# ---- block 1 ----
## config.mk

```make
export PLATFORM = sky130hd
export DESIGN_NAME = load_store_unit
export DESIGN_NICKNAME = d
export VERILOG_FILES = /design/src/rtl/lsu_pkg.sv /design/src/rtl/lsu_align.sv /design/src/rtl/load_store_unit.sv
export SDC_FILE = /design/constraint.sdc
export NUM_CORES = 1
export LEC_CHECK = 0
export ABC_CLOCK_PERIOD_IN_PS = 3500
export CAP_MARGIN = 20
export CORE_MARGIN = 2
export CORE_UTILIZATION = 25
export CTS_BUF_LIST = sky130_fd_sc_hd__clkbuf_2
export CTS_CLUSTER_DIAMETER = 40
export DETAILED_ROUTE_END_ITERATION = 6
export PLACE_DENSITY = 0.57
export SLEW_MARGIN = 20
export SYNTH_ARGS = -nofsm -noshare
export SYNTH_HDL_FRONTEND = slang
export SYNTH_SLANG_ARGS = --single-unit
```

## constraint.sdc

```tcl
create_clock -name clk -period 3.5 [get_ports clk]
set_input_delay 0.525 -clock clk [delete_from_list [all_inputs] [get_ports clk]]
set_output_delay 0.525 -clock clk [all_outputs]
set_load 0.01 [all_outputs]
```

## src/rtl/lsu_pkg.sv

```systemverilog
// Shared definitions for the load/store unit: RV32I funct3 codes, memory
// write_length codes and the request FSM state encoding.
package lsu_pkg;

  localparam logic [2:0] F3_B  = 3'b000;
  localparam logic [2:0] F3_H  = 3'b001;
  localparam logic [2:0] F3_W  = 3'b010;
  localparam logic [2:0] F3_BU = 3'b100;
  localparam logic [2:0] F3_HU = 3'b101;

  localparam logic [1:0] LEN_BYTE = 2'd0;
  localparam logic [1:0] LEN_HALF = 2'd1;
  localparam logic [1:0] LEN_WORD = 2'd2;

  typedef enum logic [1:0] {
    ST_IDLE   = 2'd0,
    ST_ACCESS = 2'd1,
    ST_RESP   = 2'd2
  } lsu_state_t;

  // Offset of the last byte touched by an access of the given length.
  function automatic logic [1:0] last_byte_offset(input logic [1:0] len);
    case (len)
      LEN_BYTE: last_byte_offset = 2'd0;
      LEN_HALF: last_byte_offset = 2'd1;
      default:  last_byte_offset = 2'd3;
    endcase
  endfunction

endpackage

```

## src/rtl/lsu_align.sv

```systemverilog
// Combinational data path of the LSU: funct3 length decode, MSB-justified
// store placement and big-endian load extraction with sign/zero extension.
module lsu_align
  import lsu_pkg::*;
(
  input  logic        req_store_i,
  input  logic [2:0]  req_funct3_i,
  input  logic [31:0] req_wdata_i,
  input  logic [2:0]  ld_funct3_i,
  input  logic [31:0] rd_data_i,
  output logic [1:0]  len_o,
  output logic        funct3_err_o,
  output logic [31:0] wr_placed_o,
  output logic [31:0] rd_ext_o
);

  // Unsigned variants only exist for loads, so they are illegal on stores.
  always_comb begin
    len_o        = LEN_WORD;
    funct3_err_o = 1'b0;
    case (req_funct3_i)
      F3_B:    len_o = LEN_BYTE;
      F3_H:    len_o = LEN_HALF;
      F3_W:    len_o = LEN_WORD;
      F3_BU: begin
        len_o        = LEN_BYTE;
        funct3_err_o = req_store_i;
      end
      F3_HU: begin
        len_o        = LEN_HALF;
        funct3_err_o = req_store_i;
      end
      default: funct3_err_o = 1'b1;
    endcase
  end

  always_comb begin
    wr_placed_o = req_wdata_i;
    case (len_o)
      LEN_BYTE: wr_placed_o = {req_wdata_i[7:0], 24'h0};
      LEN_HALF: wr_placed_o = {req_wdata_i[15:0], 16'h0};
      default:  wr_placed_o = req_wdata_i;
    endcase
  end

  // The memory returns the addressed byte in the top lane.
  always_comb begin
    rd_ext_o = rd_data_i;
    case (ld_funct3_i)
      F3_B:    rd_ext_o = {{24{rd_data_i[31]}}, rd_data_i[31:24]};
      F3_BU:   rd_ext_o = {24'h0, rd_data_i[31:24]};
      F3_H:    rd_ext_o = {{16{rd_data_i[31]}}, rd_data_i[31:16]};
      F3_HU:   rd_ext_o = {16'h0, rd_data_i[31:16]};
      default: rd_ext_o = rd_data_i;
    endcase
  end

endmodule

```

## src/rtl/load_store_unit.sv

```systemverilog
// RV32I load/store unit driving a byte-addressed big-endian memory port.
// One request per three cycles: IDLE accepts, ACCESS touches memory, RESP answers.
module load_store_unit
  import lsu_pkg::*;
#(
  parameter int unsigned MEM_BYTES   = 5096,
  parameter bit          CHECK_ALIGN = 1'b1
) (
  input  logic        clk,
  input  logic        rst,
  input  logic        req_valid,
  output logic        req_ready,
  input  logic        req_store,
  input  logic [2:0]  req_funct3,
  input  logic [31:0] req_addr,
  input  logic [31:0] req_wdata,
  output logic        resp_valid,
  output logic [31:0] resp_rdata,
  output logic        resp_err,
  output logic [31:0] mem_address,
  output logic [31:0] mem_wr_data,
  output logic [1:0]  mem_write_length,
  output logic        mem_wr_enable,
  input  logic [31:0] mem_read_data
);

  lsu_state_t  state_q, state_d;
  logic [31:0] addr_q, addr_d;
  logic [31:0] wdata_q, wdata_d;
  logic [1:0]  len_q, len_d;
  logic        store_q, store_d;
  logic        err_q, err_d;
  logic [2:0]  funct3_q, funct3_d;
  logic [31:0] rdata_q, rdata_d;

  logic [1:0]  req_len;
  logic        funct3_err;
  logic [31:0] wr_placed;
  logic [31:0] rd_ext;
  logic [32:0] last_byte;
  logic        range_err;
  logic        align_err;

  lsu_align u_align (
    .req_store_i  (req_store),
    .req_funct3_i (req_funct3),
    .req_wdata_i  (req_wdata),
    .ld_funct3_i  (funct3_q),
    .rd_data_i    (mem_read_data),
    .len_o        (req_len),
    .funct3_err_o (funct3_err),
    .wr_placed_o  (wr_placed),
    .rd_ext_o     (rd_ext)
  );

  // 33-bit sum so an address near 2^32 cannot wrap back into range.
  assign last_byte = {1'b0, req_addr} + {31'b0, last_byte_offset(req_len)};
  assign range_err = (last_byte >= 33'(MEM_BYTES));
  assign align_err = CHECK_ALIGN &&
                     (((req_len == LEN_HALF) && req_addr[0]) ||
                      ((req_len == LEN_WORD) && (req_addr[1:0] != 2'b00)));

  always_comb begin
    state_d  = state_q;
    addr_d   = addr_q;
    wdata_d  = wdata_q;
    len_d    = len_q;
    store_d  = store_q;
    err_d    = err_q;
    funct3_d = funct3_q;
    rdata_d  = rdata_q;
    case (state_q)
      ST_IDLE: begin
        if (req_valid) begin
          addr_d   = req_addr;
          wdata_d  = wr_placed;
          len_d    = req_len;
          store_d  = req_store;
          err_d    = funct3_err | range_err | align_err;
          funct3_d = req_funct3;
          state_d  = ST_ACCESS;
        end
      end
      ST_ACCESS: begin
        rdata_d = (!store_q && !err_q) ? rd_ext : 32'h0;
        state_d = ST_RESP;
      end
      ST_RESP: state_d = ST_IDLE;
      default: state_d = ST_IDLE;
    endcase
  end

  always_ff @(posedge clk or posedge rst) begin
    if (rst) begin
      state_q  <= ST_IDLE;
      addr_q   <= 32'h0;
      wdata_q  <= 32'h0;
      len_q    <= LEN_BYTE;
      store_q  <= 1'b0;
      err_q    <= 1'b0;
      funct3_q <= 3'b000;
      rdata_q  <= 32'h0;
    end else begin
      state_q  <= state_d;
      addr_q   <= addr_d;
      wdata_q  <= wdata_d;
      len_q    <= len_d;
      store_q  <= store_d;
      err_q    <= err_d;
      funct3_q <= funct3_d;
      rdata_q  <= rdata_d;
    end
  end

  // Strobe decoded from state so that reset removes it immediately.
  assign req_ready        = (state_q == ST_IDLE);
  assign mem_wr_enable    = (state_q == ST_ACCESS) && store_q && !err_q;
  assign resp_valid       = (state_q == ST_RESP);
  assign resp_err         = resp_valid && err_q;
  assign resp_rdata       = resp_valid ? rdata_q : 32'h0;
  assign mem_address      = addr_q;
  assign mem_wr_data      = wdata_q;
  assign mem_write_length = len_q;

endmodule
```

# ---- block 2 ----
`src/rtl/node_frame_loader_if.sv`:
```
`default_nettype none
// ============================================================================
//  Module      : node_frame_loader_if
//  Description : Valid/ready word stream feeding node_frame_loader.
//                One signed word moves per rising edge when s_valid and
//                s_ready are both high.
//  Signals     : s_valid  - word on s_data is valid         (master -> slave)
//                s_data   - signed stream word, INPUT_SIZE   (master -> slave)
//                s_ready  - slave can take a word this cycle (slave -> master)
//  Modports    : master (stream source), slave (loader)
//  Revision    : 1.0 - initial release
// ============================================================================
interface node_frame_loader_if #(
    parameter int INPUT_SIZE = 6
) ();

    logic                          s_valid;
    logic                          s_ready;
    logic signed [INPUT_SIZE-1:0]  s_data;

    modport master (
        output s_valid,
        output s_data,
        input  s_ready
    );

    modport slave (
        input  s_valid,
        input  s_data,
        output s_ready
    );

endinterface : node_frame_loader_if
`default_nettype wire

```
`src/rtl/node_frame_loader.sv`:
```
`default_nettype none
// ============================================================================
//  Module      : node_frame_loader
//  Description : Upstream feeder for the GNN node compute stage. Collects a
//                serial stream of signed words into a shadow buffer (features
//                x0..x3 followed by 24 weights), then commits the whole frame
//                to held output registers together with a one-cycle in_ready
//                pulse. Two commits are never closer than HOLD_CYCLES edges
//                so the node's pipeline sees stable output-layer weights.
//
//  Parameters  : INPUT_SIZE   feature width, also the stream word width
//                WEIGHT_SIZE  weight width, taken from s_data[WEIGHT_SIZE-1:0]
//                HOLD_CYCLES  minimum edges between two commits (>= 1)
//
//  Ports       : clk            rising-edge clock
//                rst_n          asynchronous active-low reset
//                clear          synchronous drop of the partial frame
//                s (slave)      word stream: s_valid / s_ready / s_data
//                x0..x3         committed features (signed)
//                w04..w37       committed hidden weights (16)
//                w48..w79       committed output weights (8)
//                in_ready       one-cycle pulse marking a new frame on x*/w*
//                load_weights   only with NODE_LOADER_WEIGHT_CACHE_EN
//
//  Build macro : NODE_LOADER_WEIGHT_CACHE_EN
//                Defined  : load_weights is sampled with the first word of a
//                           frame. 0 -> 4-word frame, only x0..x3 update and
//                           the committed weights are kept. 1 -> 28 words.
//                Undefined: load_weights is absent, every frame is 28 words.
//
//  Revision    : 1.0 - initial release
// ============================================================================
module node_frame_loader #(
    parameter int INPUT_SIZE  = 6,
    parameter int WEIGHT_SIZE = 5,
    parameter int HOLD_CYCLES = 4
) (
    input  wire                           clk,
    input  wire                           rst_n,
    input  wire                           clear,
`ifdef NODE_LOADER_WEIGHT_CACHE_EN
    input  wire                           load_weights,
`endif
    node_frame_loader_if.slave            s,

    output logic signed [INPUT_SIZE-1:0]  x0,
    output logic signed [INPUT_SIZE-1:0]  x1,
    output logic signed [INPUT_SIZE-1:0]  x2,
    output logic signed [INPUT_SIZE-1:0]  x3,

    output logic signed [WEIGHT_SIZE-1:0] w04,
    output logic signed [WEIGHT_SIZE-1:0] w05,
    output logic signed [WEIGHT_SIZE-1:0] w06,
    output logic signed [WEIGHT_SIZE-1:0] w07,
    output logic signed [WEIGHT_SIZE-1:0] w14,
    output logic signed [WEIGHT_SIZE-1:0] w15,
    output logic signed [WEIGHT_SIZE-1:0] w16,
    output logic signed [WEIGHT_SIZE-1:0] w17,
    output logic signed [WEIGHT_SIZE-1:0] w24,
    output logic signed [WEIGHT_SIZE-1:0] w25,
    output logic signed [WEIGHT_SIZE-1:0] w26,
    output logic signed [WEIGHT_SIZE-1:0] w27,
    output logic signed [WEIGHT_SIZE-1:0] w34,
    output logic signed [WEIGHT_SIZE-1:0] w35,
    output logic signed [WEIGHT_SIZE-1:0] w36,
    output logic signed [WEIGHT_SIZE-1:0] w37,

    output logic signed [WEIGHT_SIZE-1:0] w48,
    output logic signed [WEIGHT_SIZE-1:0] w58,
    output logic signed [WEIGHT_SIZE-1:0] w49,
    output logic signed [WEIGHT_SIZE-1:0] w59,
    output logic signed [WEIGHT_SIZE-1:0] w68,
    output logic signed [WEIGHT_SIZE-1:0] w69,
    output logic signed [WEIGHT_SIZE-1:0] w78,
    output logic signed [WEIGHT_SIZE-1:0] w79,

    output logic                          in_ready
);

    // ------------------------------------------------------------------------
    // Constants
    // ------------------------------------------------------------------------
    localparam int            NUM_X       = 4;
    localparam int            NUM_W       = 24;
    localparam logic [4:0]    IDX_LAST    = 5'd27;   // last word of a full frame
    localparam logic [4:0]    IDX_LAST_X  = 5'd3;    // last word of a feature-only frame
    localparam logic [4:0]    IDX_FIRST_W = 5'd4;    // first weight word

    // Counter only has to hold HOLD_CYCLES-1.
    localparam int            HOLD_W      = (HOLD_CYCLES > 1) ? $clog2(HOLD_CYCLES) : 1;
    localparam logic [HOLD_W-1:0] HOLD_RELOAD = HOLD_W'(HOLD_CYCLES - 1);

    localparam logic [0:0]    ST_FILL        = 1'b0;
    localparam logic [0:0]    ST_COMMIT_WAIT = 1'b1;

    // ------------------------------------------------------------------------
    // State
    // ------------------------------------------------------------------------
    logic [0:0]                    state_q,    state_d;
    logic [4:0]                    idx_q,      idx_d;
    logic [HOLD_W-1:0]             hold_cnt_q, hold_cnt_d;
    logic                          in_ready_q, in_ready_d;

    logic signed [INPUT_SIZE-1:0]  shadow_x_q [NUM_X];
    logic signed [INPUT_SIZE-1:0]  shadow_x_d [NUM_X];
    logic signed [WEIGHT_SIZE-1:0] shadow_w_q [NUM_W];
    logic signed [WEIGHT_SIZE-1:0] shadow_w_d [NUM_W];

    logic signed [INPUT_SIZE-1:0]  x_q [NUM_X];
    logic signed [INPUT_SIZE-1:0]  x_d [NUM_X];
    logic signed [WEIGHT_SIZE-1:0] w_q [NUM_W];
    logic signed [WEIGHT_SIZE-1:0] w_d [NUM_W];

`ifdef NODE_LOADER_WEIGHT_CACHE_EN
    logic                          full_frame_q, full_frame_d;
`endif

    // ------------------------------------------------------------------------
    // Combinational helpers
    // ------------------------------------------------------------------------
    logic                          w_s_ready;
    logic                          w_commit;
    logic                          w_xfer;
    logic                          w_frame_full;
    logic                          w_last_word;
    logic [4:0]                    w_last_idx;
    logic [4:0]                    w_widx;

`ifdef NODE_LOADER_WEIGHT_CACHE_EN
    // The frame length is fixed by the load_weights value captured with
    // word 0; idx 0 is never the last word, so the registered copy is
    // always valid by the time it is needed.
    assign w_frame_full = full_frame_q;
`else
    assign w_frame_full = 1'b1;
`endif

    assign w_last_idx  = w_frame_full ? IDX_LAST : IDX_LAST_X;
    assign w_last_word = (idx_q == w_last_idx);
    assign w_widx      = idx_q - IDX_FIRST_W;

    // clear takes priority over a coincident transfer: the word is dropped.
    assign w_xfer      = s.s_valid && w_s_ready && !clear;

    // ------------------------------------------------------------------------
    // FSM: state register
    // ------------------------------------------------------------------------
    always_ff @(posedge clk or negedge rst_n) begin
        if (!rst_n) begin
            state_q <= ST_FILL;
        end else begin
            state_q <= state_d;
        end
    end

    // ------------------------------------------------------------------------
    // FSM: next state
    // ------------------------------------------------------------------------
    always_comb begin
        state_d = state_q;
        case (state_q)
            ST_FILL: begin
                if (w_xfer && w_last_word) begin
                    state_d = ST_COMMIT_WAIT;
                end
            end
            ST_COMMIT_WAIT: begin
                if (w_commit) begin
                    state_d = ST_FILL;
                end
            end
            default: state_d = ST_FILL;
        endcase
        // A clear in the wait state abandons the completed-but-uncommitted
        // frame; a commit on the same edge still goes through.
        if (clear) begin
            state_d = ST_FILL;
        end
    end

    // ------------------------------------------------------------------------
    // FSM: outputs
    // ------------------------------------------------------------------------
    always_comb begin
        w_s_ready = 1'b0;
        w_commit  = 1'b0;
        case (state_q)
            ST_FILL:        w_s_ready = rst_n;   // held low throughout reset
            ST_COMMIT_WAIT: w_commit  = (hold_cnt_q == '0);
            default: begin
                w_s_ready = 1'b0;
                w_commit  = 1'b0;
            end
        endcase
    end

    assign s.s_ready = w_s_ready;

    // ------------------------------------------------------------------------
    // Datapath: shadow fill, commit, hold counter
    // ------------------------------------------------------------------------
    always_comb begin
        idx_d        = idx_q;
        hold_cnt_d   = hold_cnt_q;
        in_ready_d   = 1'b0;
        shadow_x_d   = shadow_x_q;
        shadow_w_d   = shadow_w_q;
        x_d          = x_q;
        w_d          = w_q;
`ifdef NODE_LOADER_WEIGHT_CACHE_EN
        full_frame_d = full_frame_q;
`endif

        if (w_xfer) begin
            if (idx_q < IDX_FIRST_W) begin
                shadow_x_d[idx_q[1:0]] = s.s_data;
            end else begin
                // Weight words keep only their low bits.
                shadow_w_d[w_widx] = s.s_data[WEIGHT_SIZE-1:0];
            end
            idx_d = w_last_word ? 5'd0 : (idx_q + 5'd1);
`ifdef NODE_LOADER_WEIGHT_CACHE_EN
            if (idx_q == 5'd0) begin
                full_frame_d = load_weights;
            end
`endif
        end

        if (clear) begin
            idx_d = 5'd0;
        end

        if (w_commit) begin
            x_d = shadow_x_q;
            if (w_frame_full) begin
                w_d = shadow_w_q;
            end
            in_ready_d = 1'b1;
            hold_cnt_d = HOLD_RELOAD;
        end else if (hold_cnt_q != '0) begin
            hold_cnt_d = hold_cnt_q - 1'b1;
        end
    end

    always_ff @(posedge clk or negedge rst_n) begin
        if (!rst_n) begin
            idx_q        <= 5'd0;
            hold_cnt_q   <= '0;
            in_ready_q   <= 1'b0;
            shadow_x_q   <= '{default: '0};
            shadow_w_q   <= '{default: '0};
            x_q          <= '{default: '0};
            w_q          <= '{default: '0};
`ifdef NODE_LOADER_WEIGHT_CACHE_EN
            full_frame_q <= 1'b1;
`endif
        end else begin
            idx_q        <= idx_d;
            hold_cnt_q   <= hold_cnt_d;
            in_ready_q   <= in_ready_d;
            shadow_x_q   <= shadow_x_d;
            shadow_w_q   <= shadow_w_d;
            x_q          <= x_d;
            w_q          <= w_d;
`ifdef NODE_LOADER_WEIGHT_CACHE_EN
            full_frame_q <= full_frame_d;
`endif
        end
    end

    // ------------------------------------------------------------------------
    // Output mapping, in frame order
    // ------------------------------------------------------------------------
    assign in_ready = in_ready_q;

    assign x0  = x_q[0];
    assign x1  = x_q[1];
    assign x2  = x_q[2];
    assign x3  = x_q[3];

    assign w04 = w_q[0];
    assign w05 = w_q[1];
    assign w06 = w_q[2];
    assign w07 = w_q[3];
    assign w14 = w_q[4];
    assign w15 = w_q[5];
    assign w16 = w_q[6];
    assign w17 = w_q[7];
    assign w24 = w_q[8];
    assign w25 = w_q[9];
    assign w26 = w_q[10];
    assign w27 = w_q[11];
    assign w34 = w_q[12];
    assign w35 = w_q[13];
    assign w36 = w_q[14];
    assign w37 = w_q[15];

    assign w48 = w_q[16];
    assign w58 = w_q[17];
    assign w49 = w_q[18];
    assign w59 = w_q[19];
    assign w68 = w_q[20];
    assign w69 = w_q[21];
    assign w78 = w_q[22];
    assign w79 = w_q[23];

endmodule : node_frame_loader
`default_nettype wire

```
`src/flat_wrapper.sv`:
```
// flat-port wrapper written by rule: the top's interface ports become plain ports
module node_frame_loader_flat 
#(
    parameter int INPUT_SIZE  = 6,
    parameter int WEIGHT_SIZE = 5,
    parameter int HOLD_CYCLES = 4
)
  (clk, rst_n, clear, x0, x1, x2, x3, w04, w05, w06, w07, w14, w15, w16, w17, w24, w25, w26, w27, w34, w35, w36, w37, w48, w58, w49, w59, w68, w69, w78, w79, in_ready, s_s_valid, s_s_data, s_s_ready);
  node_frame_loader_if #(.INPUT_SIZE(INPUT_SIZE)) s_i ();
  input  wire clk;
  input  wire rst_n;
  input  wire clear;
  output logic signed [INPUT_SIZE-1:0] x0;
  output logic signed [INPUT_SIZE-1:0] x1;
  output logic signed [INPUT_SIZE-1:0] x2;
  output logic signed [INPUT_SIZE-1:0] x3;
  output logic signed [WEIGHT_SIZE-1:0] w04;
  output logic signed [WEIGHT_SIZE-1:0] w05;
  output logic signed [WEIGHT_SIZE-1:0] w06;
  output logic signed [WEIGHT_SIZE-1:0] w07;
  output logic signed [WEIGHT_SIZE-1:0] w14;
  output logic signed [WEIGHT_SIZE-1:0] w15;
  output logic signed [WEIGHT_SIZE-1:0] w16;
  output logic signed [WEIGHT_SIZE-1:0] w17;
  output logic signed [WEIGHT_SIZE-1:0] w24;
  output logic signed [WEIGHT_SIZE-1:0] w25;
  output logic signed [WEIGHT_SIZE-1:0] w26;
  output logic signed [WEIGHT_SIZE-1:0] w27;
  output logic signed [WEIGHT_SIZE-1:0] w34;
  output logic signed [WEIGHT_SIZE-1:0] w35;
  output logic signed [WEIGHT_SIZE-1:0] w36;
  output logic signed [WEIGHT_SIZE-1:0] w37;
  output logic signed [WEIGHT_SIZE-1:0] w48;
  output logic signed [WEIGHT_SIZE-1:0] w58;
  output logic signed [WEIGHT_SIZE-1:0] w49;
  output logic signed [WEIGHT_SIZE-1:0] w59;
  output logic signed [WEIGHT_SIZE-1:0] w68;
  output logic signed [WEIGHT_SIZE-1:0] w69;
  output logic signed [WEIGHT_SIZE-1:0] w78;
  output logic signed [WEIGHT_SIZE-1:0] w79;
  output logic in_ready;
  input wire logic [$bits(s_i.s_valid)-1:0] s_s_valid;
  input wire logic [$bits(s_i.s_data)-1:0] s_s_data;
  output wire logic [$bits(s_i.s_ready)-1:0] s_s_ready;
  assign s_i.s_valid = s_s_valid;
  assign s_i.s_data = s_s_data;
  assign s_s_ready = s_i.s_ready;
  node_frame_loader #(.INPUT_SIZE(INPUT_SIZE), .WEIGHT_SIZE(WEIGHT_SIZE), .HOLD_CYCLES(HOLD_CYCLES)) u_core (.clk(clk), .rst_n(rst_n), .clear(clear), .s(s_i), .x0(x0), .x1(x1), .x2(x2), .x3(x3), .w04(w04), .w05(w05), .w06(w06), .w07(w07), .w14(w14), .w15(w15), .w16(w16), .w17(w17), .w24(w24), .w25(w25), .w26(w26), .w27(w27), .w34(w34), .w35(w35), .w36(w36), .w37(w37), .w48(w48), .w58(w58), .w49(w49), .w59(w59), .w68(w68), .w69(w69), .w78(w78), .w79(w79), .in_ready(in_ready));
endmodule
```
`config.mk`:
```
export PLATFORM = sky130hd
export DESIGN_NAME = node_frame_loader_flat
export DESIGN_NICKNAME = d
export VERILOG_FILES = /design/src/rtl/node_frame_loader_if.sv /design/src/rtl/node_frame_loader.sv /design/src/flat_wrapper.sv
export SDC_FILE = /design/constraint.sdc
export NUM_CORES = 1
export LEC_CHECK = 0
export CORE_MARGIN = 4
export CORE_UTILIZATION = 55
export DETAILED_ROUTE_END_ITERATION = 10
export MAX_ROUTING_LAYER = met4
export PLACE_DENSITY = 0.85
export SETUP_SLACK_MARGIN = 0.1
export SLEW_MARGIN = 20
export SYNTH_ARGS = -nofsm -noshare
export SYNTH_HDL_FRONTEND = slang
export SYNTH_SLANG_ARGS = --single-unit
```
`constraint.sdc`:
```
create_clock -name clk -period 2.6 [get_ports clk]
set_clock_uncertainty 0.2 [all_clocks]
set_input_delay 0.65 -clock clk [delete_from_list [all_inputs] [get_ports clk]]
set_output_delay 0.65 -clock clk [all_outputs]
set_load 0.05 [all_outputs]
```
block_1/clocks.png
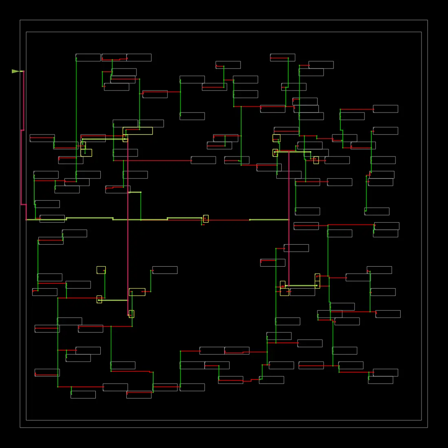
clock insertion delay at the later pin of the skew report: 0.64 ns
number of buffers created by CTS: 9

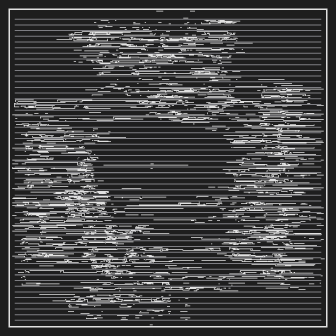
block_1/layer_met1.png
Supply wires on this layer in gray.
share of all routed wire: 45%
longest straight run: 43.2 um
main direction: horizontal
nets with wire on the layer: 812
wire length on this layer: 8350 um

==> impl_summary.log, block 1 <==
[report] implementation figures
[metrics] final cell area excluding filler cells: 0.00790 mm^2
[metrics] Initial DRT Pass Iterations: 4
[metrics] Max FO, Critical Path: 34
[metrics] Synthesized registers: roughly 110
[metrics] DR top layer: met4
[metrics] Tapcell Cnt: 275
[metrics] critical path data arrival time: about 2.2 ns
[metrics] measured slew at the worst slew-check pin: ~0.76 ns
[metrics] Met1 Wirelength: approximately 8300 um
[metrics] Top cells excl fill/tap: sky130_fd_sc_hd__clkdlybuf4s50_1 (203), sky130_fd_sc_hd__nand2_1 (192), sky130_fd_sc_hd__dfrtp_1 (105)
[metrics] distinct cell type count after synthesis: between 50 and 60
[metrics] library cell with the highest instance count after synthesis: sky130_fd_sc_hd__nand2_1
[metrics] run status: finished clean
[metrics] Non-clock buffering overhead: 27.1%
[metrics] share of post-route cells with drive strength above 1: 5.16%
[metrics] total of warnings raised by yosys: 0
[metrics] tool warning count: 28
[metrics] core outline area: between 0.02 and 0.025 mm^2
[metrics] group with the largest share of power: registers
[metrics] Slowest Stage Delay on Critical Path: approximately 0.56 ns
[metrics] Die Wd: 151 um
[metrics] worst setup path category: reg2out
[metrics] Mapped Avg Cell Area: around 8.5 um^2
[metrics] GR Overflow Total: 0
[metrics] number of fill cells: between 2000 and 2500
[metrics] die height: between 150 and 200 um
[metrics] cell type taking the most area: flip-flops and latches
[metrics] vias in the first global route: about 5000
[metrics] max-cap viol count: 0
[metrics] commonest cells in the netlist: sky130_fd_sc_hd__nand2_1 (193), sky130_fd_sc_hd__dfrtp_1 (105), sky130_fd_sc_hd__o21ai_0 (53)
block 1: sequential cells by signal (all words and copies together), names as in the netlist:
signal            cells
err_q                 1
state_q               2
mem_wr_data          32
rdata_q              32
funct3_q              3
mem_write_length      2
mem_address          32
store_q               1
block 1: cells by family after synthesis:
kind of cell	share of synthesized area (%)
and+or+nand+nor	29.1
buffers and inverters	3.25
xor gates and xnor gates	1.13
AOI/OAI and AO/OA	14.3
adders and majority gates	0.830
DFF	48.4
muxes	2.95
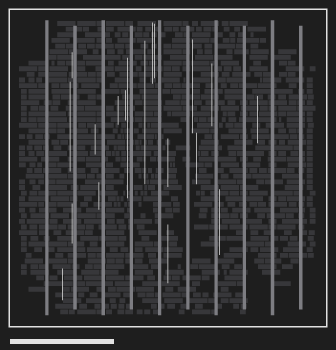
block_2/layer_met4.png
The bar under the picture is 50 um long. Supply wires on this layer in gray. Cells faint in the background.
share of all routed wire: 2.2%
wire length on this layer: 539 um

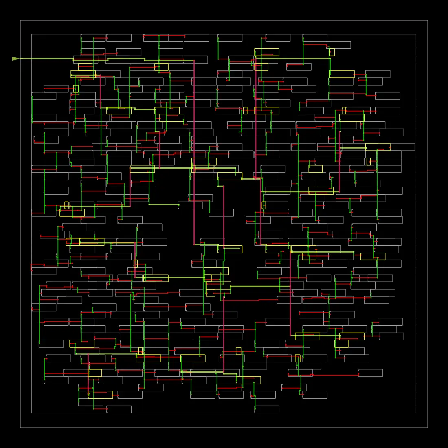
block_2/clocks.png
FFs & Latches: 297
CTS sink cnt: 297
number of buffers created by CTS: 29
clock insertion delay at the later pin of the skew report: 0.54 ns
count of clock buffers in the final design: 45

==> impl_summary.log, block 2 <==
[report] implementation figures
[metrics] run status: finished clean
[metrics] Max FO, Critical Path: 5
[metrics] core outline area: between 0.02 and 0.025 mm^2
[metrics] distinct cell type count after synthesis: 35
[metrics] global-route total usage across every layer: around 21%
[metrics] hpwl dp: ~15000 um
[metrics] wire length of the first global-routing pass: around 39000 um
[metrics] cell count of the worst reg-to-reg path: 6
[metrics] met2 Usage GRT: between 30% and 40%
[metrics] number of vias in the routed layout: between 6000 and 7000
[metrics] critical path data arrival time: approximately 1.5 ns
[metrics] Synthesized registers: 297
[metrics] measured slew at the worst slew-check pin: ~0.85 ns
[metrics] switching share of power: 21.5%
[metrics] cell type taking the most area: flip-flops and latches
[metrics] Mapped Avg Cell Area: between 15 and 20 um^2
[metrics] clk root buf: sky130_fd_sc_hd__clkbuf_16
[metrics] launch point of the critical path: u_core.state_q$_DFF_PN0_
[metrics] Combinational Power: about 360 uW
-- block 2: cells by family after synthesis --
logic type,Yosys count,synth area share [%]
buffers and inverters,48,1.76
XOR/XNOR,1,0.143
AND-OR/OR-AND,12,0.680
adder cells (fa/ha/maj),8,0.878
flip-flops,297,65.2
AND/OR/NAND/NOR,51,2.75
multiplexers,290,28.6
-- block 2: flip-flops by register name, indices dropped and copies added (netlist names), 6 cells and up --
name	cells
u_core.x3	6
u_core.shadow_w_q	120
u_core.x1	6
u_core.x0	6
u_core.shadow_x_q	24
u_core.x2	6

# ---- block 3 ----
<file path="src/rtl/matmul_ctrl_seq_pkg.sv">
// matmul_ctrl_pkg: 3-bit state encoding and a width helper that never returns 0
package matmul_ctrl_pkg;
  localparam logic [2:0] S_IDLE = 3'd0, S_LOAD = 3'd1, S_CALC = 3'd2, S_NEXT = 3'd3, S_DONE = 3'd4;
  typedef enum logic [2:0] {IDLE = S_IDLE, LOAD = S_LOAD, CALC = S_CALC, NEXT = S_NEXT, DONE = S_DONE} state_t;
  function automatic int width_of(input int n);
    return (n > 1) ? $clog2(n) : 1;
  endfunction
endpackage

</file>
<file path="src/rtl/matmul_ctrl_seq_if.sv">
// matmul_ctrl_seq_if: start/load/abort requests in, phase enables, indices, col_done/finish/busy out
interface matmul_ctrl_seq_if #(parameter int COL_W = 2, parameter int MAC_W = 3);
  logic start_in, xload_done, abort_in, input_load_en, ALU_en, col_done, finish, busy;
  logic [COL_W-1:0] n_cols_in, col_idx;
  logic [MAC_W-1:0] mac_idx;
  modport master(output start_in, n_cols_in, xload_done, abort_in,
                 input input_load_en, ALU_en, mac_idx, col_idx, col_done, finish, busy);
  modport slave(input start_in, n_cols_in, xload_done, abort_in,
                output input_load_en, ALU_en, mac_idx, col_idx, col_done, finish, busy);
endinterface

</file>
<file path="src/rtl/matmul_ctrl_seq_wrap_counter.sv">
// wrap_counter: clr/en counter wrapping to 0 after MAX; at_max flags cnt == MAX
module wrap_counter #(
  parameter int WIDTH = 3,
  parameter int MAX = 7
) (
  input  logic             clk,
  input  logic             rst,
  input  logic             clr,
  input  logic             en,
  output logic [WIDTH-1:0] cnt,
  output logic             at_max
);
  assign at_max = cnt == WIDTH'(MAX);
  always_ff @(posedge clk)
    if (rst || clr) cnt <= '0;
    else if (en) cnt <= at_max ? '0 : cnt + WIDTH'(1);
endmodule

</file>
<file path="src/rtl/matmul_ctrl_seq.sv">
// matmul_ctrl_seq: load-then-column MAC sequencer; ports clk, rst, bus (start/n_cols/xload/abort in; enables, indices, col_done, finish, busy out)
module matmul_ctrl_seq import matmul_ctrl_pkg::*; #(
  parameter int MAX_COLS = 4,
  parameter int MAC_LEN = 8,
  parameter int COL_W = width_of(MAX_COLS),
  parameter int MAC_W = width_of(MAC_LEN)
) (
  input logic clk,
  input logic rst,
  matmul_ctrl_seq_if.slave bus
);
  state_t state;
  logic [COL_W-1:0] n_q, col_idx;
  logic [MAC_W-1:0] mac_idx;
  logic mac_last, col_max, last_col, clr;
  assign clr = bus.abort_in || !(state inside {LOAD, CALC, NEXT});
  assign last_col = col_max || col_idx == n_q;
  wrap_counter #(.WIDTH(MAC_W), .MAX(MAC_LEN-1)) u_mac (
    .clk, .rst, .clr, .en(state == CALC), .cnt(mac_idx), .at_max(mac_last));
  wrap_counter #(.WIDTH(COL_W), .MAX(MAX_COLS-1)) u_col (
    .clk, .rst, .clr, .en(state == NEXT && !last_col), .cnt(col_idx), .at_max(col_max));
  always_ff @(posedge clk)
    if (rst) begin
      state <= IDLE;
      n_q <= '0;
    end else if (bus.abort_in) state <= IDLE;
    else
      case (state)
        IDLE: if (bus.start_in) begin
          state <= LOAD;
          n_q <= bus.n_cols_in > COL_W'(MAX_COLS-1) ? COL_W'(MAX_COLS-1) : bus.n_cols_in;
        end
        LOAD: state <= bus.xload_done ? CALC : LOAD;
        CALC: state <= mac_last ? NEXT : CALC;
        NEXT: state <= last_col ? DONE : CALC;
        default: state <= IDLE;
      endcase
  assign bus.input_load_en = state == LOAD;
  assign bus.ALU_en = state == CALC;
  assign bus.col_done = state == NEXT;
  assign bus.finish = state == DONE;
  assign bus.busy = state != IDLE;
  assign bus.mac_idx = mac_idx;
  assign bus.col_idx = col_idx;
endmodule
</file>
<file path="src/flat_wrapper.sv">
// flat-port wrapper written by rule: the top's interface ports become plain ports
module matmul_ctrl_seq_flat import matmul_ctrl_pkg::*;
#(
  parameter int MAX_COLS = 4,
  parameter int MAC_LEN = 8,
  parameter int COL_W = width_of(MAX_COLS),
  parameter int MAC_W = width_of(MAC_LEN)
)
  (clk, rst, bus_start_in, bus_n_cols_in, bus_xload_done, bus_abort_in, bus_input_load_en, bus_ALU_en, bus_mac_idx, bus_col_idx, bus_col_done, bus_finish, bus_busy);
  matmul_ctrl_seq_if #(.COL_W(COL_W), .MAC_W(MAC_W)) bus_i ();
  input logic clk;
  input logic rst;
  input wire logic [$bits(bus_i.start_in)-1:0] bus_start_in;
  input wire logic [$bits(bus_i.n_cols_in)-1:0] bus_n_cols_in;
  input wire logic [$bits(bus_i.xload_done)-1:0] bus_xload_done;
  input wire logic [$bits(bus_i.abort_in)-1:0] bus_abort_in;
  output wire logic [$bits(bus_i.input_load_en)-1:0] bus_input_load_en;
  output wire logic [$bits(bus_i.ALU_en)-1:0] bus_ALU_en;
  output wire logic [$bits(bus_i.mac_idx)-1:0] bus_mac_idx;
  output wire logic [$bits(bus_i.col_idx)-1:0] bus_col_idx;
  output wire logic [$bits(bus_i.col_done)-1:0] bus_col_done;
  output wire logic [$bits(bus_i.finish)-1:0] bus_finish;
  output wire logic [$bits(bus_i.busy)-1:0] bus_busy;
  assign bus_i.start_in = bus_start_in;
  assign bus_i.n_cols_in = bus_n_cols_in;
  assign bus_i.xload_done = bus_xload_done;
  assign bus_i.abort_in = bus_abort_in;
  assign bus_input_load_en = bus_i.input_load_en;
  assign bus_ALU_en = bus_i.ALU_en;
  assign bus_mac_idx = bus_i.mac_idx;
  assign bus_col_idx = bus_i.col_idx;
  assign bus_col_done = bus_i.col_done;
  assign bus_finish = bus_i.finish;
  assign bus_busy = bus_i.busy;
  matmul_ctrl_seq #(.MAX_COLS(MAX_COLS), .MAC_LEN(MAC_LEN), .COL_W(COL_W), .MAC_W(MAC_W)) u_core (.clk(clk), .rst(rst), .bus(bus_i));
endmodule
</file>
<file path="config.mk">
export PLATFORM = sky130hd
export DESIGN_NAME = matmul_ctrl_seq_flat
export DESIGN_NICKNAME = d
export VERILOG_FILES = /design/src/rtl/matmul_ctrl_seq_pkg.sv /design/src/rtl/matmul_ctrl_seq_if.sv /design/src/rtl/matmul_ctrl_seq_wrap_counter.sv /design/src/rtl/matmul_ctrl_seq.sv /design/src/flat_wrapper.sv
export SDC_FILE = /design/constraint.sdc
export NUM_CORES = 1
export LEC_CHECK = 0
export CORE_MARGIN = 10
export CORE_UTILIZATION = 30
export DETAILED_ROUTE_END_ITERATION = 10
export PLACE_DENSITY = 0.52
export RECOVER_POWER = 50
export SYNTH_ARGS = -nofsm -noshare
export SYNTH_HDL_FRONTEND = slang
export SYNTH_SLANG_ARGS = --single-unit
</file>
<file path="constraint.sdc">
create_clock -name clk -period 2.2 [get_ports clk]
set_input_delay 0.44 -clock clk [delete_from_list [all_inputs] [get_ports clk]]
set_output_delay 0.44 -clock clk [all_outputs]
set_load 0.01 [all_outputs]
</file>
# ---- block 4 ----
File: src/rtl/cache_pkg.sv
// Shared types and width helpers for the set-associative data cache.
package cache_pkg;

    typedef enum logic [2:0] {
        ST_IDLE      = 3'd0,
        ST_MISS_REQ  = 3'd1,
        ST_MISS_WAIT = 3'd2,
        ST_WR_REQ    = 3'd3,
        ST_RESP      = 3'd4
    } cache_state_t;

    // Set index width: word offset is the low two address bits.
    function automatic int index_width(input int sets);
        return $clog2(sets);
    endfunction

    // Tag is everything above the index.
    function automatic int tag_width(input int addr_width, input int sets);
        return addr_width - 2 - $clog2(sets);
    endfunction

    // Age (and way-number) width; a single way still needs one bit to carry it.
    function automatic int age_width(input int ways);
        return (ways > 1) ? $clog2(ways) : 1;
    endfunction

endpackage

File: src/rtl/cache_lru.sv
// True-LRU age vector for one set: next-age computation and victim choice.
module cache_lru
    import cache_pkg::*;
#(
    parameter int WAYS  = 2,
    parameter int AGE_W = age_width(WAYS)
) (
    input  logic [WAYS-1:0][AGE_W-1:0] ages_i,
    input  logic [WAYS-1:0]            valid_i,
    input  logic [AGE_W-1:0]           touch_way_i,
    input  logic                       update_i,
    output logic [WAYS-1:0][AGE_W-1:0] ages_o,
    output logic [AGE_W-1:0]           victim_o
);

    generate
        if (WAYS == 1) begin : gen_direct
            // Direct-mapped: the only way is always age 0 and always the victim.
            assign ages_o   = '0;
            assign victim_o = '0;
        end else begin : gen_lru
            // Touched way becomes youngest; every younger way ages by one.
            always_comb begin
                ages_o = ages_i;
                if (update_i) begin
                    for (int w = 0; w < WAYS; w++) begin
                        if (ages_i[w] < ages_i[touch_way_i]) begin
                            ages_o[w] = ages_i[w] + AGE_W'(1);
                        end
                    end
                    ages_o[touch_way_i] = '0;
                end
            end

            // Lowest invalid way wins; with a full set, the oldest way goes.
            always_comb begin
                victim_o = '0;
                for (int w = 0; w < WAYS; w++) begin
                    if (ages_i[w] == AGE_W'(WAYS - 1)) begin
                        victim_o = AGE_W'(w);
                    end
                end
                for (int w = WAYS - 1; w >= 0; w--) begin
                    if (!valid_i[w]) begin
                        victim_o = AGE_W'(w);
                    end
                end
            end
        end
    endgenerate

endmodule

File: src/rtl/cache_nway.sv
// N-way set-associative, write-through, no-write-allocate, one-word-line data cache.
//
// Handshakes: a transfer happens on a rising edge where valid && ready are both
// high. The core port accepts only in IDLE. The memory request is registered
// and, once raised, keeps we/addr/wdata stable until mem_req_ready is seen.
module cache_nway
    import cache_pkg::*;
#(
    parameter int DATA_WIDTH = 32,
    parameter int ADDR_WIDTH = 32,
    parameter int SETS       = 8,
    parameter int WAYS       = 2
) (
    input  logic                  clk,
    input  logic                  rst,
    input  logic                  req_valid,
    input  logic                  req_we,
    input  logic [ADDR_WIDTH-1:0] req_addr,
    input  logic [DATA_WIDTH-1:0] req_wdata,
    output logic                  req_ready,
    output logic                  resp_valid,
    output logic [DATA_WIDTH-1:0] resp_rdata,
    output logic                  hit,
    output logic                  mem_req_valid,
    output logic                  mem_req_we,
    output logic [ADDR_WIDTH-1:0] mem_req_addr,
    output logic [DATA_WIDTH-1:0] mem_req_wdata,
    input  logic                  mem_req_ready,
    input  logic                  mem_resp_valid,
    input  logic [DATA_WIDTH-1:0] mem_resp_rdata,
    output cache_state_t          dbg_state
);

    localparam int IDX_W = index_width(SETS);
    localparam int TAG_W = tag_width(ADDR_WIDTH, SETS);
    localparam int AGE_W = age_width(WAYS);

    cache_state_t state_q, state_d;
    logic                  mem_req_valid_q, mem_req_valid_d;
    logic                  mem_req_we_q, mem_req_we_d;
    logic [ADDR_WIDTH-1:0] mem_req_addr_q, mem_req_addr_d;
    logic [DATA_WIDTH-1:0] mem_req_wdata_q, mem_req_wdata_d;
    logic                  hit_q, hit_d;
    logic [DATA_WIDTH-1:0] rdata_q, rdata_d;

    logic [WAYS-1:0]                 valid_q [SETS];
    logic [WAYS-1:0]                 valid_d [SETS];
    logic [WAYS-1:0][TAG_W-1:0]      tag_q   [SETS];
    logic [WAYS-1:0][TAG_W-1:0]      tag_d   [SETS];
    logic [WAYS-1:0][DATA_WIDTH-1:0] data_q  [SETS];
    logic [WAYS-1:0][DATA_WIDTH-1:0] data_d  [SETS];
    logic [WAYS-1:0][AGE_W-1:0]      age_q   [SETS];
    logic [WAYS-1:0][AGE_W-1:0]      age_d   [SETS];

    // Byte-offset bits never select anything in a word-line cache.
    logic unused_addr_lsbs;
    assign unused_addr_lsbs = ^req_addr[1:0];

    // Request fields are looked up live; fill fields come from the latched miss address.
    logic [IDX_W-1:0] req_idx, fill_idx, set_idx;
    logic [TAG_W-1:0] req_tag, fill_tag;
    assign req_idx  = req_addr[2 +: IDX_W];
    assign req_tag  = req_addr[ADDR_WIDTH-1 -: TAG_W];
    assign fill_idx = mem_req_addr_q[2 +: IDX_W];
    assign fill_tag = mem_req_addr_q[ADDR_WIDTH-1 -: TAG_W];
    assign set_idx  = (state_q == ST_IDLE) ? req_idx : fill_idx;

    logic             hit_any;
    logic [AGE_W-1:0] hit_way;

    // Tag compare across the ways of the requested set; at most one can match.
    always_comb begin
        hit_any = 1'b0;
        hit_way = '0;
        for (int w = 0; w < WAYS; w++) begin
            if (valid_q[req_idx][w] && (tag_q[req_idx][w] == req_tag)) begin
                hit_any = 1'b1;
                hit_way = AGE_W'(w);
            end
        end
    end

    logic                       accept, fill, lru_update;
    logic [AGE_W-1:0]           victim, touch_way;
    logic [WAYS-1:0][AGE_W-1:0] ages_next;

    assign accept     = req_valid && (state_q == ST_IDLE);
    assign fill       = (state_q == ST_MISS_WAIT) && mem_resp_valid;
    assign lru_update = (accept && hit_any) || fill;
    assign touch_way  = fill ? victim : hit_way;

    cache_lru #(
        .WAYS  (WAYS),
        .AGE_W (AGE_W)
    ) u_lru (
        .ages_i      (age_q[set_idx]),
        .valid_i     (valid_q[set_idx]),
        .touch_way_i (touch_way),
        .update_i    (lru_update),
        .ages_o      (ages_next),
        .victim_o    (victim)
    );

    // Next-state, memory request, response and array updates.
    always_comb begin
        state_d         = state_q;
        mem_req_valid_d = mem_req_valid_q;
        mem_req_we_d    = mem_req_we_q;
        mem_req_addr_d  = mem_req_addr_q;
        mem_req_wdata_d = mem_req_wdata_q;
        hit_d           = hit_q;
        rdata_d         = rdata_q;
        valid_d         = valid_q;
        tag_d           = tag_q;
        data_d          = data_q;
        age_d           = age_q;

        case (state_q)
            ST_IDLE: begin
                if (req_valid) begin
                    mem_req_addr_d  = {req_addr[ADDR_WIDTH-1:2], 2'b00};
                    mem_req_wdata_d = req_wdata;
                    mem_req_we_d    = req_we;
                    hit_d           = hit_any;
                    if (req_we) begin
                        mem_req_valid_d = 1'b1;
                        state_d         = ST_WR_REQ;
                        if (hit_any) begin
                            data_d[req_idx][hit_way] = req_wdata;
                        end
                    end else if (hit_any) begin
                        rdata_d = data_q[req_idx][hit_way];
                        state_d = ST_RESP;
                    end else begin
                        mem_req_valid_d = 1'b1;
                        state_d         = ST_MISS_REQ;
                    end
                end
            end
            ST_MISS_REQ: begin
                if (mem_req_ready) begin
                    mem_req_valid_d = 1'b0;
                    state_d         = ST_MISS_WAIT;
                end
            end
            ST_MISS_WAIT: begin
                if (mem_resp_valid) begin
                    valid_d[fill_idx][victim] = 1'b1;
                    tag_d[fill_idx][victim]   = fill_tag;
                    data_d[fill_idx][victim]  = mem_resp_rdata;
                    rdata_d                   = mem_resp_rdata;
                    hit_d                     = 1'b0;
                    state_d                   = ST_RESP;
                end
            end
            ST_WR_REQ: begin
                if (mem_req_ready) begin
                    mem_req_valid_d = 1'b0;
                    state_d         = ST_RESP;
                end
            end
            ST_RESP: begin
                state_d = ST_IDLE;
            end
            default: begin
                state_d = ST_IDLE;
            end
        endcase

        if (lru_update) begin
            age_d[set_idx] = ages_next;
        end
    end

    // State and storage registers; reset empties the cache and seeds ages 0..WAYS-1.
    always_ff @(posedge clk) begin
        if (rst) begin
            state_q         <= ST_IDLE;
            mem_req_valid_q <= 1'b0;
            mem_req_we_q    <= 1'b0;
            mem_req_addr_q  <= '0;
            mem_req_wdata_q <= '0;
            hit_q           <= 1'b0;
            rdata_q         <= '0;
            for (int s = 0; s < SETS; s++) begin
                valid_q[s] <= '0;
                tag_q[s]   <= '0;
                data_q[s]  <= '0;
                for (int w = 0; w < WAYS; w++) begin
                    age_q[s][w] <= AGE_W'(w);
                end
            end
        end else begin
            state_q         <= state_d;
            mem_req_valid_q <= mem_req_valid_d;
            mem_req_we_q    <= mem_req_we_d;
            mem_req_addr_q  <= mem_req_addr_d;
            mem_req_wdata_q <= mem_req_wdata_d;
            hit_q           <= hit_d;
            rdata_q         <= rdata_d;
            valid_q         <= valid_d;
            tag_q           <= tag_d;
            data_q          <= data_d;
            age_q           <= age_d;
        end
    end

    assign req_ready     = (state_q == ST_IDLE);
    assign resp_valid    = (state_q == ST_RESP);
    assign hit           = resp_valid && hit_q;
    assign resp_rdata    = rdata_q;
    assign mem_req_valid = mem_req_valid_q;
    assign mem_req_we    = mem_req_we_q;
    assign mem_req_addr  = mem_req_addr_q;
    assign mem_req_wdata = mem_req_wdata_q;
    assign dbg_state     = state_q;

endmodule

File: config.mk
export PLATFORM = sky130hd
export DESIGN_NAME = cache_nway
export DESIGN_NICKNAME = d
export VERILOG_FILES = /design/src/rtl/cache_pkg.sv /design/src/rtl/cache_lru.sv /design/src/rtl/cache_nway.sv
export SDC_FILE = /design/constraint.sdc
export NUM_CORES = 2
export LEC_CHECK = 0
export CORE_UTILIZATION = 35
export DETAILED_ROUTE_END_ITERATION = 6
export PLACE_DENSITY = 0.51
export SLEW_MARGIN = 20
export SYNTH_ARGS = -nofsm -noshare
export SYNTH_HDL_FRONTEND = slang
export SYNTH_HIERARCHICAL = 1
export SYNTH_SLANG_ARGS = --single-unit
export TNS_END_PERCENT = 30
File: constraint.sdc
create_clock -name clk -period 12.14 [get_ports clk]
set_input_delay 1.214 -clock clk [delete_from_list [all_inputs] [get_ports clk]]
set_output_delay 1.214 -clock clk [all_outputs]
set_load 0.02 [all_outputs]
# ---- block 5 ----
[src/rtl/bcd_pkg.sv]
// Shared types and constants for the sequential BCD converter and its display stage.
// Glyphs are active-low, bit order [0:6] = segments a..g.
package bcd_pkg;

   typedef logic [3:0] digit_t;

   localparam digit_t BCD_0 = 4'd0;
   localparam digit_t BCD_1 = 4'd1;
   localparam digit_t BCD_2 = 4'd2;
   localparam digit_t BCD_3 = 4'd3;
   localparam digit_t BCD_4 = 4'd4;
   localparam digit_t BCD_5 = 4'd5;
   localparam digit_t BCD_6 = 4'd6;
   localparam digit_t BCD_7 = 4'd7;
   localparam digit_t BCD_8 = 4'd8;
   localparam digit_t BCD_9 = 4'd9;

   localparam int SEG_W = 7;
   typedef logic [0:SEG_W-1] glyph_t;

   localparam glyph_t SEG_BLANK = 7'b1111111;
   localparam glyph_t SEG_ZERO  = 7'b0000001;

   typedef enum logic [1:0] {IDLE, SHIFT, DONE} state_t;

   // Pre-shift correction so a digit never exceeds 9 after doubling.
   function automatic digit_t addThree(input digit_t d);
      return (d >= BCD_5) ? digit_t'(d + 4'd3) : d;
   endfunction

endpackage

[src/rtl/bcd_converter_seq_if.sv]
// Handshake and result bundle between the converter and its client logic.
interface bcd_converter_seq_if #(
   parameter int N        = 10,
   parameter int DIGITS   = 4,
   parameter int SEGMENTS = 7
);
   logic                         start;
   logic [N-1:0]                 bin_in;
   logic                         blank_lz;
   logic                         busy;
   logic                         done;
   logic                         overflow;
   logic [4*DIGITS-1:0]          bcd_out;
   logic [DIGITS*SEGMENTS-1:0]   seg_out;

   modport master (
      output start, bin_in, blank_lz,
      input  busy, done, overflow, bcd_out, seg_out
   );

   modport slave (
      input  start, bin_in, blank_lz,
      output busy, done, overflow, bcd_out, seg_out
   );
endinterface

[src/rtl/bcd_converter_seq_decoder.sv]
// Single-digit BCD to active-low seven-segment glyph; codes above 9 show nothing.
module decoder_7seg
   import bcd_pkg::*;
(
   input  digit_t digit_i,
   output glyph_t seg_o
);

   always_comb begin
      seg_o = SEG_BLANK;
      case (digit_i)
         BCD_0:   seg_o = SEG_ZERO;
         BCD_1:   seg_o = 7'b1001111;
         BCD_2:   seg_o = 7'b0010010;
         BCD_3:   seg_o = 7'b0000110;
         BCD_4:   seg_o = 7'b1001100;
         BCD_5:   seg_o = 7'b0100100;
         BCD_6:   seg_o = 7'b0100000;
         BCD_7:   seg_o = 7'b0001111;
         BCD_8:   seg_o = 7'b0000000;
         BCD_9:   seg_o = 7'b0000100;
         default: seg_o = SEG_BLANK;
      endcase
   end

endmodule

[src/rtl/bcd_converter_seq.sv]
// Iterative double-dabble binary-to-BCD converter with start/busy/done handshake,
// sticky overflow and a leading-zero-blanked seven-segment output per digit.
module bcd_converter_seq
   import bcd_pkg::*;
#(
   parameter int N        = 10,
   parameter int DIGITS   = 4,
   parameter int SEGMENTS = 7
) (
   input  logic                clk,
   input  logic                rst,
   bcd_converter_seq_if.slave  bus
);

   localparam int CW = $clog2(N + 1);
   localparam int BW = 4 * DIGITS;

   state_t          state_q, state_d;
   logic [N-1:0]    shift_q, shift_d;
   logic [BW-1:0]   scratch_q, scratch_d;
   logic [BW-1:0]   bcd_q, bcd_d;
   logic [BW-1:0]   adjusted;
   logic [CW-1:0]   count_q, count_d;
   logic            ovfScratch_q, ovfScratch_d;
   logic            ovf_q, ovf_d;
   logic            blankReq_q, blankReq_d;
   logic            blankDisp_q, blankDisp_d;
   logic [DIGITS-1:0]          lzMask;
   logic [DIGITS*SEGMENTS-1:0] segFlat;

   always_comb begin
      adjusted = '0;
      for (int k = 0; k < DIGITS; k++) begin
         adjusted[4*k +: 4] = addThree(scratch_q[4*k +: 4]);
      end
   end

   // The blank request is kept apart from the displayed flag so the display
   // holds its old appearance until the new result lands.
   always_comb begin
      state_d      = state_q;
      shift_d      = shift_q;
      scratch_d    = scratch_q;
      count_d      = count_q;
      ovfScratch_d = ovfScratch_q;
      ovf_d        = ovf_q;
      bcd_d        = bcd_q;
      blankReq_d   = blankReq_q;
      blankDisp_d  = blankDisp_q;
      case (state_q)
         IDLE: begin
            if (bus.start) begin
               shift_d      = bus.bin_in;
               scratch_d    = '0;
               ovfScratch_d = 1'b0;
               count_d      = '0;
               blankReq_d   = bus.blank_lz;
               state_d      = SHIFT;
            end
         end
         SHIFT: begin
            shift_d      = shift_q << 1;
            scratch_d    = {adjusted[BW-2:0], shift_q[N-1]};
            ovfScratch_d = ovfScratch_q | adjusted[BW-1];
            count_d      = count_q + 1'b1;
            if (count_q == CW'(N - 1)) begin
               bcd_d       = scratch_d;
               ovf_d       = ovfScratch_d;
               blankDisp_d = blankReq_q;
               state_d     = DONE;
            end
         end
         DONE:    state_d = IDLE;
         default: state_d = IDLE;
      endcase
   end

   always_ff @(posedge clk) begin
      if (rst) begin
         state_q      <= IDLE;
         shift_q      <= '0;
         scratch_q    <= '0;
         count_q      <= '0;
         ovfScratch_q <= 1'b0;
         ovf_q        <= 1'b0;
         bcd_q        <= '0;
         blankReq_q   <= 1'b0;
         blankDisp_q  <= 1'b0;
      end else begin
         state_q      <= state_d;
         shift_q      <= shift_d;
         scratch_q    <= scratch_d;
         count_q      <= count_d;
         ovfScratch_q <= ovfScratch_d;
         ovf_q        <= ovf_d;
         bcd_q        <= bcd_d;
         blankReq_q   <= blankReq_d;
         blankDisp_q  <= blankDisp_d;
      end
   end

   // Walk from the most significant digit down; digit 0 is never a leading zero.
   always_comb begin
      logic allZero;
      allZero = 1'b1;
      lzMask  = '0;
      for (int k = DIGITS - 1; k >= 0; k--) begin
         allZero   = allZero & (bcd_q[4*k +: 4] == BCD_0);
         lzMask[k] = allZero && (k != 0);
      end
   end

   for (genvar k = 0; k < DIGITS; k++) begin : g_digit
      glyph_t glyph;
      decoder_7seg u_dec (
         .digit_i (bcd_q[4*k +: 4]),
         .seg_o   (glyph)
      );
      assign segFlat[SEGMENTS*k +: SEGMENTS] = (blankDisp_q && lzMask[k]) ? SEG_BLANK : glyph;
   end

   assign bus.busy     = (state_q != IDLE);
   assign bus.done     = (state_q == DONE);
   assign bus.overflow = ovf_q;
   assign bus.bcd_out  = bcd_q;
   assign bus.seg_out  = segFlat;

endmodule

[src/flat_wrapper.sv]
// flat-port wrapper written by rule: the top's interface ports become plain ports
module bcd_converter_seq_flat import bcd_pkg::*;
#(
   parameter int N        = 10,
   parameter int DIGITS   = 4,
   parameter int SEGMENTS = 7
)
  (clk, rst, bus_start, bus_bin_in, bus_blank_lz, bus_busy, bus_done, bus_overflow, bus_bcd_out, bus_seg_out);
  bcd_converter_seq_if #(.N(N), .DIGITS(DIGITS), .SEGMENTS(SEGMENTS)) bus_i ();
  input  logic clk;
  input  logic rst;
  input wire logic [$bits(bus_i.start)-1:0] bus_start;
  input wire logic [$bits(bus_i.bin_in)-1:0] bus_bin_in;
  input wire logic [$bits(bus_i.blank_lz)-1:0] bus_blank_lz;
  output wire logic [$bits(bus_i.busy)-1:0] bus_busy;
  output wire logic [$bits(bus_i.done)-1:0] bus_done;
  output wire logic [$bits(bus_i.overflow)-1:0] bus_overflow;
  output wire logic [$bits(bus_i.bcd_out)-1:0] bus_bcd_out;
  output wire logic [$bits(bus_i.seg_out)-1:0] bus_seg_out;
  assign bus_i.start = bus_start;
  assign bus_i.bin_in = bus_bin_in;
  assign bus_i.blank_lz = bus_blank_lz;
  assign bus_busy = bus_i.busy;
  assign bus_done = bus_i.done;
  assign bus_overflow = bus_i.overflow;
  assign bus_bcd_out = bus_i.bcd_out;
  assign bus_seg_out = bus_i.seg_out;
  bcd_converter_seq #(.N(N), .DIGITS(DIGITS), .SEGMENTS(SEGMENTS)) u_core (.clk(clk), .rst(rst), .bus(bus_i));
endmodule
[config.mk]
export PLATFORM = sky130hd
export DESIGN_NAME = bcd_converter_seq_flat
export DESIGN_NICKNAME = d
export VERILOG_FILES = /design/src/rtl/bcd_pkg.sv /design/src/rtl/bcd_converter_seq_if.sv /design/src/rtl/bcd_converter_seq_decoder.sv /design/src/rtl/bcd_converter_seq.sv /design/src/flat_wrapper.sv
export SDC_FILE = /design/constraint.sdc
export NUM_CORES = 1
export LEC_CHECK = 0
export CORE_MARGIN = 2
export CORE_UTILIZATION = 52
export CTS_BUF_LIST = sky130_fd_sc_hd__clkbuf_16
export DETAILED_ROUTE_END_ITERATION = 12
export HOLD_SLACK_MARGIN = 0.08
export PLACE_DENSITY = 0.9
export SYNTH_ARGS = -nofsm -noshare
export SYNTH_HDL_FRONTEND = slang
export SYNTH_HIERARCHICAL = 1
export SYNTH_SLANG_ARGS = --single-unit
[constraint.sdc]
create_clock -name clk -period 1.7 [get_ports clk]
set_input_delay 0.255 -clock clk [delete_from_list [all_inputs] [get_ports clk]]
set_output_delay 0.255 -clock clk [all_outputs]
set_load 0.02 [all_outputs]
# ---- block 6 ----
## src/rtl/param_stack.sv

```systemverilog
// param_stack: parametrised synchronous LIFO stack with clear, push, pop and replace commands.
// Optional feature macro: STACK_STICKY_ERROR_EN makes error latch until clear or reset.
module param_stack #(
  parameter int WIDTH       = 8,
  parameter int DEPTH       = 8,
  parameter int AFULL_LEVEL = DEPTH - 1,
  parameter int CW          = $clog2(DEPTH + 1)
) (
  input  logic             clk,
  input  logic             reset,
  input  logic [2:0]       cmd,
  input  logic [WIDTH-1:0] data_in,
  output logic [WIDTH-1:0] data_out,
  output logic             data_valid,
  output logic [WIDTH-1:0] top,
  output logic [CW-1:0]    count,
  output logic             full,
  output logic             empty,
  output logic             almost_full,
  output logic             error
);

  localparam int AW = $clog2(DEPTH);

  typedef enum logic [2:0] {
    CMD_NOP     = 3'b000,
    CMD_CLEAR   = 3'b001,
    CMD_PUSH    = 3'b010,
    CMD_POP     = 3'b011,
    CMD_REPLACE = 3'b100
  } cmd_e;

  logic [WIDTH-1:0] ram_q [DEPTH];
  logic [CW-1:0]    count_q, count_d;
  logic [WIDTH-1:0] dout_q, dout_d;
  logic             valid_q, valid_d;
  logic             error_q, error_d;
  logic             full_q, full_d;
  logic             empty_q, empty_d;
  logic             afull_q, afull_d;
  logic             illegal, clr, wr_en;
  logic [AW-1:0]    wr_addr, top_addr;

  assign top_addr = AW'(count_q - CW'(1));

  always_comb begin
    count_d = count_q;
    dout_d  = dout_q;
    valid_d = 1'b0;
    illegal = 1'b0;
    clr     = 1'b0;
    wr_en   = 1'b0;
    wr_addr = top_addr;
    case (cmd)
      CMD_CLEAR: begin
        count_d = '0;
        clr     = 1'b1;
      end
      CMD_PUSH: begin
        if (full_q) illegal = 1'b1;
        else begin
          wr_en   = 1'b1;
          wr_addr = AW'(count_q);
          count_d = count_q + CW'(1);
        end
      end
      CMD_POP: begin
        if (empty_q) illegal = 1'b1;
        else begin
          dout_d  = ram_q[top_addr];
          valid_d = 1'b1;
          count_d = count_q - CW'(1);
        end
      end
      // Replace reads the old top into data_out while the same edge overwrites it.
      CMD_REPLACE: begin
        if (empty_q) illegal = 1'b1;
        else begin
          dout_d  = ram_q[top_addr];
          valid_d = 1'b1;
          wr_en   = 1'b1;
        end
      end
      default: ;
    endcase
`ifdef STACK_STICKY_ERROR_EN
    error_d = clr ? 1'b0 : (error_q | illegal);
`else
    error_d = illegal;
`endif
    full_d  = (count_d == CW'(DEPTH));
    empty_d = (count_d == '0);
    afull_d = (count_d >= CW'(AFULL_LEVEL));
  end

  always_ff @(posedge clk) begin
    if (reset) begin
      count_q <= '0;
      dout_q  <= '0;
      valid_q <= 1'b0;
      error_q <= 1'b0;
      full_q  <= 1'b0;
      empty_q <= 1'b1;
      afull_q <= 1'b0;
    end else begin
      count_q <= count_d;
      dout_q  <= dout_d;
      valid_q <= valid_d;
      error_q <= error_d;
      full_q  <= full_d;
      empty_q <= empty_d;
      afull_q <= afull_d;
    end
  end

  always_ff @(posedge clk) begin
    if (wr_en && !reset) ram_q[wr_addr] <= data_in;
  end

  assign data_out    = dout_q;
  assign data_valid  = valid_q;
  assign count       = count_q;
  assign full        = full_q;
  assign empty       = empty_q;
  assign almost_full = afull_q;
  assign error       = error_q;
  assign top         = empty_q ? '0 : ram_q[top_addr];

endmodule

```

## config.mk

```make
export PLATFORM = sky130hd
export DESIGN_NAME = param_stack
export DESIGN_NICKNAME = d
export VERILOG_FILES = /design/src/rtl/param_stack.sv
export SDC_FILE = /design/constraint.sdc
export NUM_CORES = 1
export LEC_CHECK = 0
export CAP_MARGIN = 20
export CORE_ASPECT_RATIO = 1.4
export CORE_MARGIN = 8
export CORE_UTILIZATION = 55
export DETAILED_ROUTE_END_ITERATION = 12
export GPL_TIMING_DRIVEN = 0
export HOLD_SLACK_MARGIN = 0.08
export PLACE_DENSITY = 0.78
export SLEW_MARGIN = 0
export SYNTH_ARGS = -nofsm -noshare
export SYNTH_HDL_FRONTEND = slang
export SYNTH_SLANG_ARGS = --single-unit
```

## constraint.sdc

```tcl
create_clock -name clk -period 4.2 [get_ports clk]
set_input_delay 0.84 -clock clk [delete_from_list [all_inputs] [get_ports clk]]
set_output_delay 0.84 -clock clk [all_outputs]
set_load 0.05 [all_outputs]
```

block_4/clocks.png
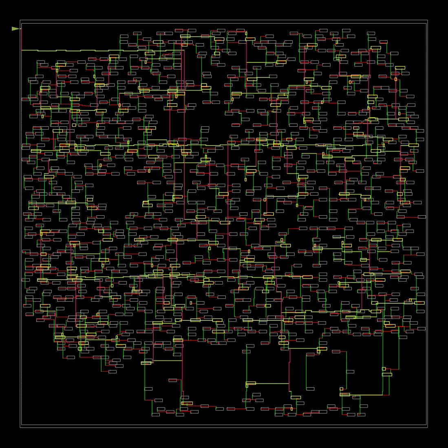
count of clock buffers in the final design: 193
clock insertion delay at the later pin of the skew report: 0.79 ns
skew final: 0.0359 ns
CTS sink cnt: 1076
number of buffers created by CTS: 130

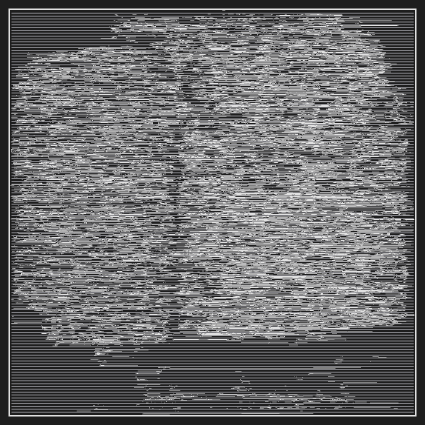
block_4/layer_met1.png
Supply wires on this layer in gray.
share of all routed wire: 38%
main direction: horizontal
nets with wire on the layer: 5637
longest straight run: 158 um

==> impl_summary.log, block 4 <==
[report] implementation figures
[metrics] run status: finished clean
[metrics] antenna viol nets, final: 0
[metrics] CP startpoint kind: input port
[metrics] path type of the worst min-delay path: reg2reg
[metrics] maximum number of pins on one net before global-route repair: around 220
[metrics] clock group total power: roughly 3800 uW
[metrics] global-route total usage across every layer: 32.9%
[metrics] cell type taking the most area: combinational gates
[metrics] yosys xor share: less than 1%
[metrics] total length of routed wires: 257000 um
[metrics] met1 GRT Util: between 40% and 50%
[metrics] post-route non-filler standard cell count: ~7800
[metrics] Final Hold Viols: 0
[metrics] met2 Usage GRT: 50.7%
[metrics] register fraction of the total cell area: a little under two fifths
[metrics] post-detailed-placement cell area: between 0.05 and 0.06 mm^2
-- block 4: critical path, delay by kind of cell --
kind | cells | cell delay (ns)
simple gates | 5 | 2.80
compound gates | 4 | 1.84
buf+inv | 4 | 2.54
-- block 4: state kept, by name, summed over array words and instances (netlist names) --
name / flops
mem_req_addr: 30
tag_q: 432
age_q: 16
data_q: 512
mem_req_wdata: 32
valid_q: 16
hit_q: 1
mem_req_valid: 1
mem_req_we: 1
resp_rdata: 32
dbg_state: 3
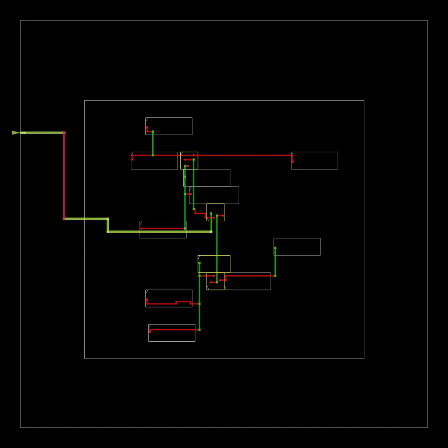
block_3/clocks.png
skew final: 0.00234 ns
number of buffers created by CTS: 3

==> impl_summary.log, block 3 <==
[report] implementation figures
[metrics] Initial DRT Pass Iterations: 4
[metrics] worst setup slack before clock tree synthesis: around 0.33 ns
[metrics] Top cells excl fill/tap: sky130_fd_sc_hd__clkdlybuf4s50_1 (15), sky130_fd_sc_hd__dfxtp_1 (9), sky130_fd_sc_hd__nor2_1 (5), sky130_fd_sc_hd__nand3_1 (5), sky130_fd_sc_hd__mux2i_1 (5)
[metrics] worst-path cell chain: or2_4, nor2_1, clkdlybuf4s50_1
[metrics] Top cells by area: sky130_fd_sc_hd__dfxtp_1 (34%), sky130_fd_sc_hd__mux2i_1 (8.5%), sky130_fd_sc_hd__ha_1 (6.4%), sky130_fd_sc_hd__nand3_1 (4.2%), sky130_fd_sc_hd__buf_6 (3.8%)
[metrics] antenna fix cells: 0
[metrics] distinct cell type count after synthesis: 28
[metrics] largest combinational cell category by area: simple AND/OR/NAND/NOR gates
[metrics] largest registers: u_core.state x3, u_core.u_mac.cnt x3
[metrics] run status: finished clean
[metrics] Final Hold Viols: 0
[metrics] Power, Total: 397 uW
[metrics] number of vias in the routed layout: about 480
[metrics] Min Clock Period, post-route: between 2 and 2.5 ns
[metrics] Sequential cell area: around 200 um^2
[metrics] Max Slew Vio Count: 0
[metrics] commonest cells in the netlist: sky130_fd_sc_hd__dfxtp_1 (10), sky130_fd_sc_hd__mux2i_1 (5), sky130_fd_sc_hd__nand3_1 (5), sky130_fd_sc_hd__nor2_1 (5), sky130_fd_sc_hd__a21oi_1 (4)
[metrics] most used logic cell in the final layout: sky130_fd_sc_hd__clkdlybuf4s50_1
[metrics] path type of the worst min-delay path: reg2reg
[metrics] number of gates resized after cts: 0
[metrics] switching power of the nets: between 90 and 100 uW
[metrics] Worst Hold Margin: 0.497 ns
[metrics] worst setup slack after layout: just under 0.09 ns
[metrics] post-detailed-placement cell area: around 750 um^2
[metrics] antenna violations before repair: 0
[metrics] buffer-and-inverter tally for the worst setup path: 1
## block 3: power by group through the flow
stage,Sequential (uW),Combinational [uW],Clock (uW)
after global placement,192,42.1,0
after floorplan,189,25.8,0
final,188,40.7,168
after CTS,188,42.3,170
after detailed placement,192,42.0,0
after global routing,189,44.9,184
## block 3: area by class of cell
class	count	area share, %
Multi-Input combinational cell	45	43.3
Sequential cell	10	25.7
Timing Repair Buffer	16	20.4
Clock buffer	4	4.63
Tap cell	25	3.99
Inverter	4	1.92
## block 3: metal layers
layer	track usage (%)	part of all wire, %
met5	0	0
met2	8.50	42
met4	4.01	1.0
met1	7.32	48
met3	4.18	8.6
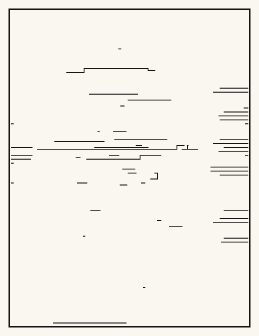
block_6/layer_met3.png
longest straight run: 48.1 um
wire length on this layer: 465 um
share of all routed wire: 6.5%

==> impl_summary.log, block 6 <==
[report] implementation figures
[metrics] run status: finished clean
[metrics] final critical-path share of the clock period: between 80% and 90%
[metrics] count of flip-flops with a built-in enable after synthesis: 64
[metrics] clock insertion delay at the later pin of the skew report: ~0.36 ns
[metrics] antenna viol nets, final: 0
[metrics] Max Slew Vio Count: 0
[metrics] share of total power in combinational logic: 17.5%
[metrics] H-tree levels: 3
[metrics] Sequential cell area: roughly 0.0023 mm^2
[metrics] Flop+latch power: about 900 uW
[metrics] multiplexer share of the synthesized area: roughly 13%
[metrics] Power, Total: around 1800 uW
[metrics] post-detailed-placement cell area: 0.00384 mm^2
[metrics] buffer-and-inverter tally for the worst setup path: 4
[metrics] top cell type's share of synthesized area: 56.7%
[metrics] library cell with the highest instance count after synthesis: sky130_fd_sc_hd__edfxtp_1
[metrics] maximum number of pins on one net before global-route repair: 17
[metrics] maximum number of buffers from clock root to sink: 2
[metrics] Met1 Wirelength: around 2700 um
[metrics] area reported by Yosys stat: ~0.0034 mm^2
[metrics] worst setup slack before clock tree synthesis: -0.836 ns
[metrics] launch point of the critical path: count[0]$_SDFF_PP0_
[metrics] Synthesized registers: 81
[metrics] total of warnings raised by yosys: 0
[metrics] core outline area: between 0.006 and 0.007 mm^2
[metrics] area used by multi-input combinational logic: 0.00105 mm^2
[metrics] total number of nets in the final design: around 280
[metrics] unrepaired setup endpoints after global routing: no
[metrics] io pins: 38
[metrics] post-route non-filler standard cell count: 346
[metrics] Combinational Power: around 320 uW
[metrics] cell count of the worst reg-to-reg path: 9
[metrics] quantity of hold-fixing buffers added after cts: 0
-- block 6: state kept, by name (all words and copies together), names as in the netlist --
register	cells
empty	1
ram_q	64
error	1
count	4
data_out	8
full	1
almost_full	1
data_valid	1
-- block 6: area by class of cell --
cell class | count | share of cell area, %
clock buffers | 9 | 3.07
multi-input cells | 123 | 26.1
repair buffers | 36 | 8.49
plain buffers | 13 | 1.61
flip-flops and latches | 81 | 56.0
well taps | 72 | 2.23
clock inverters | 7 | 2.04
inverters | 5 | 0.465
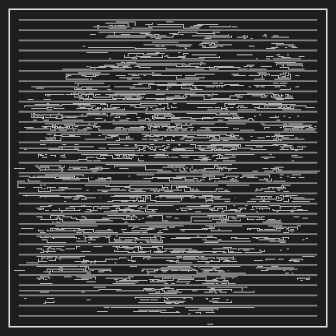
block_5/layer_met1.png
Supply wires on this layer in gray.
main direction: horizontal
nets with wire on the layer: 513
longest straight run: 33.6 um

==> impl_summary.log, block 5 <==
[report] implementation figures
[metrics] routed length per instance: between 15 and 20 um
[metrics] worst setup slack after layout: -0.395 ns
[metrics] Top cells by area: sky130_fd_sc_hd__dfxtp_1 (31%), sky130_fd_sc_hd__ha_1 (11%), sky130_fd_sc_hd__nor2_1 (7.8%), sky130_fd_sc_hd__o21ai_0 (5.2%), sky130_fd_sc_hd__nand2b_1 (5.0%)
[metrics] worst setup path category: reg2out
[metrics] measured slew at the worst slew-check pin: between 0.5 and 0.6 ns
[metrics] VDD IR max: about 0.49 mV
[metrics] final critical-path share of the clock period: 123%
[metrics] number of buffers created by CTS: 5
[metrics] distinct cell type count after synthesis: roughly 42
[metrics] violated checks: setup timing
[metrics] GR Overflow Total: 0
[metrics] cell count of the worst reg-to-reg path: 6
[metrics] Detail Route met2 WL: between 5000 and 6000 um
[metrics] Top FF cell, synth: sky130_fd_sc_hd__dfxtp_1
[metrics] commonest cells in the netlist: sky130_fd_sc_hd__nor2_1 (70), sky130_fd_sc_hd__dfxtp_1 (52), sky130_fd_sc_hd__o21ai_0 (35)
[metrics] Clock Power Share: about two fifths
[metrics] number of nets at floorplan: 474
[metrics] Tapcell Cnt: between 70 and 80
[metrics] endpoint kind of the worst setup timing path: primary output
[metrics] proportion of synthesized flip-flops having asynchronous set or reset: 0%
[metrics] launch point of the critical path: u_core/bus.bcd_out[9]$_SDFFE_PP0P_
[metrics] compound-cell area share of the yosys netlist: around 18%
[metrics] area growth from synthesis to layout: 46.0%
[metrics] CTS tree: built
[metrics] met3 usage: under 10%
[metrics] clk root buf: sky130_fd_sc_hd__clkbuf_16
[metrics] busiest grt layer: met2
[metrics] r2r setup slk: -0.20 ns
[metrics] top cell type's share of synthesized area: between 30% and 40%
[metrics] capture point of the critical path: bus_seg_out[20]
[metrics] total die size: between 0.007 and 0.008 mm^2
[metrics] Worst Hold Margin: 0.463 ns
[metrics] wire length of the first global-routing pass: approximately 15000 um
[metrics] switching share of power: 23.7%
[metrics] Final setup viols: 28
[metrics] Iteration-0 DRC Markers: about 330
[metrics] run status: finished, violations left
[metrics] routability congestion estimate from global placement: 0.837
[metrics] Post-Route Setup TNS: -7.40 ns
[metrics] final core utilization: ~78%
[metrics] antenna viol nets, final: 0
[metrics] critical path data arrival time: between 1.5 and 2 ns
## block 5: metrics by stage
stage	cells	cell area [um^2]	setup slack (ns)
floorplan	430	3360	0.00661
global placement	593	4290	-0.470
detailed placement	593	4290	-0.535
CTS	611	4630	-0.427
global route	616	4890	-0.467
finish	616	4890	-0.395
## block 5: worst max-delay path: cells and delay by family (launching register included)
family | cells | cell delay, ns
compound gates | 1 | 0.18
buf+inv | 3 | 0.38
flops | 1 | 0.35
simple gates | 3 | 0.63

==> notes/layouts.md <==
Pictures saved along the way, in no particular order.

The metal 2 layer.
(a)
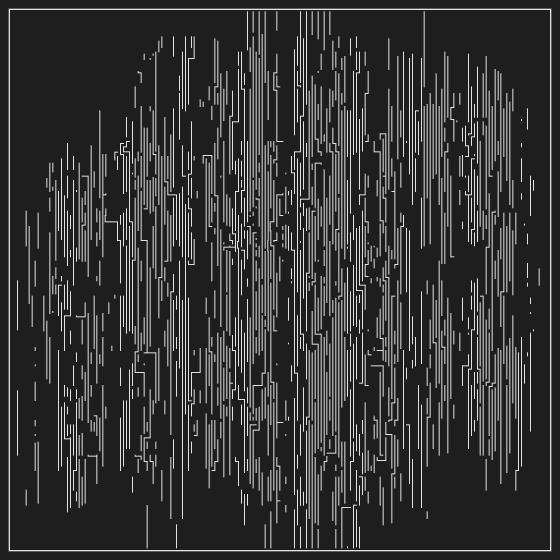
(b)
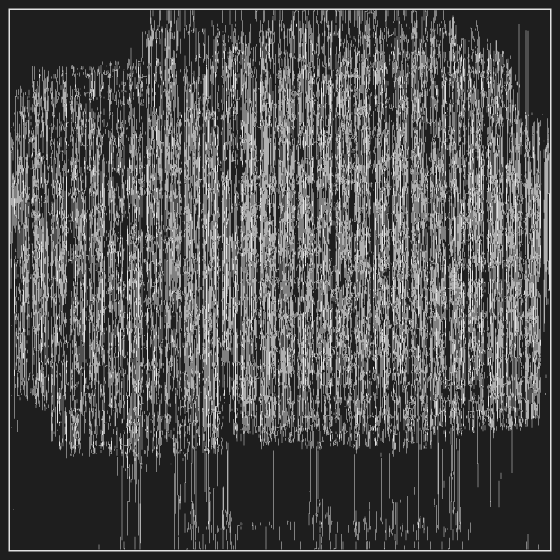
(c)
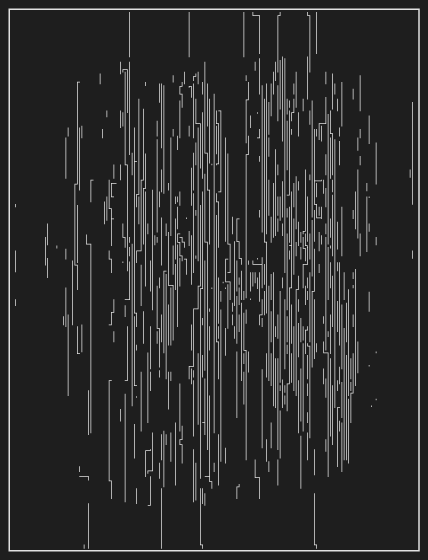
(d)
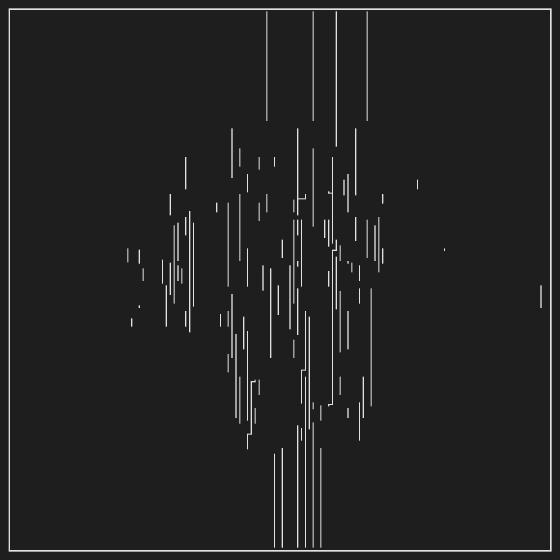
- (c) = block 6
- (b) = block 4
- (d) = block 3
- (a) = block 5

Key to (d):
longest straight run: 20.2 um
nets with wire on the layer: 71
main direction: vertical
wire length on this layer: 531 um
share of all routed wire: 42%



==> gallery <==
Metal 3.
Plate I
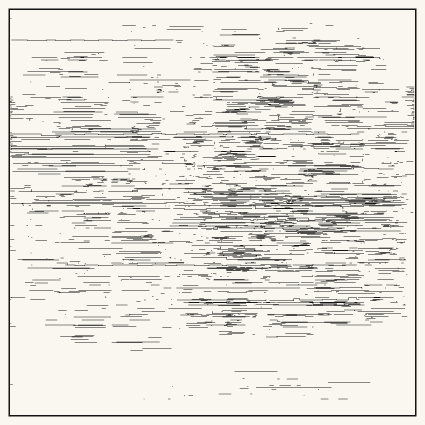
Plate II
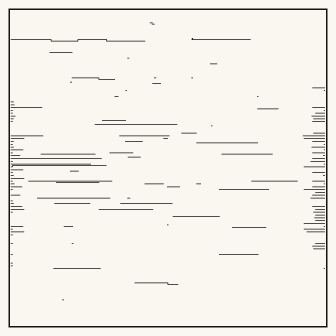
Plate III
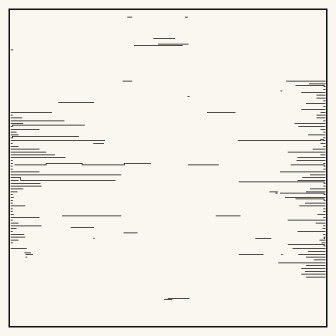
Plate IV
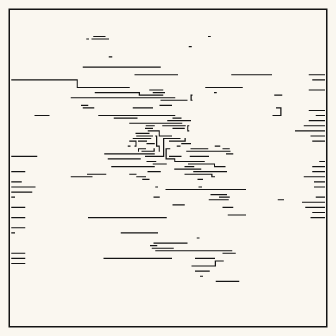
Plate V
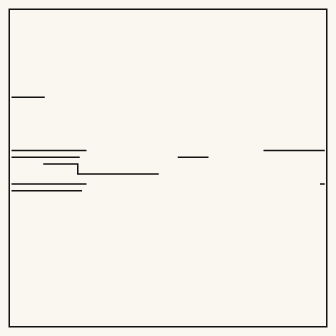
| from | picture |
|---|---|
| block 1 | Plate III |
| block 2 | Plate II |
| block 5 | Plate IV |
| block 3 | Plate V |
| block 4 | Plate I |


==> layout pictures side by side <==
The metal 1 layer.
Supply wires on this layer in gray.
picture 1
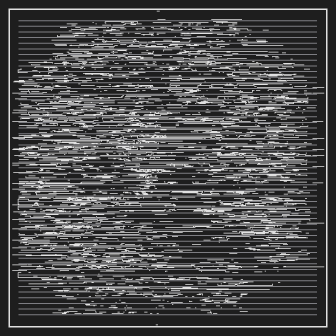
picture 2
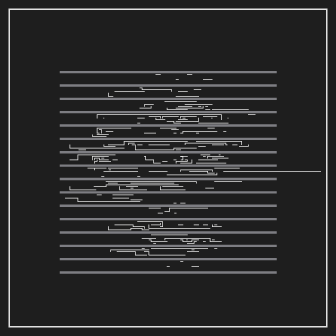
picture 3
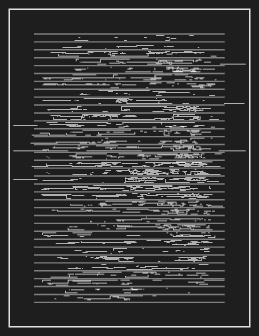
picture 2 -> block 3
picture 3 -> block 6
picture 1 -> block 2

Power figures rest on the tool's default switching activity, not on a simulated workload.
